######## seq_mult_8_flat ########
Fig. 1: seq_mult_8_flat, routing congestion map
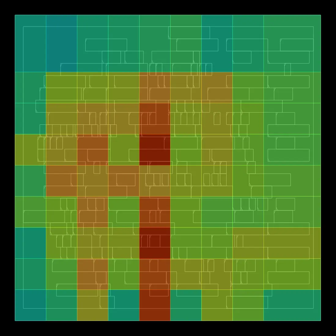

===== src/rtl/seq_mult_8_if.sv =====
// Operand/result bundle for the shift-and-add multiplier.
// The master drives the request and operands; the slave (the multiplier) returns status and product.
interface seq_mult_8_if #(
  parameter int WIDTH = 8
);
  logic                   start;
  logic [WIDTH-1:0]       a;
  logic [WIDTH-1:0]       b;
  logic                   busy;
  logic                   done;
  logic [2*WIDTH-1:0]     product;

  modport master (output start, output a, output b,
                  input  busy,  input  done, input product);
  modport slave  (input  start, input  a, input  b,
                  output busy,  output done, output product);
endinterface


===== src/rtl/seq_mult_8.sv =====
// Unsigned shift-and-add multiplier: one ripple-carry add and one right shift per clock.
// The product appears WIDTH+2 cycles after an accepted start, with a one-cycle done pulse.
module seq_mult_8 #(
  parameter int WIDTH = 8
) (
  input  logic        clk,
  input  logic        rst,
  seq_mult_8_if.slave bus
);
  localparam int              CW   = $clog2(WIDTH) + 1;
  localparam logic [CW-1:0]   LAST = CW'(WIDTH - 1);

  localparam logic [1:0] IDLE = 2'd0;
  localparam logic [1:0] RUN  = 2'd1;
  localparam logic [1:0] DONE = 2'd2;

  logic [1:0]           state;
  logic [WIDTH-1:0]     m_q;
  logic [WIDTH-1:0]     a_q;
  logic [WIDTH-1:0]     q_q;
  logic                 c_q;
  logic [CW-1:0]        cnt;
  logic                 done_q;
  logic [2*WIDTH-1:0]   product_q;

  logic [WIDTH-1:0]     addend;
  logic [WIDTH-1:0]     sum;
  logic [WIDTH:0]       carry;
  logic                 cout;

  // Ripple-carry adder. C is always zero after each shift, so the carry-in is effectively 0.
  assign addend   = q_q[0] ? m_q : '0;
  assign carry[0] = c_q;

  genvar i;
  generate
    for (i = 0; i < WIDTH; i++) begin : g_rca
      assign sum[i]     = a_q[i] ^ addend[i] ^ carry[i];
      assign carry[i+1] = (a_q[i] & addend[i]) | (carry[i] & (a_q[i] ^ addend[i]));
    end
  endgenerate

  assign cout = carry[WIDTH];

  assign bus.busy    = (state != IDLE);
  assign bus.done    = done_q;
  assign bus.product = product_q;

  always_ff @(posedge clk or posedge rst) begin
    if (rst) begin
      state     <= IDLE;
      m_q       <= '0;
      a_q       <= '0;
      q_q       <= '0;
      c_q       <= 1'b0;
      cnt       <= '0;
      done_q    <= 1'b0;
      product_q <= '0;
    end else begin
      done_q <= 1'b0;
      case (state)
        IDLE: begin
          if (bus.start) begin
            m_q   <= bus.a;
            q_q   <= bus.b;
            a_q   <= '0;
            c_q   <= 1'b0;
            cnt   <= '0;
            state <= RUN;
          end
        end
        RUN: begin
          // Carry-out becomes the new accumulator MSB; S[0] shifts into the multiplier half.
          {c_q, a_q, q_q} <= {cout, sum, q_q} >> 1;
          cnt             <= cnt + 1'b1;
          if (cnt == LAST) state <= DONE;
        end
        DONE: begin
          product_q <= {a_q, q_q};
          done_q    <= 1'b1;
          state     <= IDLE;
        end
        default: state <= IDLE;
      endcase
    end
  end
endmodule


===== src/flat_wrapper.sv =====
// flat-port wrapper written by rule: the top's interface ports become plain ports
module seq_mult_8_flat 
#(
  parameter int WIDTH = 8
)
  (clk, rst, bus_start, bus_a, bus_b, bus_busy, bus_done, bus_product);
  seq_mult_8_if #(.WIDTH(WIDTH)) bus_i ();
  input  logic clk;
  input  logic rst;
  input wire logic [$bits(bus_i.start)-1:0] bus_start;
  input wire logic [$bits(bus_i.a)-1:0] bus_a;
  input wire logic [$bits(bus_i.b)-1:0] bus_b;
  output wire logic [$bits(bus_i.busy)-1:0] bus_busy;
  output wire logic [$bits(bus_i.done)-1:0] bus_done;
  output wire logic [$bits(bus_i.product)-1:0] bus_product;
  assign bus_i.start = bus_start;
  assign bus_i.a = bus_a;
  assign bus_i.b = bus_b;
  assign bus_busy = bus_i.busy;
  assign bus_done = bus_i.done;
  assign bus_product = bus_i.product;
  seq_mult_8 #(.WIDTH(WIDTH)) u_core (.clk(clk), .rst(rst), .bus(bus_i));
endmodule

===== config.mk =====
export PLATFORM = sky130hd
export DESIGN_NAME = seq_mult_8_flat
export DESIGN_NICKNAME = d
export VERILOG_FILES = /design/src/rtl/seq_mult_8_if.sv /design/src/rtl/seq_mult_8.sv /design/src/flat_wrapper.sv
export SDC_FILE = /design/constraint.sdc
export NUM_CORES = 1
export LEC_CHECK = 0
export CAP_MARGIN = 20
export CORE_MARGIN = 1.5
export CORE_UTILIZATION = 50
export DETAILED_ROUTE_END_ITERATION = 12
export DONT_BUFFER_PORTS = 1
export GPL_ROUTABILITY_DRIVEN = 1
export SYNTH_ARGS = -nofsm -noshare
export SYNTH_HDL_FRONTEND = slang
export SYNTH_SLANG_ARGS = --single-unit

===== constraint.sdc =====
create_clock -name clk -period 5.25 [get_ports clk]
set_input_delay 1.575 -clock clk [delete_from_list [all_inputs] [get_ports clk]]
set_output_delay 1.575 -clock clk [all_outputs]
set_load 0.005 [all_outputs]

######## fosfor_cipher_host_if ########
$ cat src/rtl/fosfor_cipher_host_if.sv
// fosfor_cipher_host_if
// Nibble-serial host bridge between the 8-pin pad bus and a block-cipher
// engine with a Start/Ready handshake.
//
// Ports:
//   Clk_ik, Reset_irn       system clock, asynchronous active-low reset
//   Addr_ib, Data_ib        pin function select and pin write data
//   Data_ob                 registered pin read data (status or read result)
//   PlainText_ob, Key_ob    engine inputs, word-addressed registers
//   Start_o                 one-cycle engine start pulse
//   CipherText_ib, Ready_i  engine result and idle/result-valid flag
//
// Build option: define FOSFOR_AUTOINC_EN to post-increment the register
// address after every executed read or write command.
//
// state    | meaning
// ---------+-----------------------------------------------------------
// S_IDLE   | no operation in flight
// S_PULSE  | Start_o asserted, engine launched
// S_SETTLE | engine Ready_i not yet trusted
// S_RUN    | waiting for Ready_i, finishes (Done) in first Ready_i cycle
module fosfor_cipher_host_if #(
  parameter int BUS_W    = 4,
  parameter int DATA_W   = 8,
  parameter int ADDR_W   = 8,
  parameter int BLOCK_W  = 64,
  parameter int KEY_W    = 80,
  parameter int KEY_BASE = 'h10
) (
  input  logic               Clk_ik,
  input  logic               Reset_irn,
  input  logic [1:0]         Addr_ib,
  input  logic [BUS_W-1:0]   Data_ib,
  output logic [DATA_W-1:0]  Data_ob,
  output logic [BLOCK_W-1:0] PlainText_ob,
  output logic [KEY_W-1:0]   Key_ob,
  output logic               Start_o,
  input  logic [BLOCK_W-1:0] CipherText_ib,
  input  logic               Ready_i
);

  localparam int NPT   = BLOCK_W / DATA_W;
  localparam int NKEY  = KEY_W / DATA_W;
  localparam int CNT_W = 2 * DATA_W;
  localparam logic [ADDR_W-1:0] A_TEST   = ADDR_W'(NPT);
  localparam logic [ADDR_W-1:0] A_CNT_LO = ADDR_W'(NPT + 1);
  localparam logic [ADDR_W-1:0] A_CNT_HI = ADDR_W'(NPT + 2);

  typedef enum logic [1:0] {S_IDLE, S_PULSE, S_SETTLE, S_RUN} state_t;
  state_t state, state_nxt;

  logic [3:0]        cmd;
  logic [DATA_W-1:0] input_data, output_data, test_reg, status, rd_data;
  logic [ADDR_W-1:0] reg_address;
  logic [CNT_W-1:0]  counter;
  logic              busy, done, error, finish;
  logic              clr, do_ld, do_rd, do_wr, do_start, start_ok;
  logic              rd_err, wr_err, err_set;
  logic              test_sel, cnt_lo_sel, cnt_hi_sel;
  logic [NPT-1:0]    pt_sel;
  logic [NKEY-1:0]   key_sel;

  // 1111 is reserved for clearing status; it never decodes as read/write/start.
  assign clr      = (cmd == 4'hF);
  assign do_ld    = cmd[0] && !clr;
  assign do_rd    = cmd[1] && !clr;
  assign do_wr    = cmd[2] && !clr;
  assign do_start = cmd[3] && !clr;

  assign busy     = (state != S_IDLE);
  assign Start_o  = (state == S_PULSE);
  assign finish   = (state == S_RUN) && Ready_i;
  assign start_ok = do_start && !busy && Ready_i;
  assign status   = DATA_W'({error, done, busy, Ready_i});

  assign test_sel   = (reg_address == A_TEST);
  assign cnt_lo_sel = (reg_address == A_CNT_LO);
  assign cnt_hi_sel = (reg_address == A_CNT_HI);

  always_comb begin
    pt_sel  = '0;
    key_sel = '0;
    for (int i = 0; i < NPT; i++)  pt_sel[i]  = (reg_address == ADDR_W'(i));
    for (int i = 0; i < NKEY; i++) key_sel[i] = (reg_address == ADDR_W'(KEY_BASE + i));
  end

  always_comb begin
    rd_data = '0;
    rd_err  = 1'b0;
    if (|pt_sel) begin
      // Ciphertext is not valid while the engine is working.
      if (busy) rd_err = 1'b1;
      else
        for (int i = 0; i < NPT; i++)
          if (pt_sel[i]) rd_data = CipherText_ib[i*DATA_W +: DATA_W];
    end else if (test_sel)   rd_data = test_reg;
    else if (cnt_lo_sel)     rd_data = counter[DATA_W-1:0];
    else if (cnt_hi_sel)     rd_data = counter[CNT_W-1:DATA_W];
    else                     rd_err  = 1'b1;
  end

  // Engine inputs are frozen while busy; everything except the test
  // register and the engine inputs is not writable.
  assign wr_err  = (|pt_sel || |key_sel) ? busy : !test_sel;
  assign err_set = (do_rd && rd_err) || (do_wr && wr_err) || (do_start && !start_ok);

  always_ff @(posedge Clk_ik or negedge Reset_irn) begin
    if (!Reset_irn) state <= S_IDLE;
    else            state <= state_nxt;
  end

  always_comb begin
    state_nxt = state;
    case (state)
      S_IDLE:   if (start_ok) state_nxt = S_PULSE;
      S_PULSE:  state_nxt = S_SETTLE;
      S_SETTLE: state_nxt = S_RUN;
      S_RUN:    if (Ready_i) state_nxt = S_IDLE;
      default:  state_nxt = S_IDLE;
    endcase
  end

  always_ff @(posedge Clk_ik or negedge Reset_irn) begin
    if (!Reset_irn) begin
      cmd          <= '0;
      input_data   <= '0;
      output_data  <= '0;
      Data_ob      <= '0;
      reg_address  <= '0;
      test_reg     <= '0;
      counter      <= '0;
      done         <= 1'b0;
      error        <= 1'b0;
      PlainText_ob <= '0;
      Key_ob       <= '0;
    end else begin
      cmd <= (Addr_ib == 2'b01) ? 4'(Data_ib) : 4'd0;
      if (Addr_ib == 2'b10) input_data <= {Data_ib, input_data[DATA_W-1:BUS_W]};
      Data_ob <= Addr_ib[1] ? output_data : status;

      // Read/write in this cycle already used the pre-load address.
      if (do_ld) reg_address <= input_data[ADDR_W-1:0];
`ifdef FOSFOR_AUTOINC_EN
      else if (do_rd || do_wr) reg_address <= reg_address + ADDR_W'(1);
`endif

      if (do_rd) output_data <= rd_data;
      if (do_wr && !wr_err) begin
        if (test_sel) test_reg <= input_data;
        for (int i = 0; i < NPT; i++)
          if (pt_sel[i]) PlainText_ob[i*DATA_W +: DATA_W] <= input_data;
        for (int i = 0; i < NKEY; i++)
          if (key_sel[i]) Key_ob[i*DATA_W +: DATA_W] <= input_data;
      end

      if (start_ok)                   counter <= '0;
      else if (busy && counter != '1) counter <= counter + CNT_W'(1);

      if (finish)               done <= 1'b1;
      else if (start_ok || clr) done <= 1'b0;

      if (err_set)  error <= 1'b1;
      else if (clr) error <= 1'b0;
    end
  end

endmodule

$ cat config.mk
export PLATFORM = sky130hd
export DESIGN_NAME = fosfor_cipher_host_if
export DESIGN_NICKNAME = d
export VERILOG_FILES = /design/src/rtl/fosfor_cipher_host_if.sv
export SDC_FILE = /design/constraint.sdc
export NUM_CORES = 1
export LEC_CHECK = 0
export CAP_MARGIN = 40
export CORE_MARGIN = 8
export CORE_UTILIZATION = 35
export DETAILED_ROUTE_END_ITERATION = 8
export RECOVER_POWER = 25
export SYNTH_ARGS = -nofsm -noshare
export SYNTH_HDL_FRONTEND = slang
export SYNTH_SLANG_ARGS = --single-unit
$ cat constraint.sdc
create_clock -name Clk_ik -period 4.9 [get_ports Clk_ik]
set_input_delay 1.47 -clock Clk_ik [delete_from_list [all_inputs] [get_ports Clk_ik]]
set_output_delay 1.47 -clock Clk_ik [all_outputs]
set_load 0.02 [all_outputs]
######## gate_sweep_validator_flat ########
## config.mk

```make
export PLATFORM = sky130hd
export DESIGN_NAME = gate_sweep_validator_flat
export DESIGN_NICKNAME = d
export VERILOG_FILES = /design/src/rtl/gate_sweep_validator_if.sv /design/src/rtl/gate_sweep_validator.sv /design/src/flat_wrapper.sv
export SDC_FILE = /design/constraint.sdc
export NUM_CORES = 1
export LEC_CHECK = 0
export CORE_MARGIN = 2
export CORE_UTILIZATION = 25
export DETAILED_ROUTE_END_ITERATION = 10
export MAX_ROUTING_LAYER = met4
export PLACE_DENSITY = 0.49
export RECOVER_POWER = 25
export SYNTH_ARGS = -nofsm -noshare
export SYNTH_HDL_FRONTEND = slang
export SYNTH_SLANG_ARGS = --single-unit
```

## constraint.sdc

```tcl
create_clock -name clk -period 6.2 [get_ports clk]
set_input_delay 0.93 -clock clk [delete_from_list [all_inputs] [get_ports clk]]
set_output_delay 0.93 -clock clk [all_outputs]
set_load 0.05 [all_outputs]
```

## src/rtl/gate_sweep_validator_if.sv

```systemverilog
// Handshake/result bundle between the gate sweep validator and its controller plus gate under test.
interface gate_sweep_validator_if #(
  parameter int N_IN  = 2,
  parameter int ERR_W = 16
);
  logic              start;
  logic [2:0]        op;
  logic [N_IN-1:0]   dut_in;
  logic              dut_out;
  logic              busy;
  logic              done;
  logic              pass;
  logic [ERR_W-1:0]  err_cnt;
  logic [N_IN-1:0]   first_fail_vec;
  logic              first_fail_vld;

  // The master side issues requests and also plays the gate under test.
  modport master (
    output start, op, dut_out,
    input  dut_in, busy, done, pass, err_cnt, first_fail_vec, first_fail_vld
  );

  modport slave (
    input  start, op, dut_out,
    output dut_in, busy, done, pass, err_cnt, first_fail_vec, first_fail_vld
  );
endinterface

```

## src/rtl/gate_sweep_validator.sv

```systemverilog
// Exhaustive self-sequencing checker for an N_IN-input combinational gate.
// Optional feature macro: GATE_SWEEP_STOP_ON_FAIL_EN (end the sweep at the first mismatch).
module gate_sweep_validator #(
  parameter int N_IN       = 2,
  parameter int SETTLE_CYC = 1,
  parameter int ERR_W      = 16
) (
  input  logic                    clk,
  input  logic                    rst,
  gate_sweep_validator_if.slave   bus
);

`ifdef GATE_SWEEP_STOP_ON_FAIL_EN
  localparam bit STOP_ON_FAIL = 1'b1;
`else
  localparam bit STOP_ON_FAIL = 1'b0;
`endif

  typedef enum logic [2:0] {
    IDLE,
    APPLY,
    WAIT,
    CHECK,
    DONE
  } state_t;

  state_t            state;
  logic [2:0]        op_q;
  logic [N_IN-1:0]   vec;
  logic [31:0]       wait_cnt;
  logic [N_IN-1:0]   dut_in_q;
  logic              busy_q;
  logic              done_q;
  logic              pass_q;
  logic [ERR_W-1:0]  err_q;
  logic [N_IN-1:0]   ff_vec_q;
  logic              ff_vld_q;
  logic              mismatch;

  // Ops 6 and 7 look only at bit 0, so they behave identically for any N_IN.
  function automatic logic ref_bit(input logic [2:0] sel, input logic [N_IN-1:0] v);
    logic r;
    case (sel)
      3'd0:    r = &v;
      3'd1:    r = |v;
      3'd2:    r = ^v;
      3'd3:    r = ~&v;
      3'd4:    r = ~|v;
      3'd5:    r = ~^v;
      3'd6:    r = v[0];
      default: r = ~v[0];
    endcase
    return r;
  endfunction

  assign mismatch = (bus.dut_out != ref_bit(op_q, dut_in_q));

  always_ff @(posedge clk or posedge rst) begin
    if (rst) begin
      state    <= IDLE;
      op_q     <= '0;
      vec      <= '0;
      wait_cnt <= '0;
      dut_in_q <= '0;
      busy_q   <= 1'b0;
      done_q   <= 1'b0;
      pass_q   <= 1'b0;
      err_q    <= '0;
      ff_vec_q <= '0;
      ff_vld_q <= 1'b0;
    end else begin
      done_q <= 1'b0;
      case (state)
        IDLE: begin
          if (bus.start) begin
            op_q     <= bus.op;
            vec      <= '0;
            err_q    <= '0;
            pass_q   <= 1'b0;
            ff_vld_q <= 1'b0;
            ff_vec_q <= '0;
            busy_q   <= 1'b1;
            state    <= APPLY;
          end
        end
        APPLY: begin
          dut_in_q <= vec;
          wait_cnt <= 32'(SETTLE_CYC - 1);
          state    <= WAIT;
        end
        WAIT: begin
          if (wait_cnt == 32'd0) begin
            state <= CHECK;
          end else begin
            wait_cnt <= wait_cnt - 32'd1;
          end
        end
        CHECK: begin
          if (mismatch) begin
            if (err_q != '1) begin
              err_q <= err_q + 1'b1;
            end
            if (!ff_vld_q) begin
              ff_vec_q <= dut_in_q;
              ff_vld_q <= 1'b1;
            end
          end
          // The all-ones compare ends the run, so vec never wraps.
          if ((vec == '1) || (STOP_ON_FAIL && mismatch)) begin
            busy_q <= 1'b0;
            done_q <= 1'b1;
            state  <= DONE;
          end else begin
            vec   <= vec + 1'b1;
            state <= APPLY;
          end
        end
        DONE: begin
          pass_q <= (err_q == '0);
          state  <= IDLE;
        end
        default: state <= IDLE;
      endcase
    end
  end

  assign bus.dut_in         = dut_in_q;
  assign bus.busy           = busy_q;
  assign bus.done           = done_q;
  assign bus.pass           = pass_q;
  assign bus.err_cnt        = err_q;
  assign bus.first_fail_vec = ff_vec_q;
  assign bus.first_fail_vld = ff_vld_q;

endmodule
```

## src/flat_wrapper.sv

```systemverilog
// flat-port wrapper written by rule: the top's interface ports become plain ports
module gate_sweep_validator_flat 
#(
  parameter int N_IN       = 2,
  parameter int SETTLE_CYC = 1,
  parameter int ERR_W      = 16
)
  (clk, rst, bus_start, bus_op, bus_dut_out, bus_dut_in, bus_busy, bus_done, bus_pass, bus_err_cnt, bus_first_fail_vec, bus_first_fail_vld);
  gate_sweep_validator_if #(.N_IN(N_IN), .ERR_W(ERR_W)) bus_i ();
  input  logic clk;
  input  logic rst;
  input wire logic [$bits(bus_i.start)-1:0] bus_start;
  input wire logic [$bits(bus_i.op)-1:0] bus_op;
  input wire logic [$bits(bus_i.dut_out)-1:0] bus_dut_out;
  output wire logic [$bits(bus_i.dut_in)-1:0] bus_dut_in;
  output wire logic [$bits(bus_i.busy)-1:0] bus_busy;
  output wire logic [$bits(bus_i.done)-1:0] bus_done;
  output wire logic [$bits(bus_i.pass)-1:0] bus_pass;
  output wire logic [$bits(bus_i.err_cnt)-1:0] bus_err_cnt;
  output wire logic [$bits(bus_i.first_fail_vec)-1:0] bus_first_fail_vec;
  output wire logic [$bits(bus_i.first_fail_vld)-1:0] bus_first_fail_vld;
  assign bus_i.start = bus_start;
  assign bus_i.op = bus_op;
  assign bus_i.dut_out = bus_dut_out;
  assign bus_dut_in = bus_i.dut_in;
  assign bus_busy = bus_i.busy;
  assign bus_done = bus_i.done;
  assign bus_pass = bus_i.pass;
  assign bus_err_cnt = bus_i.err_cnt;
  assign bus_first_fail_vec = bus_i.first_fail_vec;
  assign bus_first_fail_vld = bus_i.first_fail_vld;
  gate_sweep_validator #(.N_IN(N_IN), .SETTLE_CYC(SETTLE_CYC), .ERR_W(ERR_W)) u_core (.clk(clk), .rst(rst), .bus(bus_i));
endmodule
```


==> screenshots <==
Routed metal per tile.
shot_01.png
Scale: 3 px per um. 25 x 25 tiles, from white (low) to dark blue (high), scaled to the fullest tile. Values are wire area over tile area, all layers added.
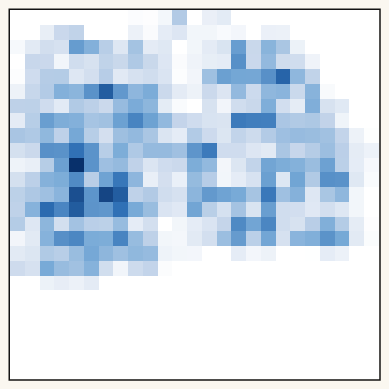
shot_02.png
Scale: 2 px per um. 35 x 35 tiles, from white (low) to dark blue (high), scaled to the fullest tile. Values are wire area over tile area, all layers added.
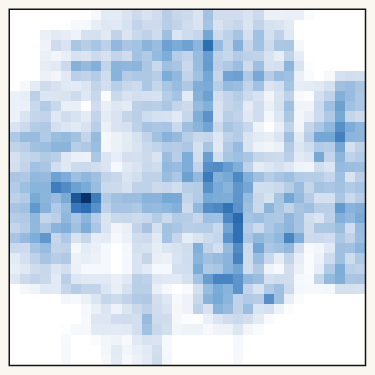
shot_03.png
Scale: 6 px per um. 14 x 14 tiles, from white (low) to dark blue (high), scaled to the fullest tile. Values are wire area over tile area, all layers added.
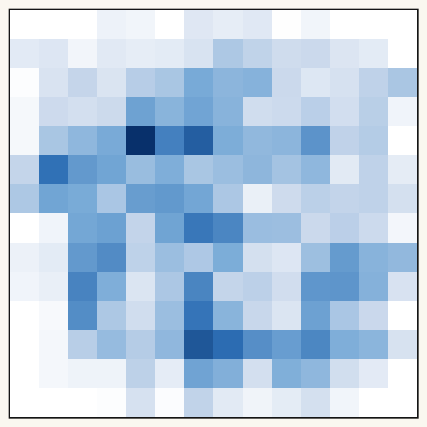
- shot_03.png = seq_mult_8_flat
- shot_01.png = gate_sweep_validator_flat
- shot_02.png = fosfor_cipher_host_if

Key to shot_01.png:
densest ninth of the die	middle left
emptiest ninth of the die	lower right
tiles over half the peak	10%
nearly empty tiles	41%
fullest tile	0.48
mean over tiles	0.089

Fig. 2: fosfor_cipher_host_if, layout detail
Region (74, 38) to (104, 68) um. Cells in grey, sequential cells in the stronger grey; small squares are vias.
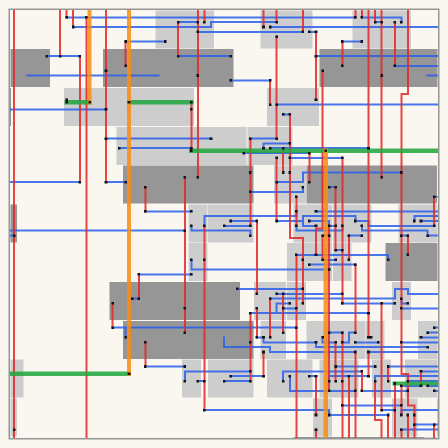
layer	colour
met3	green
met2	red
met1	blue
met4	orange
sequential cells in the window	6
most frequent	dfrtp_1 (6), nor2_1 (5), nand2_1 (3)
netlist names of flops here include	counter (4), test_reg (2)
cells with their middle in the window	37

==> run notes, fosfor_cipher_host_if <==
Outcome
* violated checks: capacitance limit, slew limit
* run status: finished with violations

Clocking
* Post-CTS Repair Setup Buffers: 0
* clock sink count: 208
* number of buffers inserted for hold repair after clock tree synthesis: 0
* H-Tree Depth: 1
* post_cts resized: 0

Final layout
* register share of the cell area: 0.4114
* Flop Count: 208
* largest registers: Key_ob x80, PlainText_ob x64, counter x16
* multi-input combinational cell area: 0.003730 mm^2
* Clock buffers and inverters, area share: 0.06408
* Area growth syn-to-layout: 38.88%
* NonClk Buf Share: 0.1945

Power and ir drop
* clock group share of total power: 0.374
* worst vdd ir: 0.2314 mV

Setup path
* setup slack on the worst flop-to-flop path: 1.96 ns

Synth
* number of cells produced by synthesis: 671
* Yosys Instances: 671
* Post-Synth AOI/OAI Area: 0.05837
* summed instance area of the synthesized netlist: 0.009110 mm^2

Place
* placed cell count: 1211
* # port buffers: 225
* area after detailed placement: 0.01185 mm^2

Final timing
* post-route clock skew: 0.008273 ns
* worst max-slew margin expressed relative to the limit: -0.5983
* Pins Over Slew Limit: 93

Min path
* min-delay src: output_data[0]

Global routing
* met2 routing resource usage after global routing: 0.2743
* global-route total usage across every layer: 0.1715
* met3 capacity usage during global routing: 0.05787

Detailed routing
* Detailed Route WL: 27590 um

Floorplan
* placeable core area: 0.02584 mm^2

Run
* max cap viols: 1

Fig. 3: gate_sweep_validator_flat, layout detail
Region (47, 22) to (77, 52) um. Cells in grey, sequential cells in the stronger grey; small squares are vias.
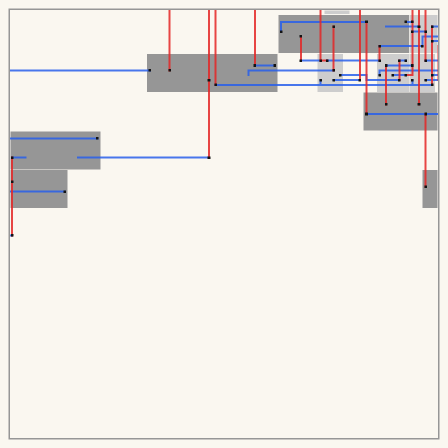
layer	colour
met2	red
met1	blue
cells with their middle in the window	8
most frequent	dfrtp_1 (4), a21oi_1 (2)
netlist names of flops here include	u_core.wait_cnt (3), u_core.bus.err_cnt (1)
sequential cells in the window	4

Fig. 4: gate_sweep_validator_flat, routed clock nets over the placement
Scale: 3 px per um.
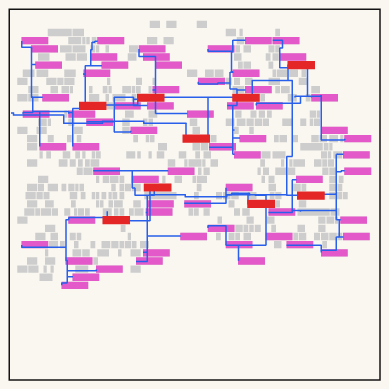
[flip-flops] magenta | count: 64
[clock wires] blue | length: 998 um
[cells driving clock nets] red | count: 9
routed clock nets	10

==> run notes, gate_sweep_validator_flat <==
Synth
* Dominant combinational family: simple AND/OR/NAND/NOR gates
* number of cells produced by synthesis: 367
* Yosys Instances: 367
* yosys stat chip area: 0.003546 mm^2
* summed instance area of the synthesized netlist: 0.003546 mm^2
* Commonest cells post-synth: 64 x sky130_fd_sc_hd__dfrtp_1, 25 x sky130_fd_sc_hd__a21oi_1, 23 x sky130_fd_sc_hd__o21ai_0, 20 x sky130_fd_sc_hd__nor2_1
* Adder Area Share: 0.02117
* synth top area cells: sky130_fd_sc_hd__dfrtp_1 45%, sky130_fd_sc_hd__or4_1 3.8%, sky130_fd_sc_hd__a21oi_1 3.5%
* Post-synth EDFFs: 0
* area share, top type: 0.4517

Min path
* path type of the worst min-delay path: reg2reg

Clocking
* number of buffers inserted for hold repair after clock tree synthesis: 0
* Post-CTS Repair Setup Buffers: 0
* clock buffer count from CTS: 9
* clock network latency to the later pin of the worst-skew pair: 0.33 ns

Detailed routing
* drt first pass iters: 4
* met2 routed WL: 4083 um
* uppermost routed layer: met3

Final timing
* endpoints failing setup: 0
* setup_tns: 0 ns
* Achievable Freq: 352.0 MHz

Global routing
* Most Crowded Layer GR: met2
* met2 routing resource usage after global routing: 0.1906
* maximum number of pins on one net before global-route repair: 65

Final layout
* Flop Count: 64
* Nets: 406
* Clock buffers and inverters, area share: 0.07396
* number of logic gates: 272
* dominant kind of cell by area: combinational gates
* register share of the cell area: 0.3683

Outcome
* run status: complete, no violations

Place
* dpl ws: 3.365 ns
* post-detail-place hpwl: 5938 um

Setup path
* worst endpoint data arrival time: 3.08 ns
* gate family responsible for the most delay along the worst path: simple AND/OR/NAND/NOR gates
* Max stage delay cell, worst path: sky130_fd_sc_hd__or4b_1
* setup slack on the worst flop-to-flop path: 3.36 ns
* critical setup path kind: reg2reg
* worst reg2reg path endpoint: u_core.wait_cnt[24]
* CP Capture Point: u_core.wait_cnt[24]
* number of cell instances on the worst register-to-register path: 7

Floorplan
* placeable core area: 0.01388 mm^2
* number of well taps: 180

Power and ir drop
* clock group share of total power: 0.303
* switching portion of total power: 0.3986
* P_leak: 1.802 nW
* combinational share of power: 0.381
* Sequential Power Share: 0.316

Fig. 5: seq_mult_8_flat, logic cells by family
Scale: 8 px per um.
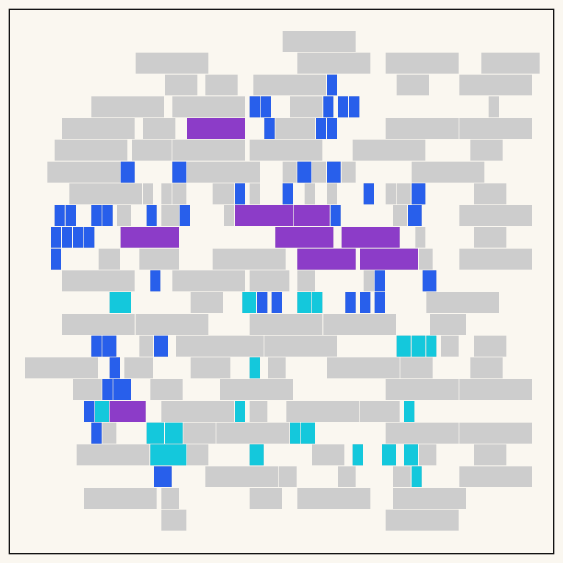
family	colour	cells	most used
NAND gates	blue	47	nand2_1
adder and majority cells	purple	9	fa_1
NOR gates	cyan	21	nor3_1

About Fig. 1:
Core Util, Final: 0.5565
met3 capacity usage during global routing: 0.04770

==> run notes, seq_mult_8_flat <==
Clocking
* number of buffers inserted for hold repair after clock tree synthesis: 0

Place
* placed cell count: 226

Detailed routing
* initial detailed-routing violation count: 41
* drt first pass iters: 4
* routed wirelength normalized by instance count: 15.94 um
* vias after detailed routing: 1317
* number of nets still failing antenna checks after routing: 0
* uppermost routed layer: met4

Global routing
* wire length of the first global-routing pass: 6361 um
* maximum number of pins on one net before global-route repair: 48
* via count of the first global-routing pass: 1332
* initial antenna violation count: 0
* Most Crowded Layer GR: met2
* met2 routing resource usage after global routing: 0.3346

Synth
* Adder Area Share: 0.07852
* post-synthesis simple-gate area fraction: 0.1559
* dominant register cell in the synthesized netlist: sky130_fd_sc_hd__dfrtp_1
* register area share after synthesis: 0.5592
* mean instance size in the synthesized netlist: 11.31 um^2
* post-synthesis async set-or-reset flop share: 1.000

Final timing
* slack of the critical path: 1.464 ns
* worst max-slew margin expressed relative to the limit: 0.3252
* post-route clock skew: 0.003104 ns

Final layout
* dominant kind of cell by area: flip-flops and latches
* most instantiated logic cell after routing: sky130_fd_sc_hd__dfrtp_1
* diode count: 0

Power and ir drop
* Sequential Power Share: 0.481
* P_leak: 0.9948 nW

Outcome
* run status: complete, no violations

Setup path
* Max stage delay cell, worst path: sky130_fd_sc_hd__dfrtp_1
* stages on the worst setup path: 13

Floorplan
* fp_density: 0.5220

Min path
* path type of the worst min-delay path: reg2reg


######## hdmi_i2c_config_seq ########
Fig. 6: hdmi_i2c_config_seq, layout detail
Region (51, 24) to (81, 54) um. Cells in grey, sequential cells in the stronger grey; small squares are vias.
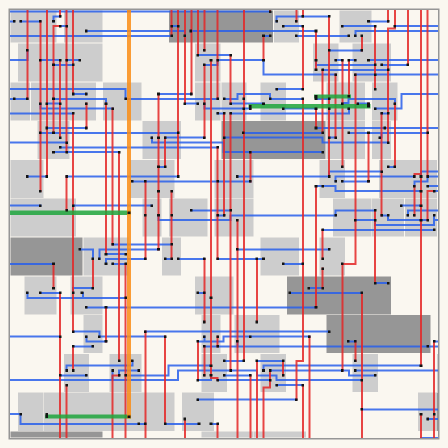

<file path="config.mk">
export PLATFORM = sky130hd
export DESIGN_NAME = hdmi_i2c_config_seq
export DESIGN_NICKNAME = d
export VERILOG_FILES = /design/src/rtl/hdmi_i2c_config_seq.sv
export SDC_FILE = /design/constraint.sdc
export NUM_CORES = 1
export LEC_CHECK = 0
export CAP_MARGIN = 20
export CORE_MARGIN = 2
export CORE_UTILIZATION = 25
export DETAILED_ROUTE_END_ITERATION = 8
export MAX_ROUTING_LAYER = met4
export PLACE_DENSITY = 0.46
export SYNTH_ARGS = -nofsm -noshare
export SYNTH_HDL_FRONTEND = slang
export SYNTH_SLANG_ARGS = --single-unit
export TNS_END_PERCENT = 5
</file>
<file path="constraint.sdc">
create_clock -name i_pt_ck -period 2.65 [get_ports i_pt_ck]
set_clock_uncertainty 0.2 [all_clocks]
set_input_delay 0.6625 -clock i_pt_ck [delete_from_list [all_inputs] [get_ports i_pt_ck]]
set_output_delay 0.6625 -clock i_pt_ck [all_outputs]
set_load 0.05 [all_outputs]
</file>
<file path="src/rtl/hdmi_i2c_config_seq.sv">
// Configuration sequencer for the HDMI transmitter: after a power-up delay it walks a
// fixed register table and drives one {slave, reg, data} write per entry into the I2C engine.
module hdmi_i2c_config_seq #(
    parameter logic [7:0]  SLAVE_ADDR = 8'h72,
    parameter int unsigned PWRUP_DLY  = 20000,
    parameter int unsigned TIMEOUT    = 4095,
    parameter int unsigned MAX_RETRY  = 3
) (
    input  logic        i_pt_ck,
    input  logic        i_reset,
    input  logic        i_hpd,
    input  logic        i_end_ok,
    input  logic        i_nack,
    output logic        o_go,
    output logic [7:0]  o_slave_address,
    output logic [15:0] o_reg_data,
    output logic [3:0]  o_index,
    output logic [1:0]  o_retry,
    output logic        o_ready,
    output logic        o_error
);
    typedef enum logic [2:0] {
        S_WAIT, S_LOAD, S_GO_HI, S_GO_LO, S_BUSY, S_CHECK, S_DONE, S_FAIL
    } state_t;

    localparam logic [14:0] DLY_LAST   = 15'(PWRUP_DLY - 1);
    localparam logic [11:0] TO_LAST    = 12'(TIMEOUT - 1);
    localparam logic [1:0]  RETRY_MAX  = 2'(MAX_RETRY);
    localparam logic [3:0]  LAST_INDEX = 4'd9;

    function automatic logic [15:0] table_entry(input logic [3:0] idx);
        case (idx)
            4'd0:    table_entry = 16'h4110;
            4'd1:    table_entry = 16'h9803;
            4'd2:    table_entry = 16'h9AE0;
            4'd3:    table_entry = 16'h9C30;
            4'd4:    table_entry = 16'h9D61;
            4'd5:    table_entry = 16'hA2A4;
            4'd6:    table_entry = 16'hA3A4;
            4'd7:    table_entry = 16'hE0D0;
            4'd8:    table_entry = 16'hF900;
            4'd9:    table_entry = 16'h1500;
            default: table_entry = 16'h0000;
        endcase
    endfunction

    state_t      r_state;
    logic [14:0] r_dly_cnt;
    logic [11:0] r_to_cnt;
    logic        r_go_cnt;
    logic        r_to_fail;
    logic        r_go;
    logic [15:0] r_reg_data;
    logic [3:0]  r_index;
    logic [1:0]  r_retry;
    logic        r_ready;
    logic        r_error;
    logic        r_hpd_s1;
    logic        r_hpd_s2;
    logic        r_hpd_d;

    logic        w_hpd_rise;
    logic        w_attempt_ok;
    logic [3:0]  w_next_index;

    assign w_hpd_rise   = r_hpd_s2 & ~r_hpd_d;
    assign w_attempt_ok = ~r_to_fail & ~i_nack;
    assign w_next_index = r_index + 4'd1;

    // Two-flop synchroniser for the asynchronous hot-plug input, plus edge history
    always_ff @(posedge i_pt_ck) begin
        if (i_reset) begin
            r_hpd_s1 <= 1'b0;
            r_hpd_s2 <= 1'b0;
            r_hpd_d  <= 1'b0;
        end else begin
            r_hpd_s1 <= i_hpd;
            r_hpd_s2 <= r_hpd_s1;
            r_hpd_d  <= r_hpd_s2;
        end
    end

    // Sequencer FSM with registered outputs
    always_ff @(posedge i_pt_ck) begin
        if (i_reset) begin
            r_state    <= S_WAIT;
            r_dly_cnt  <= 15'd0;
            r_to_cnt   <= 12'd0;
            r_go_cnt   <= 1'b0;
            r_to_fail  <= 1'b0;
            r_go       <= 1'b0;
            r_reg_data <= 16'h0000;
            r_index    <= 4'd0;
            r_retry    <= 2'd0;
            r_ready    <= 1'b0;
            r_error    <= 1'b0;
        end else begin
            case (r_state)
                S_WAIT: begin
                    if (r_dly_cnt == DLY_LAST) begin
                        r_dly_cnt  <= 15'd0;
                        r_reg_data <= table_entry(r_index);
                        r_state    <= S_LOAD;
                    end else begin
                        r_dly_cnt <= r_dly_cnt + 15'd1;
                    end
                end
                // Never re-trigger an engine that is still busy after a timeout
                S_LOAD: begin
                    r_reg_data <= table_entry(r_index);
                    if (i_end_ok) begin
                        r_go     <= 1'b1;
                        r_go_cnt <= 1'b0;
                        r_state  <= S_GO_HI;
                    end else begin
                        r_state <= S_LOAD;
                    end
                end
                S_GO_HI: begin
                    if (r_go_cnt) begin
                        r_go     <= 1'b0;
                        r_to_cnt <= 12'd0;
                        r_state  <= S_GO_LO;
                    end else begin
                        r_go_cnt <= 1'b1;
                    end
                end
                S_GO_LO: begin
                    if (r_to_cnt == TO_LAST) begin
                        r_to_fail <= 1'b1;
                        r_state   <= S_CHECK;
                    end else begin
                        r_to_cnt <= r_to_cnt + 12'd1;
                        if (!i_end_ok) begin
                            r_state <= S_BUSY;
                        end else begin
                            r_state <= S_GO_LO;
                        end
                    end
                end
                S_BUSY: begin
                    if (r_to_cnt == TO_LAST) begin
                        r_to_fail <= 1'b1;
                        r_state   <= S_CHECK;
                    end else begin
                        r_to_cnt <= r_to_cnt + 12'd1;
                        if (i_end_ok) begin
                            r_state <= S_CHECK;
                        end else begin
                            r_state <= S_BUSY;
                        end
                    end
                end
                S_CHECK: begin
                    r_to_fail <= 1'b0;
                    if (w_attempt_ok) begin
                        if (r_index == LAST_INDEX) begin
                            r_ready <= 1'b1;
                            r_state <= S_DONE;
                        end else begin
                            r_index    <= w_next_index;
                            r_retry    <= 2'd0;
                            r_reg_data <= table_entry(w_next_index);
                            r_state    <= S_LOAD;
                        end
                    end else if (r_retry < RETRY_MAX) begin
                        r_retry <= r_retry + 2'd1;
                        r_state <= S_LOAD;
                    end else begin
                        r_error <= 1'b1;
                        r_state <= S_FAIL;
                    end
                end
                S_DONE, S_FAIL: begin
                    if (w_hpd_rise) begin
                        r_ready   <= 1'b0;
                        r_error   <= 1'b0;
                        r_index   <= 4'd0;
                        r_retry   <= 2'd0;
                        r_dly_cnt <= 15'd0;
                        r_state   <= S_WAIT;
                    end else begin
                        r_state <= r_state;
                    end
                end
                default: begin
                    r_go    <= 1'b0;
                    r_state <= S_WAIT;
                end
            endcase
        end
    end

    assign o_go            = r_go;
    assign o_slave_address = SLAVE_ADDR;
    assign o_reg_data      = r_reg_data;
    assign o_index         = r_index;
    assign o_retry         = r_retry;
    assign o_ready         = r_ready;
    assign o_error         = r_error;

endmodule
</file>
######## inc_load_seq ########
==> config.mk <==
export PLATFORM = sky130hd
export DESIGN_NAME = inc_load_seq
export DESIGN_NICKNAME = d
export VERILOG_FILES = /design/src/rtl/inc_load_seq.sv
export SDC_FILE = /design/constraint.sdc
export NUM_CORES = 1
export LEC_CHECK = 0
export CORE_UTILIZATION = 40
export CTS_CLUSTER_DIAMETER = 80
export DETAILED_ROUTE_END_ITERATION = 12
export REMOVE_ABC_BUFFERS = 1
export SYNTH_ARGS = -nofsm -noshare
export SYNTH_HDL_FRONTEND = slang
export SYNTH_SLANG_ARGS = --single-unit
==> constraint.sdc <==
create_clock -name clk -period 3.45 [get_ports clk]
set_clock_uncertainty 0.15 [all_clocks]
set_input_delay 0.8625 -clock clk [delete_from_list [all_inputs] [get_ports clk]]
set_output_delay 0.8625 -clock clk [all_outputs]
set_load 0.005 [all_outputs]
==> src/rtl/inc_load_seq.sv <==
// -----------------------------------------------------------------------------
// inc_load_seq
//   Upstream feeder for the 8-bit loadable counter stage `inc`. Accepts 16-bit
//   load words over a valid/ready handshake. It issues the low byte on the
//   counter's ld/data pins. In two-byte mode it then waits GAP idle cycles and
//   issues the high byte. A one-cycle `done` pulse marks the end of each word.
//
// Parameters
//   GAP       idle cycles between low-byte and high-byte loads (0..15)
//
// Ports
//   clk       clock, rising edge
//   rst       synchronous active-low reset
//   in_valid  input word/mode valid
//   in_ready  block can accept a word (registered, high only in IDLE)
//   in_word   16-bit load word, [7:0] low byte, [15:8] high byte
//   in_mode   0 = low byte only, 1 = low then high byte
//   ld        one-cycle load strobe to the counter
//   data      load value to the counter, held while ld is low
//   busy      a word is held and not yet completed
//   done      one-cycle pulse when the current word has been fully issued
// -----------------------------------------------------------------------------
module inc_load_seq #(
  parameter int unsigned GAP = 2
) (
  input  logic        clk,
  input  logic        rst,
  input  logic        in_valid,
  output logic        in_ready,
  input  logic [15:0] in_word,
  input  logic        in_mode,
  output logic        ld,
  output logic [7:0]  data,
  output logic        busy,
  output logic        done
);

  localparam logic [2:0] S_IDLE     = 3'd0;
  localparam logic [2:0] S_LD_LO    = 3'd1;
  localparam logic [2:0] S_GAP_WAIT = 3'd2;
  localparam logic [2:0] S_LD_HI    = 3'd3;
  localparam logic [2:0] S_DONE     = 3'd4;

  // The gap counter is loaded with GAP-1 and LD_HI follows the cycle in which
  // it reads zero, giving exactly GAP idle cycles.
  localparam logic       GAP_ZERO = (GAP == 0);
  localparam logic [3:0] GAP_INIT = (GAP > 0) ? 4'(GAP - 1) : 4'd0;

  logic [2:0]  state_r;
  logic [3:0]  cnt_r;
  logic [15:0] word_r;
  logic        mode_r;
  logic        in_ready_r;
  logic        ld_r;
  logic [7:0]  data_r;
  logic        busy_r;
  logic        done_r;

  logic        xfer_s;
  logic [2:0]  state_nx_s;
  logic [3:0]  cnt_nx_s;
  logic [15:0] word_nx_s;
  logic        mode_nx_s;
  logic        ld_nx_s;
  logic [7:0]  data_nx_s;

  // Next-state, capture and gap-counter logic.
  always_comb begin
    xfer_s     = in_valid & in_ready_r;
    state_nx_s = state_r;
    cnt_nx_s   = cnt_r;
    word_nx_s  = word_r;
    mode_nx_s  = mode_r;
    case (state_r)
      S_IDLE: begin
        if (xfer_s) begin
          state_nx_s = S_LD_LO;
          word_nx_s  = in_word;
          mode_nx_s  = in_mode;
        end else begin
          state_nx_s = S_IDLE;
        end
      end
      S_LD_LO: begin
        if (!mode_r) begin
          state_nx_s = S_DONE;
        end else if (GAP_ZERO) begin
          state_nx_s = S_LD_HI;
        end else begin
          state_nx_s = S_GAP_WAIT;
          cnt_nx_s   = GAP_INIT;
        end
      end
      S_GAP_WAIT: begin
        if (cnt_r == 4'd0) begin
          state_nx_s = S_LD_HI;
        end else begin
          cnt_nx_s = cnt_r - 4'd1;
        end
      end
      S_LD_HI:  state_nx_s = S_DONE;
      S_DONE:   state_nx_s = S_IDLE;
      default:  state_nx_s = S_IDLE;
    endcase
  end

  // Outputs are decoded from the next state so they are registered yet still
  // line up with the state they describe; data holds whenever ld is low.
  always_comb begin
    ld_nx_s   = 1'b0;
    data_nx_s = data_r;
    case (state_nx_s)
      S_LD_LO: begin
        ld_nx_s   = 1'b1;
        data_nx_s = word_nx_s[7:0];
      end
      S_LD_HI: begin
        ld_nx_s   = 1'b1;
        data_nx_s = word_nx_s[15:8];
      end
      default: begin
        ld_nx_s   = 1'b0;
        data_nx_s = data_r;
      end
    endcase
  end

  // State and registered outputs; reset discards any held word.
  always_ff @(posedge clk) begin
    if (!rst) begin
      state_r    <= S_IDLE;
      cnt_r      <= 4'd0;
      word_r     <= 16'h0000;
      mode_r     <= 1'b0;
      in_ready_r <= 1'b0;
      ld_r       <= 1'b0;
      data_r     <= 8'h00;
      busy_r     <= 1'b0;
      done_r     <= 1'b0;
    end else begin
      state_r    <= state_nx_s;
      cnt_r      <= cnt_nx_s;
      word_r     <= word_nx_s;
      mode_r     <= mode_nx_s;
      in_ready_r <= (state_nx_s == S_IDLE);
      ld_r       <= ld_nx_s;
      data_r     <= data_nx_s;
      busy_r     <= (state_nx_s != S_IDLE);
      done_r     <= (state_nx_s == S_DONE);
    end
  end

  assign in_ready = in_ready_r;
  assign ld       = ld_r;
  assign data     = data_r;
  assign busy     = busy_r;
  assign done     = done_r;

endmodule

######## cu_sequencer ########
<file path="config.mk">
export PLATFORM = sky130hd
export DESIGN_NAME = cu_sequencer
export DESIGN_NICKNAME = d
export VERILOG_FILES = /design/src/rtl/cu_sequencer.sv
export SDC_FILE = /design/constraint.sdc
export NUM_CORES = 1
export LEC_CHECK = 0
export CAP_MARGIN = 0
export CORE_MARGIN = 2
export CORE_UTILIZATION = 50
export DETAILED_ROUTE_END_ITERATION = 6
export PLACE_DENSITY = 0.92
export SYNTH_ARGS = -nofsm -noshare
export SYNTH_HDL_FRONTEND = slang
export SYNTH_SLANG_ARGS = --single-unit
</file>
<file path="constraint.sdc">
create_clock -name clk -period 8.7 [get_ports clk]
set_clock_uncertainty 0.15 [all_clocks]
set_input_delay 2.61 -clock clk [delete_from_list [all_inputs] [get_ports clk]]
set_output_delay 2.61 -clock clk [all_outputs]
set_load 0.02 [all_outputs]
</file>
<file path="src/rtl/cu_sequencer.sv">
// Multi-cycle sequencer for the LEGv8 control unit: shared state register, sub-CU select,
// fetch/IR/status/PC strobes, memory-wait timeout and retired-instruction counter.
//
// state | meaning
// FETCH | request instruction, load IR and PC+4 when memory is ready
// EXEC0 | first execute cycle, class-specific sub-CU drives the control word
// EXEC1 | second cycle of CBZ/CBNZ/BL, resolves the PC update
// MEM   | waiting on data memory for LDUR/STUR
// FAULT | sticky error, strobes quiet, left only by reset
module cu_sequencer #(
   parameter int MEM_TIMEOUT = 16,
   parameter int CNT_W       = 16
) (
   input  logic             clk,
   input  logic             rst_n,
   input  logic             i_run,
   input  logic [10:0]      i_opcode,
   input  logic [3:0]       i_status,
   input  logic             i_mem_ready,
   output logic [3:0]       o_state,
   output logic [1:0]       o_cu_sel,
   output logic             o_mem_req,
   output logic             o_ir_load,
   output logic             o_status_load,
   output logic [1:0]       o_pc_fs,
   output logic             o_fault,
   output logic [CNT_W-1:0] o_retire_count
);
   localparam int WAIT_W = (MEM_TIMEOUT < 2) ? 1 : $clog2(MEM_TIMEOUT);
   localparam logic [WAIT_W-1:0] WAIT_LAST = WAIT_W'(MEM_TIMEOUT - 1);

   typedef enum logic [3:0] {
      ST_FETCH = 4'd0,
      ST_EXEC0 = 4'd1,
      ST_EXEC1 = 4'd2,
      ST_MEM   = 4'd3,
      ST_FAULT = 4'd15
   } state_t;

   typedef enum logic [2:0] {
      OP_ALU, OP_CBZ, OP_CBNZ, OP_B, OP_BL, OP_LDUR, OP_STUR, OP_ILL
   } op_t;

   state_t            r_state;
   state_t            w_next;
   op_t               w_op;
   logic [WAIT_W-1:0] r_wait;
   logic              r_fault;
   logic [CNT_W-1:0]  r_retire;
   logic [1:0]        w_cu_sel;
   logic [1:0]        w_pc_fs;
   logic              w_mem_req;
   logic              w_ir_load;
   logic              w_status_load;
   logic              w_waiting;
   logic              w_timeout;
   logic              w_z;

   assign w_z       = i_status[2];
   assign w_timeout = (MEM_TIMEOUT != 0) && (r_wait == WAIT_LAST) && !i_mem_ready;

   always_comb begin
      if (i_opcode[10:3] == 8'b10110100)      w_op = OP_CBZ;
      else if (i_opcode[10:3] == 8'b10110101) w_op = OP_CBNZ;
      else if (i_opcode[10:5] == 6'b000101)   w_op = OP_B;
      else if (i_opcode[10:5] == 6'b100101)   w_op = OP_BL;
      else if (i_opcode == 11'b11111000010)   w_op = OP_LDUR;
      else if (i_opcode == 11'b11111000000)   w_op = OP_STUR;
      else if (i_opcode == 11'h000)           w_op = OP_ILL;
      else                                    w_op = OP_ALU;
   end

   always_comb begin
      w_next        = r_state;
      w_cu_sel      = 2'b11;
      w_pc_fs       = 2'b00;
      w_mem_req     = 1'b0;
      w_ir_load     = 1'b0;
      w_status_load = 1'b0;
      w_waiting     = 1'b0;
      case (r_state)
         ST_FETCH: begin
            w_mem_req = i_run;
            if (i_run && i_mem_ready) begin
               w_ir_load = 1'b1;
               w_pc_fs   = 2'b01;
               w_next    = ST_EXEC0;
            end else if (i_run) begin
               w_waiting = 1'b1;
               if (w_timeout) w_next = ST_FAULT;
            end
         end
         ST_EXEC0: begin
            case (w_op)
               OP_ALU: begin
                  w_cu_sel = 2'b00;
                  w_next   = ST_FETCH;
               end
               OP_CBZ, OP_CBNZ: begin
                  w_cu_sel      = 2'b01;
                  w_status_load = 1'b1;
                  w_next        = ST_EXEC1;
               end
               OP_B: begin
                  w_cu_sel = 2'b01;
                  w_pc_fs  = 2'b11;
                  w_next   = ST_FETCH;
               end
               OP_BL: begin
                  w_cu_sel = 2'b01;
                  w_next   = ST_EXEC1;
               end
               OP_LDUR, OP_STUR: begin
                  w_cu_sel  = 2'b10;
                  w_mem_req = 1'b1;
                  w_next    = i_mem_ready ? ST_FETCH : ST_MEM;
               end
               default: w_next = ST_FAULT;
            endcase
         end
         ST_EXEC1: begin
            w_cu_sel = 2'b01;
            w_next   = ST_FETCH;
            case (w_op)
               OP_CBZ:  w_pc_fs = w_z ? 2'b11 : 2'b00;
               OP_CBNZ: w_pc_fs = w_z ? 2'b00 : 2'b11;
               OP_BL:   w_pc_fs = 2'b11;
               default: w_pc_fs = 2'b00;
            endcase
         end
         ST_MEM: begin
            w_cu_sel  = 2'b10;
            w_mem_req = 1'b1;
            if (i_mem_ready) begin
               w_next = ST_FETCH;
            end else begin
               w_waiting = 1'b1;
               if (w_timeout) w_next = ST_FAULT;
            end
         end
         ST_FAULT: w_next = ST_FAULT;
         default:  w_next = ST_FAULT;
      endcase
   end

   // Strobes are forced quiet while reset is asserted, even though state already reads FETCH.
   assign o_cu_sel       = rst_n ? w_cu_sel : 2'b11;
   assign o_pc_fs        = rst_n ? w_pc_fs : 2'b00;
   assign o_mem_req      = rst_n & w_mem_req;
   assign o_ir_load      = rst_n & w_ir_load;
   assign o_status_load  = rst_n & w_status_load;
   assign o_state        = r_state;
   assign o_fault        = r_fault;
   assign o_retire_count = r_retire;

   always_ff @(posedge clk or negedge rst_n) begin
      if (!rst_n) begin
         r_state  <= ST_FETCH;
         r_fault  <= 1'b0;
         r_retire <= '0;
         r_wait   <= '0;
      end else begin
         r_state <= w_next;
         if (w_next == ST_FAULT) r_fault <= 1'b1;
         if ((w_next == ST_FETCH) &&
             ((r_state == ST_EXEC0) || (r_state == ST_EXEC1) || (r_state == ST_MEM)))
            r_retire <= r_retire + 1'b1;
         r_wait <= (w_waiting && (w_next == r_state)) ? r_wait + 1'b1 : '0;
      end
   end

endmodule
</file>
######## hs_sink_array ########
### src/rtl/hs_sink_pkg.sv
// rtl/hs_sink_pkg.sv - shared FSM state and merged-FIFO entry types for hs_sink_array
package hs_sink_pkg;

    // Entry fields are sized for the largest supported build: N_CH <= 16, DATA_W <= 32.
    localparam int HS_CHAN_W_MAX = 4;
    localparam int HS_DATA_W_MAX = 32;

    typedef enum logic [1:0] {
        IDLE = 2'd0,
        WAIT = 2'd1,
        ACK  = 2'd2
    } hs_state_e;

    typedef struct packed {
        logic [HS_CHAN_W_MAX-1:0] chan;
        logic [HS_DATA_W_MAX-1:0] data;
    } hs_fifo_ent_t;

endpackage

### src/rtl/hs_rr_arb.sv
// rtl/hs_rr_arb.sv - round-robin arbiter, one-hot grant, search starts after the last grantee
module hs_rr_arb #(
    parameter int N = 2
) (
    input  logic         clk,
    input  logic         rst_n,
    input  logic         en,
    input  logic [N-1:0] req,
    output logic [N-1:0] gnt
);

    localparam int PW = (N > 1) ? $clog2(N) : 1;

    logic [PW-1:0] ptr_q;
    logic [PW-1:0] ptr_d;
    logic          found;
    int            idx;

    always_comb begin
        gnt   = '0;
        ptr_d = ptr_q;
        found = 1'b0;
        idx   = 0;
        for (int k = 0; k < N; k++) begin
            idx = (int'(ptr_q) + k) % N;
            if (en && !found && req[idx]) begin
                gnt[idx] = 1'b1;
                found    = 1'b1;
                ptr_d    = PW'((idx + 1) % N);
            end
        end
    end

    always_ff @(posedge clk or negedge rst_n) begin
        if (!rst_n) begin
            ptr_q <= '0;
        end else begin
            ptr_q <= ptr_d;
        end
    end

endmodule

### src/rtl/hs_sink_array.sv
// rtl/hs_sink_array.sv - per-channel req/ack sinks; merged output FIFO when HS_SINK_FIFO_EN is defined
module hs_sink_array
    import hs_sink_pkg::*;
#(
    parameter int N_CH   = 2,
    parameter int DATA_W = 8,
    parameter int DLY_W  = 4,
    parameter int CNT_W  = 16,
    parameter int DEPTH  = 4
) (
    input  logic                                clk,
    input  logic                                rst_n,
    input  logic [DLY_W-1:0]                    ack_dly,
    input  logic [N_CH-1:0]                     req,
    input  logic [N_CH*DATA_W-1:0]              data,
    output logic [N_CH-1:0]                     ack,
    output logic [N_CH*CNT_W-1:0]               xfer_cnt,
    output logic [N_CH*DATA_W-1:0]              last_data,
    output logic                                out_valid,
    input  logic                                out_ready,
    output logic [((N_CH > 1) ? $clog2(N_CH) : 1)-1:0] out_chan,
    output logic [DATA_W-1:0]                   out_data
);

    localparam int CHAN_W = (N_CH > 1) ? $clog2(N_CH) : 1;

    logic [N_CH-1:0] elig;
    logic [N_CH-1:0] gnt;
    logic [N_CH-1:0] in_ack;

    for (genvar i = 0; i < N_CH; i++) begin : g_ch
        hs_state_e         st_q;
        hs_state_e         st_d;
        logic [DLY_W-1:0]  cnt_q;
        logic [DLY_W-1:0]  cnt_d;
        logic [CNT_W-1:0]  xfer_q;
        logic [DATA_W-1:0] last_q;
        logic              expiring;

        // The wait expires on the cycle the counter reaches zero, so ACK lands ack_dly+1 cycles after req.
        assign expiring  = (cnt_q <= DLY_W'(1));
        assign elig[i]   = req[i] && (((st_q == IDLE) && (ack_dly == '0)) ||
                                      ((st_q == WAIT) && expiring));
        assign in_ack[i] = (st_q == ACK);

        always_comb begin
            st_d  = st_q;
            cnt_d = cnt_q;
            case (st_q)
                IDLE: begin
                    if (req[i]) begin
                        cnt_d = ack_dly;
                        st_d  = gnt[i] ? ACK : WAIT;
                    end
                end
                WAIT: begin
                    if (!req[i]) begin
                        st_d = IDLE;
                    end else begin
                        if (cnt_q != '0) begin
                            cnt_d = cnt_q - DLY_W'(1);
                        end
                        if (gnt[i]) begin
                            st_d = ACK;
                        end
                    end
                end
                ACK:     st_d = IDLE;
                default: st_d = IDLE;
            endcase
        end

        always_ff @(posedge clk or negedge rst_n) begin
            if (!rst_n) begin
                st_q   <= IDLE;
                cnt_q  <= '0;
                xfer_q <= '0;
                last_q <= '0;
            end else begin
                st_q  <= st_d;
                cnt_q <= cnt_d;
                if (st_q == ACK) begin
                    xfer_q <= xfer_q + CNT_W'(1);
                    last_q <= data[i*DATA_W +: DATA_W];
                end
            end
        end

        assign xfer_cnt[i*CNT_W +: CNT_W]    = xfer_q;
        assign last_data[i*DATA_W +: DATA_W] = last_q;
    end

    assign ack = in_ack;

`ifdef HS_SINK_FIFO_EN
    localparam int AW = $clog2(DEPTH);

    hs_fifo_ent_t mem [DEPTH];
    hs_fifo_ent_t push_ent;
    hs_fifo_ent_t head;
    logic [AW:0]  wr_q;
    logic [AW:0]  rd_q;
    logic [AW:0]  level;
    logic         push;
    logic         pop;
    logic         room;
    logic         unused_head;

    assign level = wr_q - rd_q;
    assign push  = |in_ack;
    assign pop   = out_valid && out_ready;
    // Count the push still in ACK so a grant can never overfill the FIFO.
    assign room  = ({1'b0, level} + {{(AW+1){1'b0}}, push}) < (AW+2)'(DEPTH);

    hs_rr_arb #(.N(N_CH)) u_arb (
        .clk   (clk),
        .rst_n (rst_n),
        .en    (room),
        .req   (elig),
        .gnt   (gnt)
    );

    always_comb begin
        push_ent = '0;
        for (int k = 0; k < N_CH; k++) begin
            if (in_ack[k]) begin
                push_ent.chan = HS_CHAN_W_MAX'(k);
                push_ent.data = HS_DATA_W_MAX'(data[k*DATA_W +: DATA_W]);
            end
        end
    end

    always_ff @(posedge clk) begin
        if (push) begin
            mem[wr_q[AW-1:0]] <= push_ent;
        end
    end

    always_ff @(posedge clk or negedge rst_n) begin
        if (!rst_n) begin
            wr_q <= '0;
            rd_q <= '0;
        end else begin
            if (push) wr_q <= wr_q + (AW+1)'(1);
            if (pop)  rd_q <= rd_q + (AW+1)'(1);
        end
    end

    assign head        = mem[rd_q[AW-1:0]];
    assign out_valid   = (level != '0);
    assign out_chan    = head.chan[CHAN_W-1:0];
    assign out_data    = head.data[DATA_W-1:0];
    assign unused_head = ^head;
`else
    logic unused_ready;

    assign gnt          = elig;
    assign out_valid    = 1'b0;
    assign out_chan     = '0;
    assign out_data     = '0;
    assign unused_ready = out_ready;
`endif

endmodule

### config.mk
export PLATFORM = sky130hd
export DESIGN_NAME = hs_sink_array
export DESIGN_NICKNAME = d
export VERILOG_FILES = /design/src/rtl/hs_sink_pkg.sv /design/src/rtl/hs_rr_arb.sv /design/src/rtl/hs_sink_array.sv
export SDC_FILE = /design/constraint.sdc
export NUM_CORES = 1
export LEC_CHECK = 0
export CAP_MARGIN = 25
export CELL_PAD_IN_SITES_DETAIL_PLACEMENT = 1
export CELL_PAD_IN_SITES_GLOBAL_PLACEMENT = 1
export CORE_MARGIN = 10
export CORE_UTILIZATION = 36
export DETAILED_ROUTE_END_ITERATION = 8
export GPL_TIMING_DRIVEN = 0
export PLACE_DENSITY_LB_ADDON = 0.1
export SLEW_MARGIN = 5
export SYNTH_ARGS = -nofsm -noshare
export SYNTH_HDL_FRONTEND = slang
export SYNTH_HIERARCHICAL = 1
export SYNTH_SLANG_ARGS = --single-unit
### constraint.sdc
create_clock -name clk -period 1.66 [get_ports clk]
set_clock_uncertainty 0.05 [all_clocks]
set_input_delay 0.332 -clock clk [delete_from_list [all_inputs] [get_ports clk]]
set_output_delay 0.332 -clock clk [all_outputs]
set_load 0.05 [all_outputs]
######## sync_debounce_multi ########
--- src/rtl/sync_debounce_multi.sv ---
// Multi-channel level synchronizer with per-channel debounce filter.
// Each channel runs an in->sync_raw flop chain, a stability counter and registered rise/fall pulses.
module sync_debounce_multi #(
  parameter int               WIDTH     = 4,
  parameter int               STAGES    = 3,
  parameter int               DEBOUNCE  = 4,
  parameter logic [WIDTH-1:0] RESET_VAL = '0
) (
  input  logic             clk,
  input  logic             rst,
  input  logic [WIDTH-1:0] in,
  output logic [WIDTH-1:0] sync_raw,
  output logic [WIDTH-1:0] out,
  output logic [WIDTH-1:0] rise,
  output logic [WIDTH-1:0] fall
);

  localparam int             CW       = $clog2(DEBOUNCE + 1);
  localparam logic [CW-1:0]  CNT_LAST = CW'(DEBOUNCE - 1);

  logic [WIDTH-1:0] stage_q [STAGES];
  logic [CW-1:0]    cnt_q   [WIDTH];

  // Synchronizer chain: only stage_q[1] ever observes the possibly metastable stage_q[0].
  always_ff @(posedge clk) begin
    if (rst) begin
      for (int k = 0; k < STAGES; k++) stage_q[k] <= RESET_VAL;
    end else begin
      stage_q[0] <= in;
      for (int k = 1; k < STAGES; k++) stage_q[k] <= stage_q[k-1];
    end
  end

  assign sync_raw = stage_q[STAGES-1];

  // A new level is accepted on the DEBOUNCE-th consecutive cycle it differs from out;
  // any return to out restarts the count, so the counter never passes DEBOUNCE-1.
  always_ff @(posedge clk) begin
    if (rst) begin
      out  <= RESET_VAL;
      rise <= '0;
      fall <= '0;
      for (int i = 0; i < WIDTH; i++) cnt_q[i] <= '0;
    end else begin
      rise <= '0;
      fall <= '0;
      for (int i = 0; i < WIDTH; i++) begin
        if (sync_raw[i] == out[i]) begin
          cnt_q[i] <= '0;
        end else if (cnt_q[i] != CNT_LAST) begin
          cnt_q[i] <= cnt_q[i] + CW'(1);
        end else begin
          out[i]   <= sync_raw[i];
          cnt_q[i] <= '0;
          rise[i]  <= sync_raw[i];
          fall[i]  <= ~sync_raw[i];
        end
      end
    end
  end

endmodule

--- config.mk ---
export PLATFORM = sky130hd
export DESIGN_NAME = sync_debounce_multi
export DESIGN_NICKNAME = d
export VERILOG_FILES = /design/src/rtl/sync_debounce_multi.sv
export SDC_FILE = /design/constraint.sdc
export NUM_CORES = 1
export LEC_CHECK = 0
export CAP_MARGIN = 15
export CORE_MARGIN = 5
export CORE_UTILIZATION = 40
export DETAILED_ROUTE_END_ITERATION = 7
export GPL_ROUTABILITY_DRIVEN = 1
export PLACE_DENSITY = 0.67
export SLEW_MARGIN = 30
export SYNTH_ARGS = -nofsm -noshare
export SYNTH_HDL_FRONTEND = slang
export SYNTH_SLANG_ARGS = --single-unit
--- constraint.sdc ---
create_clock -name clk -period 1.7 [get_ports clk]
set_clock_uncertainty 0.15 [all_clocks]
set_input_delay 0.255 -clock clk [delete_from_list [all_inputs] [get_ports clk]]
set_output_delay 0.255 -clock clk [all_outputs]
set_load 0.01 [all_outputs]
Fig. 7: hdmi_i2c_config_seq, logic cells by family
Scale: 4 px per um.
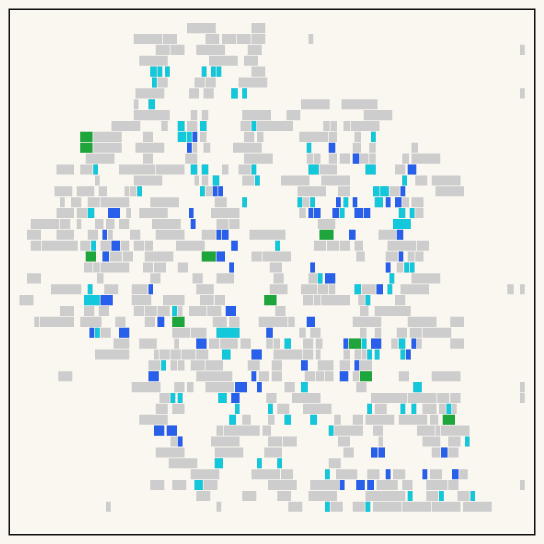
family	colour	cells	most used
AND-OR and OR-AND gates	green	10	a211o_1
NOR gates	cyan	88	nor2_1
NAND gates	blue	69	nand2_1

Fig. 8: hdmi_i2c_config_seq, M4 wires
Scale: 4 px per um. Supply wires on this layer in grey.
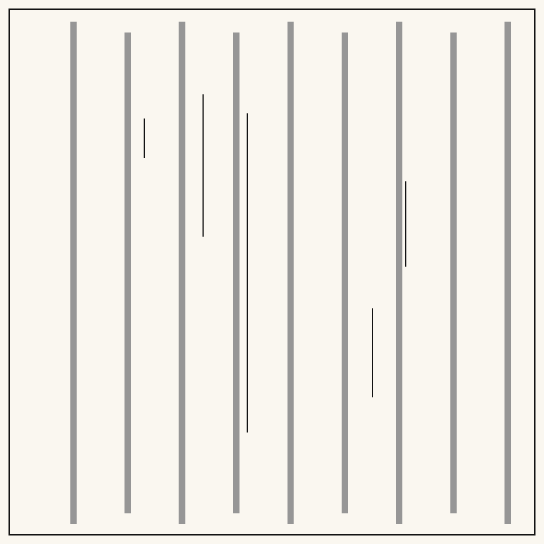
wire length on this layer	167 um
nets with wire on the layer	3
longest straight run	79.6 um
share of all routed wire	1.6%
main direction	vertical

## Picture notes: Fig. 6
layer	colour
met3	green
met4	orange
met2	red
met1	blue
most frequent	buf_4 (10), nor3_1 (5), dfxtp_1 (5)
sequential cells in the window	5
cells with their middle in the window	56
netlist names of flops here include	r_state (3)

==> run notes, hdmi_i2c_config_seq <==
Clocking
* clock sink count: 74
* number of buffers inserted for hold repair after clock tree synthesis: 0
* Post-CTS Repair Setup Buffers: 1

Setup path
* worst endpoint required time: 2.73 ns
* gate family responsible for the most delay along the worst path: simple AND/OR/NAND/NOR gates
* category of the worst setup path capture point: flop

Detailed routing
* uppermost routed layer: met4
* via-per-instance ratio: 4.780
* met2 routed WL: 5175 um

Place
* placed cell count: 729
* RePlAce Congestion: 0.8535

Run
* max cap viols: 0

Synth
* post-synthesis simple-gate area fraction: 0.2327
* Synth Area in XOR/XNOR: 0.03041

Global routing
* initial antenna violation count: 0
* met3 capacity usage during global routing: 0.03217
* residual overflow from global routing: 0

Power and ir drop
* switching portion of total power: 0.2373
* Sequential Power Share: 0.485
* reported combinational group power: 0.0845 mW

Final timing
* Hold Fails Final Rpt: 0

Final layout
* register share of the cell area: 0.2970
* number of logic gates: 354

Outcome
* run status: complete, no violations

Min path
* cell count of the worst hold path: 1

Floorplan
* placeable core area: 0.01583 mm^2

Fig. 9: cu_sequencer, routed clock nets over the placement
Scale: 6 px per um.
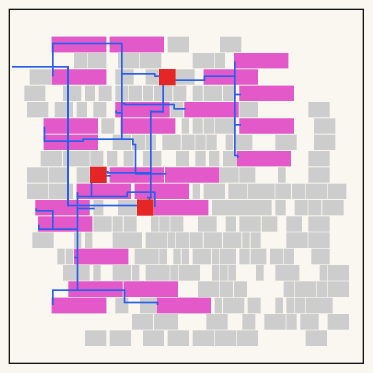
[clock wires] blue | length: 270 um
[flip-flops] magenta | count: 25
[cells driving clock nets] red | count: 3
routed clock nets	4

Fig. 10: cu_sequencer, logic cells by family
Scale: 10 px per um.
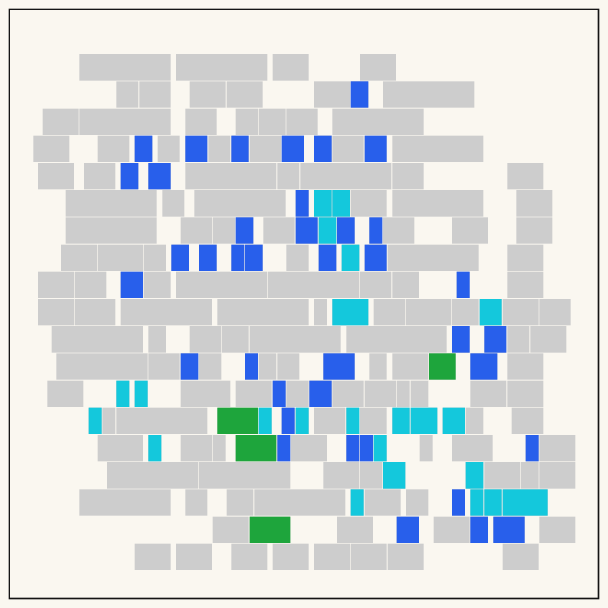
family	colour	cells	most used
NOR gates	cyan	23	nor2_1
AND-OR and OR-AND gates	green	4	a221o_2
NAND gates	blue	39	nand3_1

==> run notes, cu_sequencer <==
Final timing
* Period minus WS final: 8.056 ns
* worst-case hold slack: 0.3285 ns
* RSZ-0062 raised after global routing: false
* Hold Fails Final Rpt: 0
* Pins Over Slew Limit: 0
* endpoints failing setup: 0
* slack of the critical path: 0.6438 ns
* setup_tns: 0 ns

Outcome
* run status: finished with violations
* violated checks: DRC

Detailed routing
* Detailed Route WL: 3544 um
* detailed-route DRC error count: 3

Synth
* post-synthesis register bit count: 25
* Synth area leader: sky130_fd_sc_hd__dfrtp_1
* synth top area cells: sky130_fd_sc_hd__dfrtp_1 42%, sky130_fd_sc_hd__xnor2_1 9.9%, sky130_fd_sc_hd__nand3_1 4.7%

Floorplan
* number of rows created at floorplan: 19
* Die X-Extent: 58.78 um

Setup path
* critical register-to-register path startpoint: r_wait[0]
* gate family responsible for the most delay along the worst path: simple AND/OR/NAND/NOR gates
* Critical Path Start Type: input port
* Max stage delay cell, worst path: sky130_fd_sc_hd__clkdlybuf4s50_1
* worst endpoint data arrival time: 5.30 ns
* Max stage delay on crit path: 0.55 ns

Final layout
* Core Util, Final: 0.7007
* share of cell area taken by multi-input logic gates: 0.4157
* register share of the cell area: 0.3183
* Signal inverters: 5
* multi-input combinational cell area: 817.0 um^2

Place
* post-detail-place hpwl: 2743 um
* # port buffers: 43

Run
* max cap viols: 0

Global routing
* global-route total usage across every layer: 0.2119
* via count of the first global-routing pass: 1238

Power and ir drop
* Int Pwr: 0.1687 mW
* reported combinational group power: 0.0527 mW
* Switch Pwr: 0.06754 mW

Clocking
* clock sink count: 25

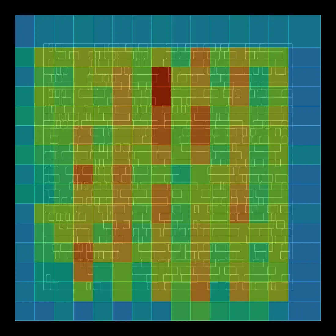
Fig. 11. Routing congestion map (hs_sink_array).
routed wirelength normalized by instance count: 14.78 um
Most Crowded Layer GR: met2
Core Util, Final: 0.5231
global-route total usage across every layer: 0.1194

==> run notes, hs_sink_array <==
Outcome
* run status: complete, no violations

Detailed routing
* met2 routed WL: 3465 um
* via-per-instance ratio: 4.682
* wire length on met1: 2976 um

Synth
* Commonest cells post-synth: 60 x sky130_fd_sc_hd__dfrtp_1, 40 x sky130_fd_sc_hd__nand2_1, 20 x sky130_fd_sc_hd__xnor2_1, 16 x sky130_fd_sc_hd__nand3_1, 14 x sky130_fd_sc_hd__nor2_1
* Adder Area Share: 0.03138
* Synth area leader: sky130_fd_sc_hd__dfrtp_1
* mean instance size in the synthesized netlist: 10.65 um^2
* area share, top type: 0.5379
* post-synthesis register bit count: 60
* Post-Synth AOI/OAI Area: 0.04303
* number of cells produced by synthesis: 262

Final layout
* share of cell area taken by multi-input logic gates: 0.3109
* Area growth syn-to-layout: 43.30%
* footprint of the flip-flops and latches: 0.001518 mm^2
* diode count: 0
* most instantiated logic cell after routing: sky130_fd_sc_hd__dfrtp_1
* dominant kind of cell by area: flip-flops and latches
* CLK BUF: 10
* largest reg by FF count: g_ch.xfer_q
* Signal inverters: 9
* flip-flop count of the largest register after layout: 32
* top logic cells by instance count in the layout: 47 x sky130_fd_sc_hd__dfrtp_1, 40 x sky130_fd_sc_hd__nand2_1, 22 x sky130_fd_sc_hd__clkdlybuf4s50_1
* Clock buffers and inverters, area share: 0.05599
* Fillers: 853
* share of cells above drive strength 1: 0.2752

Global routing
* wire length of the first global-routing pass: 11290 um

Power and ir drop
* Switch Pwr: 2.511 mW
* reported combinational group power: 2.35 mW
* PwrDens: 1500 mW/mm^2
* post-layout power: 6.001 mW
* Max power group: combinational logic
* worst vdd ir: 0.8941 mV
* P_leak: 1.890 nW
* Int Pwr: 3.490 mW

Setup path
* stages on the worst setup path: 3
* Worst path most repeated cell: sky130_fd_sc_hd__buf_8
* worst path cell trace: nor2b_4, buf_8, buf_8

Place
* post-detail-place hpwl: 5009 um
* placed cell count: 446

Clocking
* clock network latency to the later pin of the worst-skew pair: 0.33 ns
* number of buffers inserted for hold repair after clock tree synthesis: 0
* CTS tree: done
* clock buffer count from CTS: 9

Final timing
* RSZ-0062 raised after global routing: true
* slack of the critical path: 0.04439 ns
* endpoints failing setup: 0
* setup_tns: 0 ns
* Achievable Freq: 619.0 MHz
* fin crit share: 0.9733
* worst-case hold slack: 0.01409 ns

Floorplan
* Die X-Extent: 108.1 um
* number of well taps: 102
* # IOs: 85

Fig. 12: sync_debounce_multi, routed metal per tile
Scale: 6 px per um. 14 x 14 tiles, from white (low) to dark blue (high), scaled to the fullest tile. Values are wire area over tile area, all layers added.
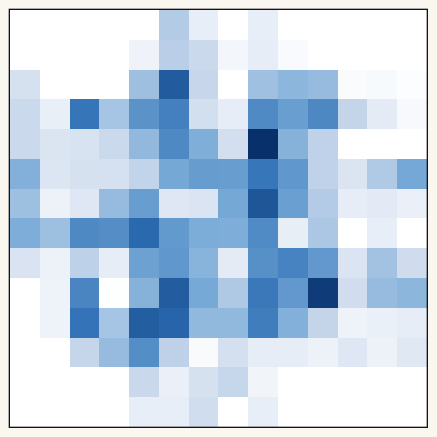
emptiest ninth of the die	upper right
fullest tile	0.25
tiles over half the peak	20%
mean over tiles	0.064
densest ninth of the die	centre
nearly empty tiles	27%

==> run notes, sync_debounce_multi <==
Global routing
* global-route track usage on met1: 0.1038
* residual overflow from global routing: 0
* met3 capacity usage during global routing: 0.03623
* global-route total usage across every layer: 0.09022
* Most Crowded Layer GR: met2
* initial antenna violation count: 0
* met2 routing resource usage after global routing: 0.1314
* wire length of the first global-routing pass: 3387 um

Synth
* Synth Area in XOR/XNOR: 0.02480
* register area share after synthesis: 0.5952
* area share, top type: 0.3401
* Synth top cell by count: sky130_fd_sc_hd__dfxtp_1
* mean instance size in the synthesized netlist: 13.99 um^2
* synth top area cells: sky130_fd_sc_hd__dfxtp_1 34%, sky130_fd_sc_hd__edfxtp_1 26%, sky130_fd_sc_hd__ha_1 7.1%
* Dominant combinational family: simple AND/OR/NAND/NOR gates
* dominant register cell in the synthesized netlist: sky130_fd_sc_hd__dfxtp_1
* number of cells produced by synthesis: 101
* Unique masters post-synth: 18
* MUX area fraction: 0.02834
* summed instance area of the synthesized netlist: 0.001413 mm^2
* yosys stat chip area: 0.001413 mm^2
* Adder Area Share: 0.07086

Final layout
* diode count: 0
* share of cell area taken by multi-input logic gates: 0.2983
* dominant kind of cell by area: flip-flops and latches
* Signal inverters: 4
* Clock buffers and inverters, area share: 0.04161
* Fillers: 301
* Core Util, Final: 0.5234
* top logic cells by instance count in the layout: 16 x sky130_fd_sc_hd__dfxtp_1, 13 x sky130_fd_sc_hd__clkdlybuf4s50_1, 12 x sky130_fd_sc_hd__edfxtp_1, 12 x sky130_fd_sc_hd__conb_1
* most instantiated logic cell after routing: sky130_fd_sc_hd__dfxtp_1
* multi-input combinational cell area: 529.3 um^2

Detailed routing
* met2 routed WL: 915 um
* initial detailed-routing violation count: 21
* uppermost routed layer: met4
* Detailed Route WL: 1947 um
* number of nets still failing antenna checks after routing: 0
* detailed-route DRC error count: 0
* via-per-instance ratio: 4.331

Outcome
* run status: complete, no violations

Setup path
* Critical Path Start Type: flop
* worst endpoint required time: 1.29 ns
* Max stage delay cell, worst path: sky130_fd_sc_hd__clkdlybuf4s50_1
* worst endpoint data arrival time: 1.18 ns
* worst path bufs/invs: 1
* stages on the worst setup path: 1
* number of cell instances on the worst register-to-register path: 3
* critical setup path kind: reg2out
* setup slack on the worst flop-to-flop path: 0.19 ns
* worst path cell trace: clkdlybuf4s50_1

Place
* RePlAce Congestion: 0.7099
* placed cell count: 173
* area after detailed placement: 0.001668 mm^2

Min path
* cell count of the worst hold path: 1
* min-delay src: stage_q[0][6]

Power and ir drop
* reported combinational group power: 0.0755 mW
* Clk. pwr: 0.530 mW
* P_leak: 0.8146 nW
* Int Pwr: 1.199 mW

Clocking
* Worst-path clk slew: 0.11 ns
* number of buffers inserted for hold repair after clock tree synthesis: 0
* CTS tree: done
* post_cts resized: 8

Final timing
* Period minus WS final: 1.586 ns
* Achievable Freq: 630.6 MHz
* RSZ-0062 raised after global routing: false

Floorplan
* Die H: 69.43 um
* full die area: 0.004820 mm^2
* number of rows created at floorplan: 21

Fig. 13: inc_load_seq, routed metal per tile
Scale: 6 px per um. 13 x 13 tiles, from white (low) to dark blue (high), scaled to the fullest tile. Values are wire area over tile area, all layers added.
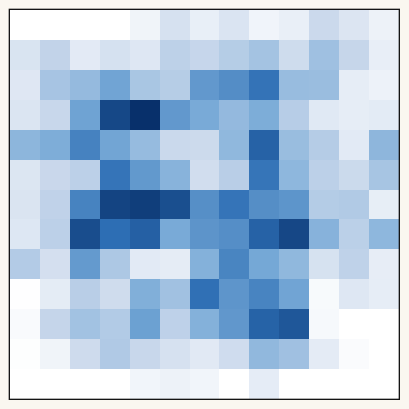
mean over tiles	0.13
densest ninth of the die	centre
nearly empty tiles	11%
fullest tile	0.41
tiles over half the peak	24%

==> run notes, inc_load_seq <==
Global routing
* met3 capacity usage during global routing: 0.04225
* global-route total usage across every layer: 0.1871
* residual overflow from global routing: 0
* maximum number of pins on one net before global-route repair: 21
* via count of the first global-routing pass: 1239
* met2 routing resource usage after global routing: 0.2904
* global-route track usage on met1: 0.2435

Synth
* post-synthesis register bit count: 36
* MUX area fraction: 0.06354
* post-synthesis simple-gate area fraction: 0.1994
* Yosys Instances: 156
* Synth Area in XOR/XNOR: 0
* dominant register cell in the synthesized netlist: sky130_fd_sc_hd__dfxtp_1
* Unique masters post-synth: 33
* count of yosys warnings during synthesis: 0

Final layout
* multi-input combinational cell area: 794.5 um^2
* Signal inverters: 4
* NonClk Buf Share: 0.1726
* flip-flop count of the largest register after layout: 16
* largest reg by FF count: word_r
* Nets: 210
* footprint of the flip-flops and latches: 720.7 um^2
* share of cell area taken by multi-input logic gates: 0.3942

Detailed routing
* initial detailed-routing violation count: 80
* met2 routed WL: 1505 um
* vias after detailed routing: 1286
* routed wirelength normalized by instance count: 15.02 um

Outcome
* run status: complete, no violations

Power and ir drop
* reported combinational group power: 0.105 mW
* post-layout power: 0.8280 mW
* Sequential Power Share: 0.532
* Max power group: sequential cells
* P_leak: 0.8044 nW
* combinational share of power: 0.127
* PwrDens: 410.8 mW/mm^2

Setup path
* worst path bufs/invs: 2
* gate family responsible for the most delay along the worst path: simple AND/OR/NAND/NOR gates
* worst path cell trace: clkdlybuf4s50_1, buf_4, nand2_1, or4_1, o211ai_2
* setup slack on the worst flop-to-flop path: 1.24 ns
* worst endpoint required time: 3.52 ns
* CP Capture Point: data[1]
* category of the worst setup path capture point: flop

Clocking
* Bufs on Longest Clock Path: 2
* number of buffers inserted for hold repair after clock tree synthesis: 0
* post_cts resized: 0
* cell at the root of the clock tree: sky130_fd_sc_hd__clkbuf_8
* clock sink count: 36

Floorplan
* number of rows created at floorplan: 22
* Die X-Extent: 64.76 um

Final timing
* worst max-slew margin expressed relative to the limit: 0.6682
* Achievable Freq: 397.5 MHz
* worst-margin pin slew: 0.4955 ns
* Hold Fails Final Rpt: 0
* fin crit share: 0.7291
* Pins Over Slew Limit: 0

Place
* RePlAce Congestion: 0.7152
* placed cell count: 229

Min path
* path type of the worst min-delay path: reg2reg
* cell count of the worst hold path: 2


######## jk_reg_sequencer ########
Fig. 14: jk_reg_sequencer, routed metal per tile
Scale: 4 px per um. 11 x 17 tiles, from white (low) to dark blue (high), scaled to the fullest tile. Values are wire area over tile area, all layers added.
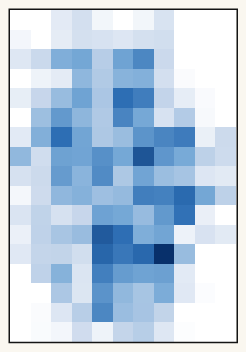

## src/rtl/jk_reg_sequencer.sv

```systemverilog
// Command-driven controller for a WIDTH-bit JK flip-flop bank (set/clear/toggle/load/count with repeat).
// Optional feature macro: JK_SEQ_COUNT_EN enables op 5 (COUNT) on the masked subfield.
module jk_reg_sequencer #(
  parameter int WIDTH = 8,
  parameter int REP_W = 4
) (
  input  logic             clk,
  input  logic             rst,
  input  logic             cmd_valid,
  output logic             cmd_ready,
  input  logic [2:0]       cmd_op,
  input  logic [WIDTH-1:0] cmd_data,
  input  logic [WIDTH-1:0] cmd_mask,
  input  logic [REP_W-1:0] cmd_rep,
  output logic [WIDTH-1:0] q,
  output logic [WIDTH-1:0] qb,
  output logic             busy,
  output logic             done,
  output logic             err
);

  typedef enum logic [1:0] {IDLE, EXEC, DONE} state_t;

  state_t           state, state_next;
  logic [2:0]       op_r;
  logic [WIDTH-1:0] data_r, mask_r;
  logic [REP_W-1:0] rep_r, rep_cnt;
  logic [WIDTH-1:0] j_vec, k_vec;
  logic             accept, op_legal;

  always_comb begin
    op_legal = (cmd_op <= 3'd4);
`ifdef JK_SEQ_COUNT_EN
    if (cmd_op == 3'd5) op_legal = 1'b1;
`endif
  end

  assign accept = cmd_valid && (state == IDLE);

  always_comb begin
    state_next = state;
    cmd_ready  = 1'b0;
    busy       = 1'b0;
    done       = 1'b0;
    case (state)
      IDLE: begin
        cmd_ready = 1'b1;
        if (cmd_valid) state_next = op_legal ? EXEC : DONE;
      end
      EXEC: begin
        busy = 1'b1;
        if (rep_cnt == rep_r) state_next = DONE;
      end
      DONE: begin
        done       = 1'b1;
        state_next = IDLE;
      end
      default: state_next = IDLE;
    endcase
  end

`ifdef JK_SEQ_COUNT_EN
  // Ripple-carry toggle enables: a masked bit toggles when every lower masked bit is 1.
  logic [WIDTH-1:0] count_t;
  logic             carry;
  always_comb begin
    count_t = '0;
    carry   = 1'b1;
    for (int i = 0; i < WIDTH; i++) begin
      if (mask_r[i]) begin
        count_t[i] = carry;
        carry      = carry & q[i];
      end
    end
  end
`endif

  always_comb begin
    j_vec = '0;
    k_vec = '0;
    if (state == EXEC) begin
      case (op_r)
        3'd1: k_vec = mask_r;
        3'd2: j_vec = mask_r;
        3'd3: begin
          j_vec = mask_r;
          k_vec = mask_r;
        end
        3'd4: begin
          j_vec = data_r & mask_r;
          k_vec = ~data_r & mask_r;
        end
`ifdef JK_SEQ_COUNT_EN
        3'd5: begin
          j_vec = count_t;
          k_vec = count_t;
        end
`endif
        default: begin
          j_vec = '0;
          k_vec = '0;
        end
      endcase
    end
  end

  // JK characteristic: q+ = J&~q | ~K&q, applied to every bit each edge.
  always_ff @(posedge clk or posedge rst) begin
    if (rst) begin
      state   <= IDLE;
      op_r    <= '0;
      data_r  <= '0;
      mask_r  <= '0;
      rep_r   <= '0;
      rep_cnt <= '0;
      err     <= 1'b0;
      q       <= '0;
    end else begin
      state <= state_next;
      q     <= (j_vec & ~q) | (~k_vec & q);
      if (accept) begin
        op_r    <= cmd_op;
        data_r  <= cmd_data;
        mask_r  <= cmd_mask;
        rep_r   <= cmd_rep;
        rep_cnt <= '0;
        err     <= ~op_legal;
      end else if (state == EXEC) begin
        rep_cnt <= rep_cnt + 1'b1;
      end
    end
  end

  assign qb = ~q;

endmodule
```

## config.mk

```make
export PLATFORM = sky130hd
export DESIGN_NAME = jk_reg_sequencer
export DESIGN_NICKNAME = d
export VERILOG_FILES = /design/src/rtl/jk_reg_sequencer.sv
export SDC_FILE = /design/constraint.sdc
export NUM_CORES = 1
export LEC_CHECK = 0
export CAP_MARGIN = 25
export CORE_ASPECT_RATIO = 1.5
export CORE_MARGIN = 2
export CORE_UTILIZATION = 45
export DETAILED_ROUTE_END_ITERATION = 7
export HOLD_SLACK_MARGIN = 0.03
export PLACE_DENSITY = 0.82
export SKIP_CTS_REPAIR_TIMING = 1
export SYNTH_ARGS = -nofsm -noshare
export SYNTH_HDL_FRONTEND = slang
export SYNTH_SLANG_ARGS = --single-unit
```

## constraint.sdc

```tcl
create_clock -name clk -period 2.9 [get_ports clk]
set_clock_uncertainty 0.2 [all_clocks]
set_input_delay 0.58 -clock clk [delete_from_list [all_inputs] [get_ports clk]]
set_output_delay 0.58 -clock clk [all_outputs]
set_load 0.005 [all_outputs]
```

######## halfword_splitter_flat ########
<file path="src/rtl/halfword_splitter_if.sv">
// Valid/ready word-in / halfword-out bus of the halfword splitter.
// The splitter uses the slave modport; the upstream/downstream side uses master.
interface halfword_splitter_if #(
  parameter int HALF_W = 16
);
  logic                  in_valid;
  logic                  in_ready;
  logic [2*HALF_W-1:0]   in_word;
  logic                  out_valid;
  logic                  out_ready;
  logic [HALF_W-1:0]     out_half;
  logic                  out_upper;
  logic                  out_last;

  modport master (
    output in_valid, in_word, out_ready,
    input  in_ready, out_valid, out_half, out_upper, out_last
  );

  modport slave (
    input  in_valid, in_word, out_ready,
    output in_ready, out_valid, out_half, out_upper, out_last
  );
endinterface

</file>
<file path="src/rtl/halfword_splitter.sv">
// Splits each 32-bit word into an upper then a lower halfword beat.
// Optional macro HALFWORD_SPLITTER_SKIP_ZERO_EN drops the lower beat when it is zero.
module halfword_splitter #(
  parameter int HALF_W = 16,
  parameter int CNT_W  = 16
) (
  input  logic                 clk,
  input  logic                 rst,
  halfword_splitter_if.slave   bus,
  output logic [CNT_W-1:0]     word_count
);

  typedef enum logic [1:0] {IDLE, UPPER, LOWER} state_t;

  state_t            state;
  logic [HALF_W-1:0] lower;
  logic              accept;
  logic              done;
  logic              upper_is_last;
  logic              new_skip;

`ifdef HALFWORD_SPLITTER_SKIP_ZERO_EN
  logic skip;

  assign new_skip      = (bus.in_word[HALF_W-1:0] == '0);
  assign upper_is_last = skip;

  always_ff @(posedge clk) begin
    if (rst)
      skip <= 1'b0;
    else if (accept)
      skip <= new_skip;
  end
`else
  assign new_skip      = 1'b0;
  assign upper_is_last = 1'b0;
`endif

  // The next word may enter on the cycle the current word's final beat is taken.
  always_comb begin
    bus.in_ready = 1'b0;
    if (!rst) begin
      case (state)
        IDLE:    bus.in_ready = 1'b1;
        UPPER:   bus.in_ready = upper_is_last & bus.out_ready;
        LOWER:   bus.in_ready = bus.out_ready;
        default: bus.in_ready = 1'b0;
      endcase
    end
  end

  assign accept = bus.in_valid & bus.in_ready;
  assign done   = bus.out_valid & bus.out_ready &
                  ((state == LOWER) | ((state == UPPER) & upper_is_last));

  // Only the lower half needs holding; the upper half goes straight to out_half.
  always_ff @(posedge clk) begin
    if (rst) begin
      state         <= IDLE;
      lower         <= '0;
      word_count    <= '0;
      bus.out_valid <= 1'b0;
      bus.out_half  <= '0;
      bus.out_upper <= 1'b0;
      bus.out_last  <= 1'b0;
    end else begin
      if (done)
        word_count <= word_count + CNT_W'(1);

      if (accept) begin
        state         <= UPPER;
        lower         <= bus.in_word[HALF_W-1:0];
        bus.out_valid <= 1'b1;
        bus.out_half  <= bus.in_word[2*HALF_W-1:HALF_W];
        bus.out_upper <= 1'b1;
        bus.out_last  <= new_skip;
      end else if (done) begin
        state         <= IDLE;
        bus.out_valid <= 1'b0;
        bus.out_half  <= '0;
        bus.out_upper <= 1'b0;
        bus.out_last  <= 1'b0;
      end else if (state == UPPER && bus.out_ready) begin
        state         <= LOWER;
        bus.out_half  <= lower;
        bus.out_upper <= 1'b0;
        bus.out_last  <= 1'b1;
      end
    end
  end

endmodule

</file>
<file path="src/flat_wrapper.sv">
// flat-port wrapper written by rule: the top's interface ports become plain ports
module halfword_splitter_flat 
#(
  parameter int HALF_W = 16,
  parameter int CNT_W  = 16
)
  (clk, rst, word_count, bus_in_valid, bus_in_word, bus_out_ready, bus_in_ready, bus_out_valid, bus_out_half, bus_out_upper, bus_out_last);
  halfword_splitter_if #(.HALF_W(HALF_W)) bus_i ();
  input  logic clk;
  input  logic rst;
  output logic [CNT_W-1:0] word_count;
  input wire logic [$bits(bus_i.in_valid)-1:0] bus_in_valid;
  input wire logic [$bits(bus_i.in_word)-1:0] bus_in_word;
  input wire logic [$bits(bus_i.out_ready)-1:0] bus_out_ready;
  output wire logic [$bits(bus_i.in_ready)-1:0] bus_in_ready;
  output wire logic [$bits(bus_i.out_valid)-1:0] bus_out_valid;
  output wire logic [$bits(bus_i.out_half)-1:0] bus_out_half;
  output wire logic [$bits(bus_i.out_upper)-1:0] bus_out_upper;
  output wire logic [$bits(bus_i.out_last)-1:0] bus_out_last;
  assign bus_i.in_valid = bus_in_valid;
  assign bus_i.in_word = bus_in_word;
  assign bus_i.out_ready = bus_out_ready;
  assign bus_in_ready = bus_i.in_ready;
  assign bus_out_valid = bus_i.out_valid;
  assign bus_out_half = bus_i.out_half;
  assign bus_out_upper = bus_i.out_upper;
  assign bus_out_last = bus_i.out_last;
  halfword_splitter #(.HALF_W(HALF_W), .CNT_W(CNT_W)) u_core (.clk(clk), .rst(rst), .bus(bus_i), .word_count(word_count));
endmodule
</file>
<file path="config.mk">
export PLATFORM = sky130hd
export DESIGN_NAME = halfword_splitter_flat
export DESIGN_NICKNAME = d
export VERILOG_FILES = /design/src/rtl/halfword_splitter_if.sv /design/src/rtl/halfword_splitter.sv /design/src/flat_wrapper.sv
export SDC_FILE = /design/constraint.sdc
export NUM_CORES = 1
export LEC_CHECK = 0
export CORE_MARGIN = 2
export CORE_UTILIZATION = 41
export DETAILED_ROUTE_END_ITERATION = 16
export PLACE_DENSITY = 0.76
export SLEW_MARGIN = 20
export SYNTH_ARGS = -nofsm -noshare
export SYNTH_HDL_FRONTEND = slang
export SYNTH_SLANG_ARGS = --single-unit
</file>
<file path="constraint.sdc">
create_clock -name clk -period 1.8 [get_ports clk]
set_input_delay 0.54 -clock clk [delete_from_list [all_inputs] [get_ports clk]]
set_output_delay 0.54 -clock clk [all_outputs]
set_load 0.02 [all_outputs]
</file>
Fig. 15: halfword_splitter_flat, routed clock nets over the placement
Scale: 4 px per um.
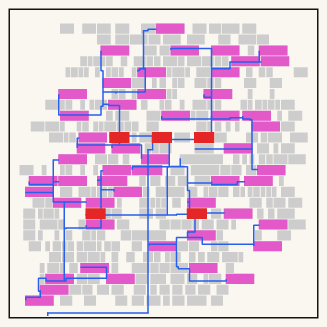
[clock wires] blue | length: 590 um
[cells driving clock nets] red | count: 5
[flip-flops] magenta | count: 51
flops lie	spread over the die

Fig. 16: halfword_splitter_flat, layout detail
Region (23, 8) to (53, 38) um. Cells in grey, sequential cells in the stronger grey; small squares are vias.
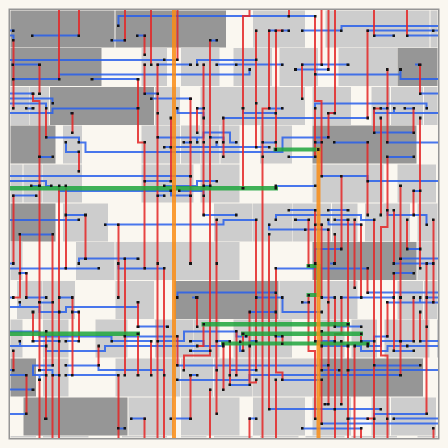
layer	colour
met4	orange
met1	blue
met3	green
met2	red
most frequent	buf_4 (11), dfxtp_1 (7), a21oi_1 (6)
netlist names of flops here include	u_core.word_count (5)
cells with their middle in the window	71
sequential cells in the window	9

==> run notes, halfword_splitter_flat <==
Floorplan
* fp_density: 0.4248
* Die X-Extent: 76.75 um
* # IOs: 72

Setup path
* worst path bufs/invs: 2
* worst path cell trace: clkdlybuf4s50_1, nand2b_4, a211oi_4, buf_6, a2bb2oi_1, nor3_1
* beginning of the critical path: bus_in_valid

Global routing
* met2 routing resource usage after global routing: 0.3254
* wire length of the first global-routing pass: 9342 um

Clocking
* clock buffer count from CTS: 5
* clock network latency to the later pin of the worst-skew pair: 0.30 ns
* cell at the root of the clock tree: sky130_fd_sc_hd__clkbuf_8

Synth
* area share, top type: 0.4706
* Synth Area in XOR/XNOR: 0.03633
* Commonest cells post-synth: 51 x sky130_fd_sc_hd__dfxtp_1, 42 x sky130_fd_sc_hd__nand2_1, 38 x sky130_fd_sc_hd__nor3_1, 28 x sky130_fd_sc_hd__nor2_1, 23 x sky130_fd_sc_hd__a21oi_1
* Post-synth EDFFs: 0
* count of yosys warnings during synthesis: 0

Outcome
* run status: complete, no violations

Final timing
* Hold Fails Final Rpt: 0
* worst-case hold slack: 0.4606 ns
* post-route clock skew: 0.003382 ns
* Pins Over Slew Limit: 0
* RSZ-0062 raised after global routing: false

Final layout
* top logic cells by instance count in the layout: 49 x sky130_fd_sc_hd__dfxtp_1, 42 x sky130_fd_sc_hd__nand2_1, 36 x sky130_fd_sc_hd__nor3_1
* share of cells above drive strength 1: 0.1441
* Non-Filler Cell Area, Final: 0.003269 mm^2
* multi-input combinational cell area: 0.001087 mm^2

Place
* RePlAce Congestion: 0.8385
* dpl ws: -0.5297 ns
* post-detail-place hpwl: 3983 um
* area after detailed placement: 0.003105 mm^2

Power and ir drop
* power attributed to sequential cells: 1.25 mW
* switching portion of total power: 0.2637
* worst vdd ir: 0.5020 mV
* Clk. pwr: 0.823 mW
* P_leak: 1.513 nW

Min path
* min-delay src: u_core.lower[4]

Detailed routing
* wire length on met1: 2397 um
* drt first pass iters: 4

Fig. 17: jk_reg_sequencer, logic cells by family
Scale: 6 px per um.
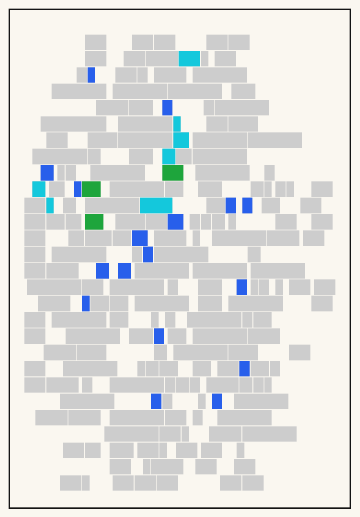
family	colour	cells
NOR gates	cyan	7
NAND gates	blue	17
AND-OR and OR-AND gates	green	3

Fig. 18: jk_reg_sequencer, layout detail
Region (13, 10) to (43, 40) um. Cells in grey, sequential cells in the stronger grey; small squares are vias.
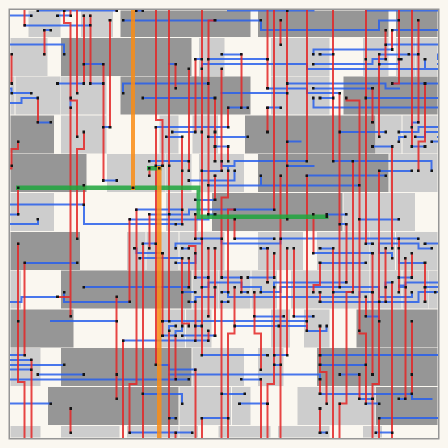
layer	colour
met2	red
met1	blue
met3	green
met4	orange
netlist names of flops here include	data_r (5), mask_r (5), q (3)
sequential cells in the window	15
most frequent	dfrtp_1 (15), o21ai_0 (7)
cells with their middle in the window	60

About Fig. 14:
nearly empty tiles	20%
mean over tiles	0.13
emptiest ninth of the die	upper right
fullest tile	0.44
tiles over half the peak	24%

==> run notes, jk_reg_sequencer <==
Synth
* post-synthesis simple-gate area fraction: 0.09444
* Synth top cell by count: sky130_fd_sc_hd__dfrtp_1
* count of yosys warnings during synthesis: 0
* yosys stat chip area: 0.001868 mm^2
* Post-synth EDFFs: 0
* Dominant combinational family: multiplexers
* post-synthesis register bit count: 38
* Synth Area in XOR/XNOR: 0.01875
* dominant register cell in the synthesized netlist: sky130_fd_sc_hd__dfrtp_1

Global routing
* met2 routing resource usage after global routing: 0.2949

Final layout
* diode count: 0
* Non-Filler Cell Area, Final: 0.002446 mm^2
* most instantiated logic cell after routing: sky130_fd_sc_hd__clkdlybuf4s50_1
* Non-clock buffers: 48
* Fillers: 325

Final timing
* Achievable Freq: 418.7 MHz
* worst max-slew margin expressed relative to the limit: 0.5116
* fin crit share: 0.8237
* worst-case hold slack: 0.2865 ns
* slack of the critical path: 0.5114 ns

Clocking
* CTS tree: done
* Bufs on Longest Clock Path: 2
* Worst-path clk slew: 0.07 ns
* clock sink count: 38
* H-Tree Depth: 2

Setup path
* worst reg2reg path endpoint: q[5]
* gate family responsible for the most delay along the worst path: buffers and inverters
* Critical Path Start Type: flop

Outcome
* run status: complete, no violations

Detailed routing
* vias after detailed routing: 1383

Power and ir drop
* P_leak: 1.091 nW
* PwrDens: 1095 mW/mm^2

Run
* max cap viols: 0


==> screenshots <==
Routing congestion map.
Plate I
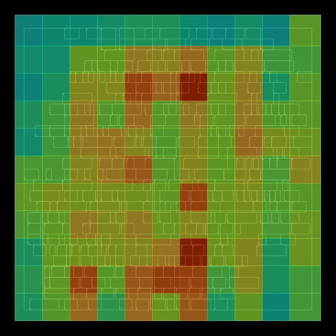
Plate II
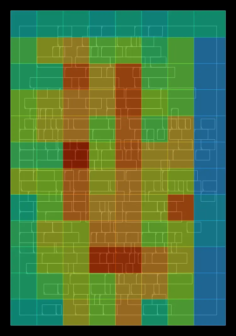
Plate II comes from jk_reg_sequencer.
Plate I comes from halfword_splitter_flat.
The one with the most wire per cell is Plate II.


######## falafel_req_arbiter_flat ########
`src/rtl/falafel_req_arbiter_if.sv`:
```
// Requester-side and falafel-side handshake bundle for falafel_req_arbiter.
// The arbiter takes the slave view; the requesters/falafel environment takes the master view.
interface falafel_req_arbiter_if #(
  parameter int N_REQ  = 4,
  parameter int DATA_W = 64
);
  logic [N_REQ-1:0]        req_valid_i;
  logic [N_REQ-1:0]        req_ready_o;
  logic [N_REQ-1:0]        req_is_alloc_i;
  logic [N_REQ*DATA_W-1:0] req_size_i;
  logic [N_REQ*DATA_W-1:0] req_addr_i;
  logic [N_REQ-1:0]        rsp_valid_o;
  logic [N_REQ-1:0]        rsp_ready_i;
  logic                    rsp_is_write_o;
  logic [DATA_W-1:0]       rsp_data_o;
  logic                    fal_req_valid_o;
  logic                    fal_req_ready_i;
  logic                    fal_is_alloc_o;
  logic [DATA_W-1:0]       fal_size_o;
  logic [DATA_W-1:0]       fal_addr_o;
  logic                    fal_rsp_valid_i;
  logic                    fal_rsp_ready_o;
  logic                    fal_rsp_is_write_i;
  logic [DATA_W-1:0]       fal_rsp_data_i;

  modport slave (
    input  req_valid_i, req_is_alloc_i, req_size_i, req_addr_i, rsp_ready_i,
           fal_req_ready_i, fal_rsp_valid_i, fal_rsp_is_write_i, fal_rsp_data_i,
    output req_ready_o, rsp_valid_o, rsp_is_write_o, rsp_data_o,
           fal_req_valid_o, fal_is_alloc_o, fal_size_o, fal_addr_o, fal_rsp_ready_o
  );

  modport master (
    output req_valid_i, req_is_alloc_i, req_size_i, req_addr_i, rsp_ready_i,
           fal_req_ready_i, fal_rsp_valid_i, fal_rsp_is_write_i, fal_rsp_data_i,
    input  req_ready_o, rsp_valid_o, rsp_is_write_o, rsp_data_o,
           fal_req_valid_o, fal_is_alloc_o, fal_size_o, fal_addr_o, fal_rsp_ready_o
  );
endinterface

```
`src/rtl/falafel_req_arbiter.sv`:
```
// Round-robin arbiter sharing one falafel allocator between N_REQ requesters;
// one request in flight at a time, result routed back to the granted requester.
module falafel_req_arbiter #(
  parameter int N_REQ  = 4,
  parameter int DATA_W = 64
) (
  input  logic                     clk_i,
  input  logic                     rst_i,
  falafel_req_arbiter_if.slave     bus,
  output logic                     busy_o,
  output logic [$clog2(N_REQ)-1:0] grant_idx_o
);
  localparam int IDX_W = $clog2(N_REQ);

  typedef enum logic [1:0] {
    ST_IDLE,
    ST_ISSUE,
    ST_WAIT_RSP,
    ST_RETURN
  } state_e;

  state_e            state_q, state_d;
  logic [IDX_W-1:0]  rr_ptr_q, rr_ptr_d;
  logic [IDX_W-1:0]  grant_q, grant_d;
  logic              is_alloc_q, is_alloc_d;
  logic [DATA_W-1:0] size_q, size_d;
  logic [DATA_W-1:0] addr_q, addr_d;
  logic              rsp_is_write_q, rsp_is_write_d;
  logic [DATA_W-1:0] rsp_data_q, rsp_data_d;

  logic              found;
  logic [IDX_W-1:0]  winner;
  logic [IDX_W-1:0]  cand;

  always_ff @(posedge clk_i) begin
    if (rst_i) begin
      state_q        <= ST_IDLE;
      rr_ptr_q       <= '0;
      grant_q        <= '0;
      is_alloc_q     <= 1'b0;
      size_q         <= '0;
      addr_q         <= '0;
      rsp_is_write_q <= 1'b0;
      rsp_data_q     <= '0;
    end else begin
      state_q        <= state_d;
      rr_ptr_q       <= rr_ptr_d;
      grant_q        <= grant_d;
      is_alloc_q     <= is_alloc_d;
      size_q         <= size_d;
      addr_q         <= addr_d;
      rsp_is_write_q <= rsp_is_write_d;
      rsp_data_q     <= rsp_data_d;
    end
  end

  // First valid requester at or after rr_ptr, wrapping modulo N_REQ.
  always_comb begin
    found  = 1'b0;
    winner = '0;
    cand   = '0;
    for (int unsigned i = 0; i < N_REQ; i++) begin
      cand = IDX_W'((32'(rr_ptr_q) + i) % 32'(N_REQ));
      if (!found && bus.req_valid_i[cand]) begin
        found  = 1'b1;
        winner = cand;
      end
    end
  end

  always_comb begin
    state_d             = state_q;
    rr_ptr_d            = rr_ptr_q;
    grant_d             = grant_q;
    is_alloc_d          = is_alloc_q;
    size_d              = size_q;
    addr_d              = addr_q;
    rsp_is_write_d      = rsp_is_write_q;
    rsp_data_d          = rsp_data_q;
    bus.req_ready_o     = '0;
    bus.rsp_valid_o     = '0;
    bus.fal_req_valid_o = 1'b0;
    bus.fal_rsp_ready_o = 1'b0;

    case (state_q)
      ST_IDLE: begin
        if (found) begin
          grant_d    = winner;
          is_alloc_d = bus.req_is_alloc_i[winner];
          size_d     = bus.req_size_i[winner*DATA_W +: DATA_W];
          addr_d     = bus.req_addr_i[winner*DATA_W +: DATA_W];
          rr_ptr_d   = IDX_W'((32'(winner) + 32'd1) % 32'(N_REQ));
          state_d    = ST_ISSUE;
        end
      end
      ST_ISSUE: begin
        bus.fal_req_valid_o      = 1'b1;
        bus.req_ready_o[grant_q] = bus.fal_req_ready_i;
        if (bus.fal_req_ready_i) state_d = ST_WAIT_RSP;
      end
      ST_WAIT_RSP: begin
        bus.fal_rsp_ready_o = 1'b1;
        if (bus.fal_rsp_valid_i) begin
          rsp_is_write_d = bus.fal_rsp_is_write_i;
          rsp_data_d     = bus.fal_rsp_data_i;
          state_d        = ST_RETURN;
        end
      end
      ST_RETURN: begin
        bus.rsp_valid_o[grant_q] = 1'b1;
        if (bus.rsp_ready_i[grant_q]) state_d = ST_IDLE;
      end
      default: state_d = ST_IDLE;
    endcase
  end

  assign bus.fal_is_alloc_o = is_alloc_q;
  assign bus.fal_size_o     = size_q;
  assign bus.fal_addr_o     = addr_q;
  assign bus.rsp_is_write_o = rsp_is_write_q;
  assign bus.rsp_data_o     = rsp_data_q;
  assign busy_o             = (state_q != ST_IDLE);
  assign grant_idx_o        = grant_q;

  // A falafel result outside WAIT_RSP violates the one-result-per-request contract; it must never be accepted.
  a_no_spurious_accept: assert property (@(posedge clk_i) disable iff (rst_i)
    (bus.fal_rsp_valid_i && state_q != ST_WAIT_RSP) |-> !bus.fal_rsp_ready_o);

endmodule

```
`src/flat_wrapper.sv`:
```
// flat-port wrapper written by rule: the top's interface ports become plain ports
module falafel_req_arbiter_flat 
#(
  parameter int N_REQ  = 4,
  parameter int DATA_W = 64
)
  (clk_i, rst_i, busy_o, grant_idx_o, bus_req_valid_i, bus_req_is_alloc_i, bus_req_size_i, bus_req_addr_i, bus_rsp_ready_i, bus_fal_req_ready_i, bus_fal_rsp_valid_i, bus_fal_rsp_is_write_i, bus_fal_rsp_data_i, bus_req_ready_o, bus_rsp_valid_o, bus_rsp_is_write_o, bus_rsp_data_o, bus_fal_req_valid_o, bus_fal_is_alloc_o, bus_fal_size_o, bus_fal_addr_o, bus_fal_rsp_ready_o);
  falafel_req_arbiter_if #(.N_REQ(N_REQ), .DATA_W(DATA_W)) bus_i ();
  input  logic clk_i;
  input  logic rst_i;
  output logic busy_o;
  output logic [$clog2(N_REQ)-1:0] grant_idx_o;
  input wire logic [$bits(bus_i.req_valid_i)-1:0] bus_req_valid_i;
  input wire logic [$bits(bus_i.req_is_alloc_i)-1:0] bus_req_is_alloc_i;
  input wire logic [$bits(bus_i.req_size_i)-1:0] bus_req_size_i;
  input wire logic [$bits(bus_i.req_addr_i)-1:0] bus_req_addr_i;
  input wire logic [$bits(bus_i.rsp_ready_i)-1:0] bus_rsp_ready_i;
  input wire logic [$bits(bus_i.fal_req_ready_i)-1:0] bus_fal_req_ready_i;
  input wire logic [$bits(bus_i.fal_rsp_valid_i)-1:0] bus_fal_rsp_valid_i;
  input wire logic [$bits(bus_i.fal_rsp_is_write_i)-1:0] bus_fal_rsp_is_write_i;
  input wire logic [$bits(bus_i.fal_rsp_data_i)-1:0] bus_fal_rsp_data_i;
  output wire logic [$bits(bus_i.req_ready_o)-1:0] bus_req_ready_o;
  output wire logic [$bits(bus_i.rsp_valid_o)-1:0] bus_rsp_valid_o;
  output wire logic [$bits(bus_i.rsp_is_write_o)-1:0] bus_rsp_is_write_o;
  output wire logic [$bits(bus_i.rsp_data_o)-1:0] bus_rsp_data_o;
  output wire logic [$bits(bus_i.fal_req_valid_o)-1:0] bus_fal_req_valid_o;
  output wire logic [$bits(bus_i.fal_is_alloc_o)-1:0] bus_fal_is_alloc_o;
  output wire logic [$bits(bus_i.fal_size_o)-1:0] bus_fal_size_o;
  output wire logic [$bits(bus_i.fal_addr_o)-1:0] bus_fal_addr_o;
  output wire logic [$bits(bus_i.fal_rsp_ready_o)-1:0] bus_fal_rsp_ready_o;
  assign bus_i.req_valid_i = bus_req_valid_i;
  assign bus_i.req_is_alloc_i = bus_req_is_alloc_i;
  assign bus_i.req_size_i = bus_req_size_i;
  assign bus_i.req_addr_i = bus_req_addr_i;
  assign bus_i.rsp_ready_i = bus_rsp_ready_i;
  assign bus_i.fal_req_ready_i = bus_fal_req_ready_i;
  assign bus_i.fal_rsp_valid_i = bus_fal_rsp_valid_i;
  assign bus_i.fal_rsp_is_write_i = bus_fal_rsp_is_write_i;
  assign bus_i.fal_rsp_data_i = bus_fal_rsp_data_i;
  assign bus_req_ready_o = bus_i.req_ready_o;
  assign bus_rsp_valid_o = bus_i.rsp_valid_o;
  assign bus_rsp_is_write_o = bus_i.rsp_is_write_o;
  assign bus_rsp_data_o = bus_i.rsp_data_o;
  assign bus_fal_req_valid_o = bus_i.fal_req_valid_o;
  assign bus_fal_is_alloc_o = bus_i.fal_is_alloc_o;
  assign bus_fal_size_o = bus_i.fal_size_o;
  assign bus_fal_addr_o = bus_i.fal_addr_o;
  assign bus_fal_rsp_ready_o = bus_i.fal_rsp_ready_o;
  falafel_req_arbiter #(.N_REQ(N_REQ), .DATA_W(DATA_W)) u_core (.clk_i(clk_i), .rst_i(rst_i), .bus(bus_i), .busy_o(busy_o), .grant_idx_o(grant_idx_o));
endmodule
```
`config.mk`:
```
export PLATFORM = sky130hd
export DESIGN_NAME = falafel_req_arbiter_flat
export DESIGN_NICKNAME = d
export VERILOG_FILES = /design/src/rtl/falafel_req_arbiter_if.sv /design/src/rtl/falafel_req_arbiter.sv /design/src/flat_wrapper.sv
export SDC_FILE = /design/constraint.sdc
export NUM_CORES = 1
export LEC_CHECK = 0
export ABC_AREA = 1
export CAP_MARGIN = 20
export CORE_AREA = 2 2 307 309
export DETAILED_ROUTE_END_ITERATION = 8
export DIE_AREA = 0 0 309 311
export PLACE_DENSITY = 0.33
export SLEW_MARGIN = 10
export SYNTH_ARGS = -nofsm -noshare
export SYNTH_HDL_FRONTEND = slang
export SYNTH_SLANG_ARGS = --single-unit
```
`constraint.sdc`:
```
create_clock -name clk_i -period 2.65 [get_ports clk_i]
set_clock_uncertainty 0.15 [all_clocks]
set_input_delay 0.265 -clock clk_i [delete_from_list [all_inputs] [get_ports clk_i]]
set_output_delay 0.265 -clock clk_i [all_outputs]
set_load 0.005 [all_outputs]
```
######## ex_sequencer ########
### config.mk
export PLATFORM = sky130hd
export DESIGN_NAME = ex_sequencer
export DESIGN_NICKNAME = d
export VERILOG_FILES = /design/src/rtl/ex_sequencer.sv
export SDC_FILE = /design/constraint.sdc
export NUM_CORES = 1
export LEC_CHECK = 0
export CAP_MARGIN = 40
export CORE_MARGIN = 2
export CORE_UTILIZATION = 51
export CTS_CLUSTER_DIAMETER = 150
export DETAILED_ROUTE_END_ITERATION = 12
export GPL_TIMING_DRIVEN = 0
export PLACE_DENSITY = 0.9
export SKIP_CTS_REPAIR_TIMING = 1
export SYNTH_ARGS = -nofsm -noshare
export SYNTH_HDL_FRONTEND = slang
export SYNTH_SLANG_ARGS = --single-unit
### constraint.sdc
create_clock -name i_clk -period 13 [get_ports i_clk]
set_input_delay 1.3 -clock i_clk [delete_from_list [all_inputs] [get_ports i_clk]]
set_output_delay 1.3 -clock i_clk [all_outputs]
set_load 0.03 [all_outputs]
### src/rtl/ex_sequencer.sv
// Issue controller between decode and execute: buffers decoded instructions,
// launches them one at a time, holds results for MEM and handles branch flushes.
package ex_sequencer_pkg;

    typedef struct packed {
        logic [3:0] alu_op;
        logic       branch;
        logic       jump;
        logic       mem_read;
        logic       mem_write;
        logic       reg_write;
        logic [4:0] rd;
    } control_s;

    function automatic control_s control_s_default();
        control_s c;
        c = '0;
        return c;
    endfunction

endpackage

module ex_sequencer
    import ex_sequencer_pkg::*;
#(
    parameter int XLEN    = 32,
    parameter int DEPTH   = 2,
    parameter int TIMEOUT = 16
) (
    input  logic            i_clk,
    input  logic            i_reset,
    input  logic            i_id_valid,
    output logic            o_id_ready,
    input  logic [XLEN-1:0] i_id_pc,
    input  control_s        i_id_control,
    input  logic [XLEN-1:0] i_id_rs1,
    input  logic [XLEN-1:0] i_id_rs2,
    input  logic [XLEN-1:0] i_id_imm,
    output logic            o_ex_start,
    output logic [XLEN-1:0] o_ex_pc,
    output logic [XLEN-1:0] o_ex_rs1,
    output logic [XLEN-1:0] o_ex_rs2,
    output logic [XLEN-1:0] o_ex_imm,
    output control_s        o_ex_control,
    input  logic            i_ex_done,
    input  logic [XLEN-1:0] i_ex_rd_output,
    input  logic [XLEN-1:0] i_ex_pc_ext,
    input  logic            i_ex_pc_load,
    output logic            o_mem_valid,
    input  logic            i_mem_ready,
    output control_s        o_mem_control,
    output logic [XLEN-1:0] o_mem_rd_output,
    output logic            o_redirect,
    output logic [XLEN-1:0] o_redirect_pc,
    output logic            o_busy,
    output logic            o_error
);

    localparam int AW = $clog2(DEPTH);
    localparam int WW = $clog2(TIMEOUT + 1);
    localparam logic [WW-1:0] WD_LAST = WW'(TIMEOUT - 1);
    localparam logic [WW-1:0] WD_MAX  = WW'(TIMEOUT);

    localparam logic [1:0] S_IDLE      = 2'd0;
    localparam logic [1:0] S_ISSUE     = 2'd1;
    localparam logic [1:0] S_WAIT_DONE = 2'd2;
    localparam logic [1:0] S_HOLD      = 2'd3;

    logic [1:0]      state;
    logic [AW:0]     wr_ptr;
    logic [AW:0]     rd_ptr;
    logic [WW-1:0]   watchdog;

    logic [XLEN-1:0] fifo_pc   [DEPTH];
    logic [XLEN-1:0] fifo_rs1  [DEPTH];
    logic [XLEN-1:0] fifo_rs2  [DEPTH];
    logic [XLEN-1:0] fifo_imm  [DEPTH];
    control_s        fifo_ctrl [DEPTH];

    logic fifo_empty;
    logic fifo_full;
    logic push;
    logic pop;
    logic flush;

    assign fifo_empty = (wr_ptr == rd_ptr);
    assign fifo_full  = (wr_ptr[AW] != rd_ptr[AW]) && (wr_ptr[AW-1:0] == rd_ptr[AW-1:0]);
    assign o_id_ready = !fifo_full;
    assign push       = i_id_valid && !fifo_full;
    assign pop        = (state == S_ISSUE);
    assign flush      = (state == S_WAIT_DONE) && i_ex_done && i_ex_pc_load;
    assign o_busy     = (state != S_IDLE) || !fifo_empty;

    always_ff @(posedge i_clk) begin
        if (push) begin
            fifo_pc[wr_ptr[AW-1:0]]   <= i_id_pc;
            fifo_rs1[wr_ptr[AW-1:0]]  <= i_id_rs1;
            fifo_rs2[wr_ptr[AW-1:0]]  <= i_id_rs2;
            fifo_imm[wr_ptr[AW-1:0]]  <= i_id_imm;
            fifo_ctrl[wr_ptr[AW-1:0]] <= i_id_control;
        end
    end

    // A taken branch discards everything younger, including a same-cycle push.
    always_ff @(posedge i_clk) begin
        if (i_reset) begin
            wr_ptr <= '0;
            rd_ptr <= '0;
        end else if (flush) begin
            wr_ptr <= rd_ptr;
        end else begin
            if (push) wr_ptr <= wr_ptr + 1'b1;
            if (pop)  rd_ptr <= rd_ptr + 1'b1;
        end
    end

    always_ff @(posedge i_clk) begin
        if (i_reset) begin
            state           <= S_IDLE;
            watchdog        <= '0;
            o_ex_start      <= 1'b0;
            o_ex_pc         <= '0;
            o_ex_rs1        <= '0;
            o_ex_rs2        <= '0;
            o_ex_imm        <= '0;
            o_ex_control    <= control_s_default();
            o_mem_valid     <= 1'b0;
            o_mem_control   <= control_s_default();
            o_mem_rd_output <= '0;
            o_redirect      <= 1'b0;
            o_redirect_pc   <= '0;
            o_error         <= 1'b0;
        end else begin
            o_ex_start <= 1'b0;
            o_redirect <= 1'b0;
            case (state)
                S_IDLE: begin
                    if (!fifo_empty) state <= S_ISSUE;
                end
                S_ISSUE: begin
                    o_ex_pc      <= fifo_pc[rd_ptr[AW-1:0]];
                    o_ex_rs1     <= fifo_rs1[rd_ptr[AW-1:0]];
                    o_ex_rs2     <= fifo_rs2[rd_ptr[AW-1:0]];
                    o_ex_imm     <= fifo_imm[rd_ptr[AW-1:0]];
                    o_ex_control <= fifo_ctrl[rd_ptr[AW-1:0]];
                    o_ex_start   <= 1'b1;
                    watchdog     <= '0;
                    state        <= S_WAIT_DONE;
                end
                S_WAIT_DONE: begin
                    if (watchdog != WD_MAX) watchdog <= watchdog + 1'b1;
                    if (watchdog == WD_LAST) o_error <= 1'b1;
                    if (i_ex_done) begin
                        o_mem_control   <= o_ex_control;
                        o_mem_rd_output <= i_ex_rd_output;
                        o_mem_valid     <= 1'b1;
                        state           <= S_HOLD;
                        if (i_ex_pc_load) begin
                            o_redirect    <= 1'b1;
                            o_redirect_pc <= i_ex_pc_ext;
                        end
                    end
                end
                S_HOLD: begin
                    if (i_mem_ready) begin
                        o_mem_valid <= 1'b0;
                        state       <= fifo_empty ? S_IDLE : S_ISSUE;
                    end
                end
                default: state <= S_IDLE;
            endcase
        end
    end

endmodule

Fig. 19: falafel_req_arbiter_flat, M4 wires
Scale: 1.5 px per um. Supply wires on this layer in grey.
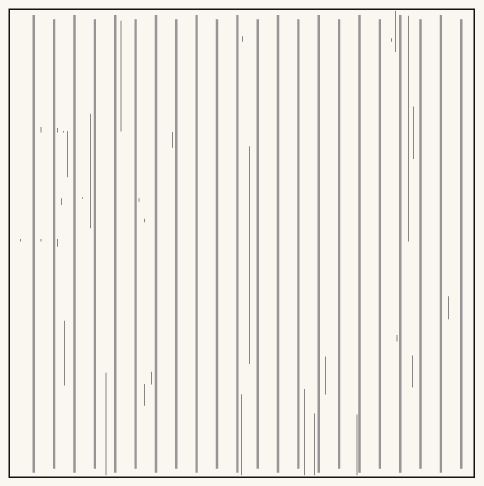
main direction	vertical
nets with wire on the layer	21
longest straight run	150 um
share of all routed wire	1.2%

==> run notes, falafel_req_arbiter_flat <==
Outcome
* run status: complete, no violations

Setup path
* Worst path most repeated cell: sky130_fd_sc_hd__nand2_1
* Max stage delay cell, worst path: sky130_fd_sc_hd__dfxtp_4
* stages on the worst setup path: 13
* worst reg2reg path endpoint: u_core.bus.fal_size_o[52]
* beginning of the critical path: u_core.rr_ptr_q[1]
* number of cell instances on the worst register-to-register path: 13
* critical setup path kind: reg2reg
* Crit Path Max Fanout: 17

Min path
* cell count of the worst hold path: 4
* path type of the worst min-delay path: in2reg

Global routing
* maximum number of pins on one net before global-route repair: 79
* wire length of the first global-routing pass: 117200 um
* via count of the first global-routing pass: 16560

Power and ir drop
* P_leak: 10.15 nW
* power attributed to sequential cells: 4.61 mW
* switching portion of total power: 0.4906

Floorplan
* fp_density: 0.1347

Synth
* Synth area leader: sky130_fd_sc_hd__dfxtp_1
* synth top area cells: sky130_fd_sc_hd__dfxtp_1 32%, sky130_fd_sc_hd__nand2_1 18%, sky130_fd_sc_hd__nor2_1 13%
* dominant register cell in the synthesized netlist: sky130_fd_sc_hd__dfxtp_1

Clocking
* number of buffers inserted for hold repair after clock tree synthesis: 0
* Post-CTS Repair Setup Buffers: 0
* H-Tree Depth: 4

Detailed routing
* routed wirelength normalized by instance count: 19.91 um
* drt first pass iters: 8

Final layout
* number of logic gates: 1587
* Fillers: 10470
* Clock buffers and inverters, area share: 0.02615

Run
* max cap viols: 0

Place
* post-detail-place hpwl: 66180 um
* # port buffers: 799
* RePlAce Congestion: 0.8658

Fig. 20: ex_sequencer, routed metal per tile
Scale: 2 px per um. 39 x 39 tiles, from white (low) to dark blue (high), scaled to the fullest tile. Values are wire area over tile area, all layers added.
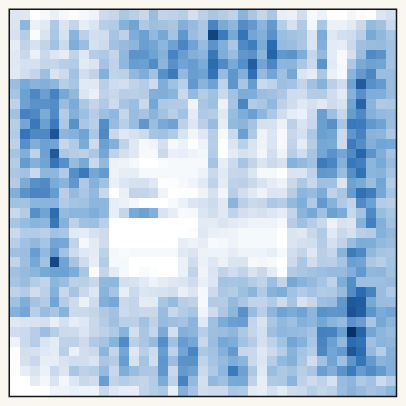
nearly empty tiles	4.3%
fullest tile	0.72
mean over tiles	0.23
tiles over half the peak	18%

==> run notes, ex_sequencer <==
Outcome
* run status: complete, no violations

Final layout
* Core Util, Final: 0.7132
* share of cells above drive strength 1: 0.07567
* Non-clock buffers: 538
* CLK BUF: 73
* Nets: 2014
* Flop Count: 519

Detailed routing
* DR WL met3: 4667 um
* initial detailed-routing violation count: 624
* drt first pass iters: 7
* uppermost routed layer: met5

Final timing
* slack of the critical path: 9.532 ns
* setup_tns: 0 ns
* RSZ-0062 raised after global routing: false
* Hold Fails Final Rpt: 0

Synth
* Synth area leader: sky130_fd_sc_hd__edfxtp_1
* Synth Area in XOR/XNOR: 0.003302
* Yosys Instances: 1289
* post-synthesis simple-gate area fraction: 0.05985
* synth top area cells: sky130_fd_sc_hd__edfxtp_1 47%, sky130_fd_sc_hd__dfxtp_1 26%, sky130_fd_sc_hd__mux2i_1 8.0%

Global routing
* global-route track usage on met1: 0.2866
* initial antenna violation count: 7

Floorplan
* Die H: 192.8 um
* fp_density: 0.5151
* placeable core area: 0.03531 mm^2

Power and ir drop
* worst vdd ir: 0.1680 mV

Setup path
* beginning of the critical path: state[0]
* Crit Path Max Fanout: 5
* stages on the worst setup path: 4
* category of the worst setup path capture point: output pin
* worst endpoint required time: 11.70 ns
* setup slack on the worst flop-to-flop path: 10.61 ns

Clocking
* Worst-path clk slew: 0.06 ns
* CTS tree: done
* cell at the root of the clock tree: sky130_fd_sc_hd__clkbuf_16
* H-Tree Depth: 2

Place
* # port buffers: 436

Min path
* path type of the worst min-delay path: reg2reg

Run
* number of OpenROAD warnings: 33



## Gallery

Layout detail.
(a)
Region (14, 3) to (44, 33) um. Cells in grey, sequential cells in the stronger grey; small squares are vias.
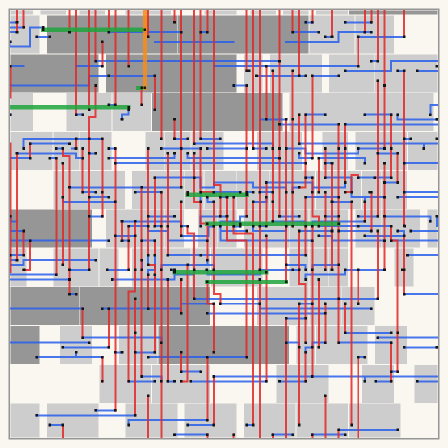
(b)
Region (140, 78) to (170, 108) um. Cells in grey, sequential cells in the stronger grey; small squares are vias.
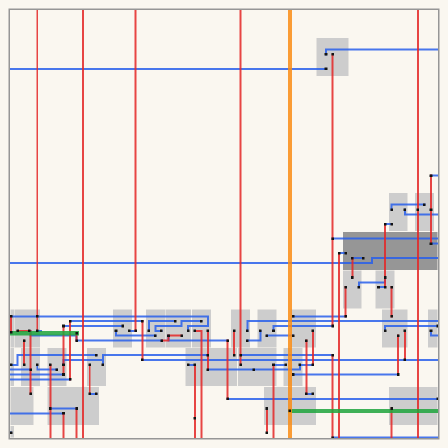
(c)
Region (39, 17) to (69, 47) um. Cells in grey, sequential cells in the stronger grey; small squares are vias.
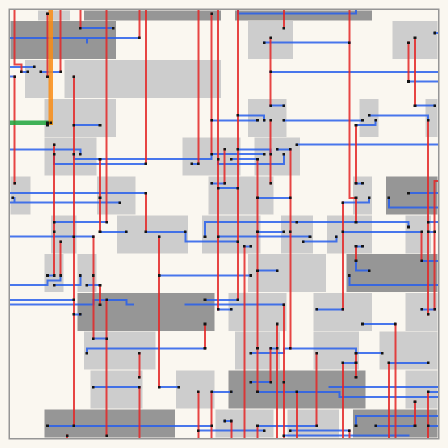
(d)
Region (17, 4) to (47, 34) um. Cells in grey, sequential cells in the stronger grey; small squares are vias.
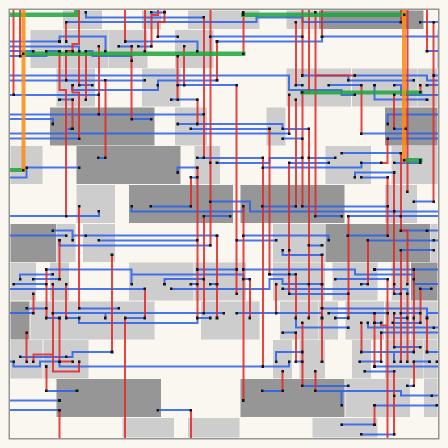
(e)
Region (20, 6) to (50, 36) um. Cells in grey, sequential cells in the stronger grey; small squares are vias.
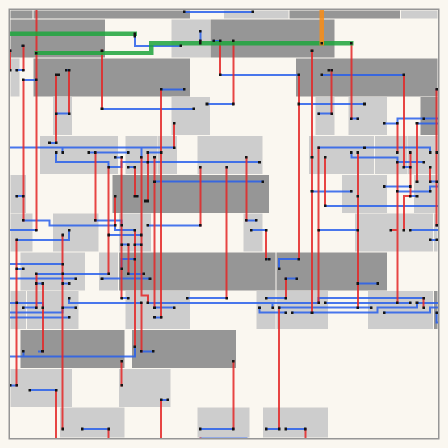
(f)
Region (81, 43) to (111, 73) um. Cells in grey, sequential cells in the stronger grey; small squares are vias.
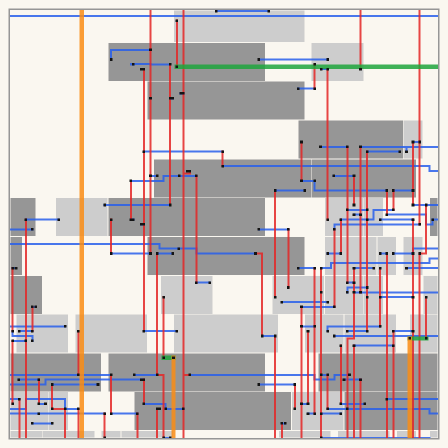
(e): sync_debounce_multi
(a): cu_sequencer
(d): inc_load_seq
(b): falafel_req_arbiter_flat
(f): ex_sequencer
(c): hs_sink_array


==> screenshots <==
Logic cells by family.
panel A
Scale: 8 px per um.
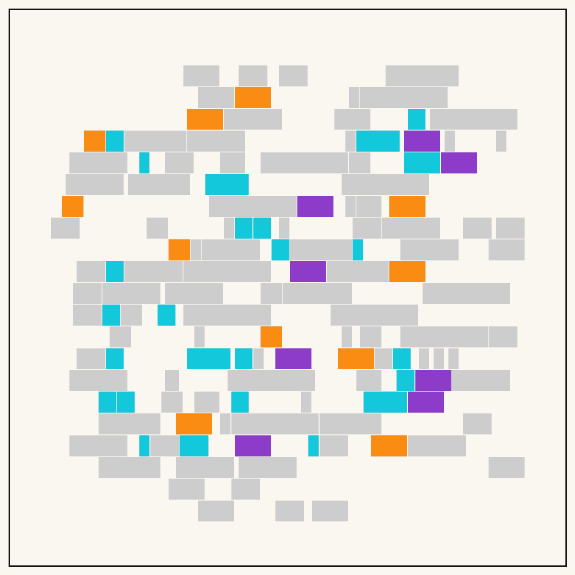
panel B
Scale: 3 px per um.
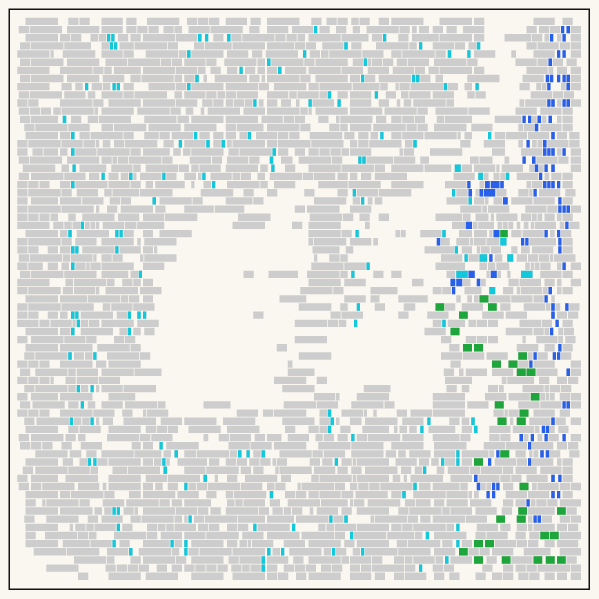
panel C
Scale: 8 px per um.
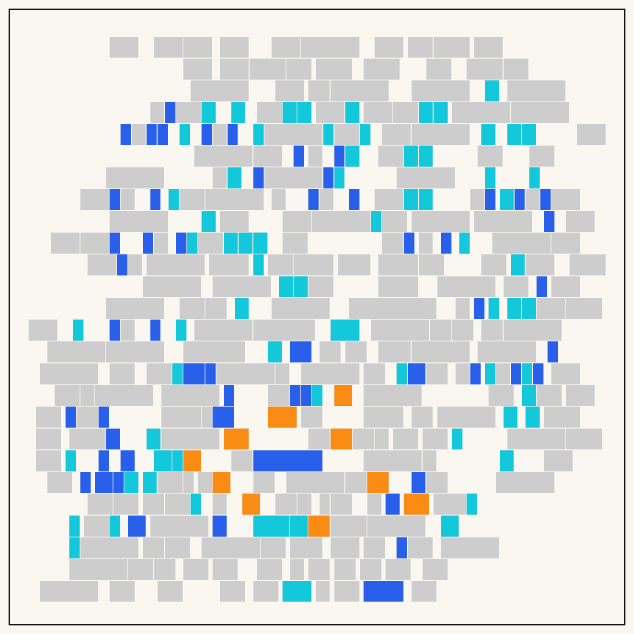
panel D
Scale: 6 px per um.
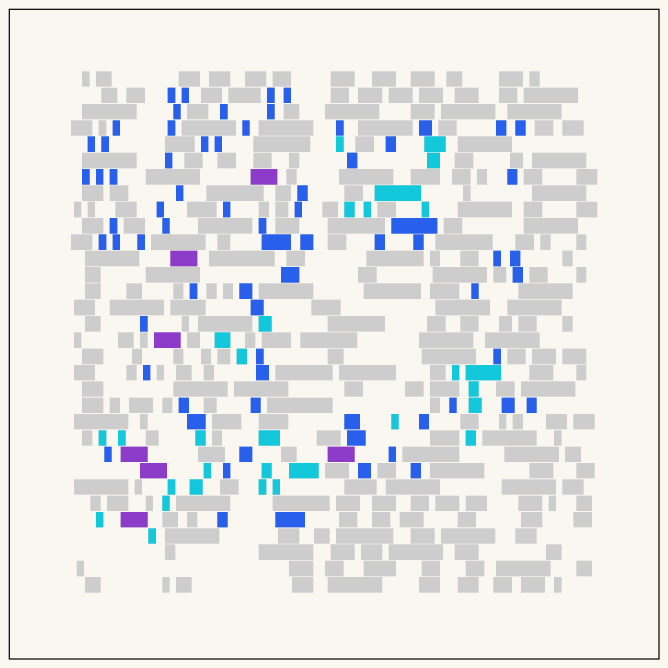
panel E
Scale: 10 px per um.
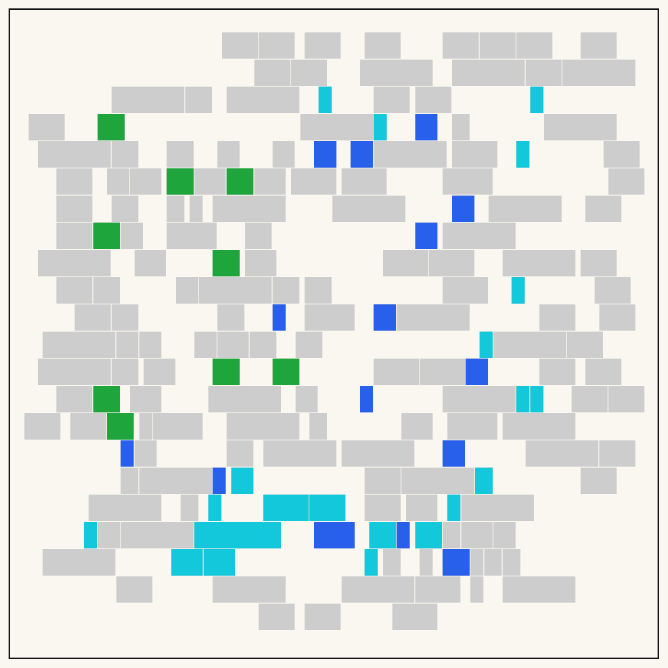
panel F
Scale: 2 px per um.
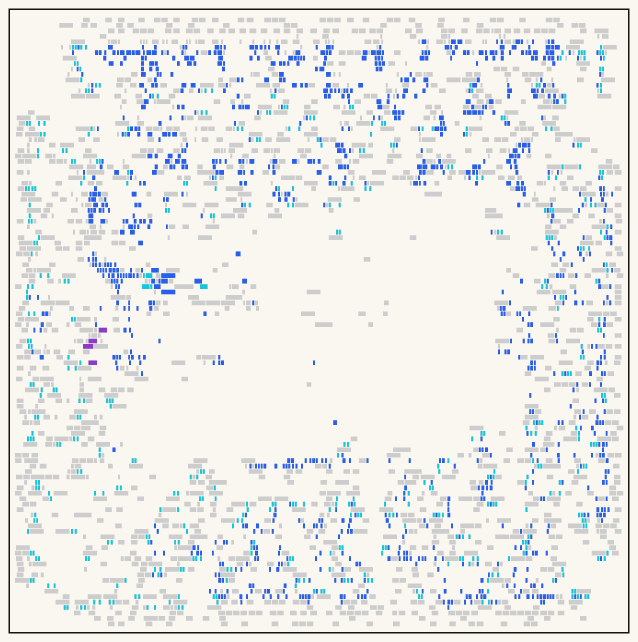
panel F: falafel_req_arbiter_flat
panel B: ex_sequencer
panel C: halfword_splitter_flat
panel E: inc_load_seq
panel A: sync_debounce_multi
panel D: hs_sink_array
- largest die: panel F
- most cells: panel F

Power and IR drop assume default switching activity.
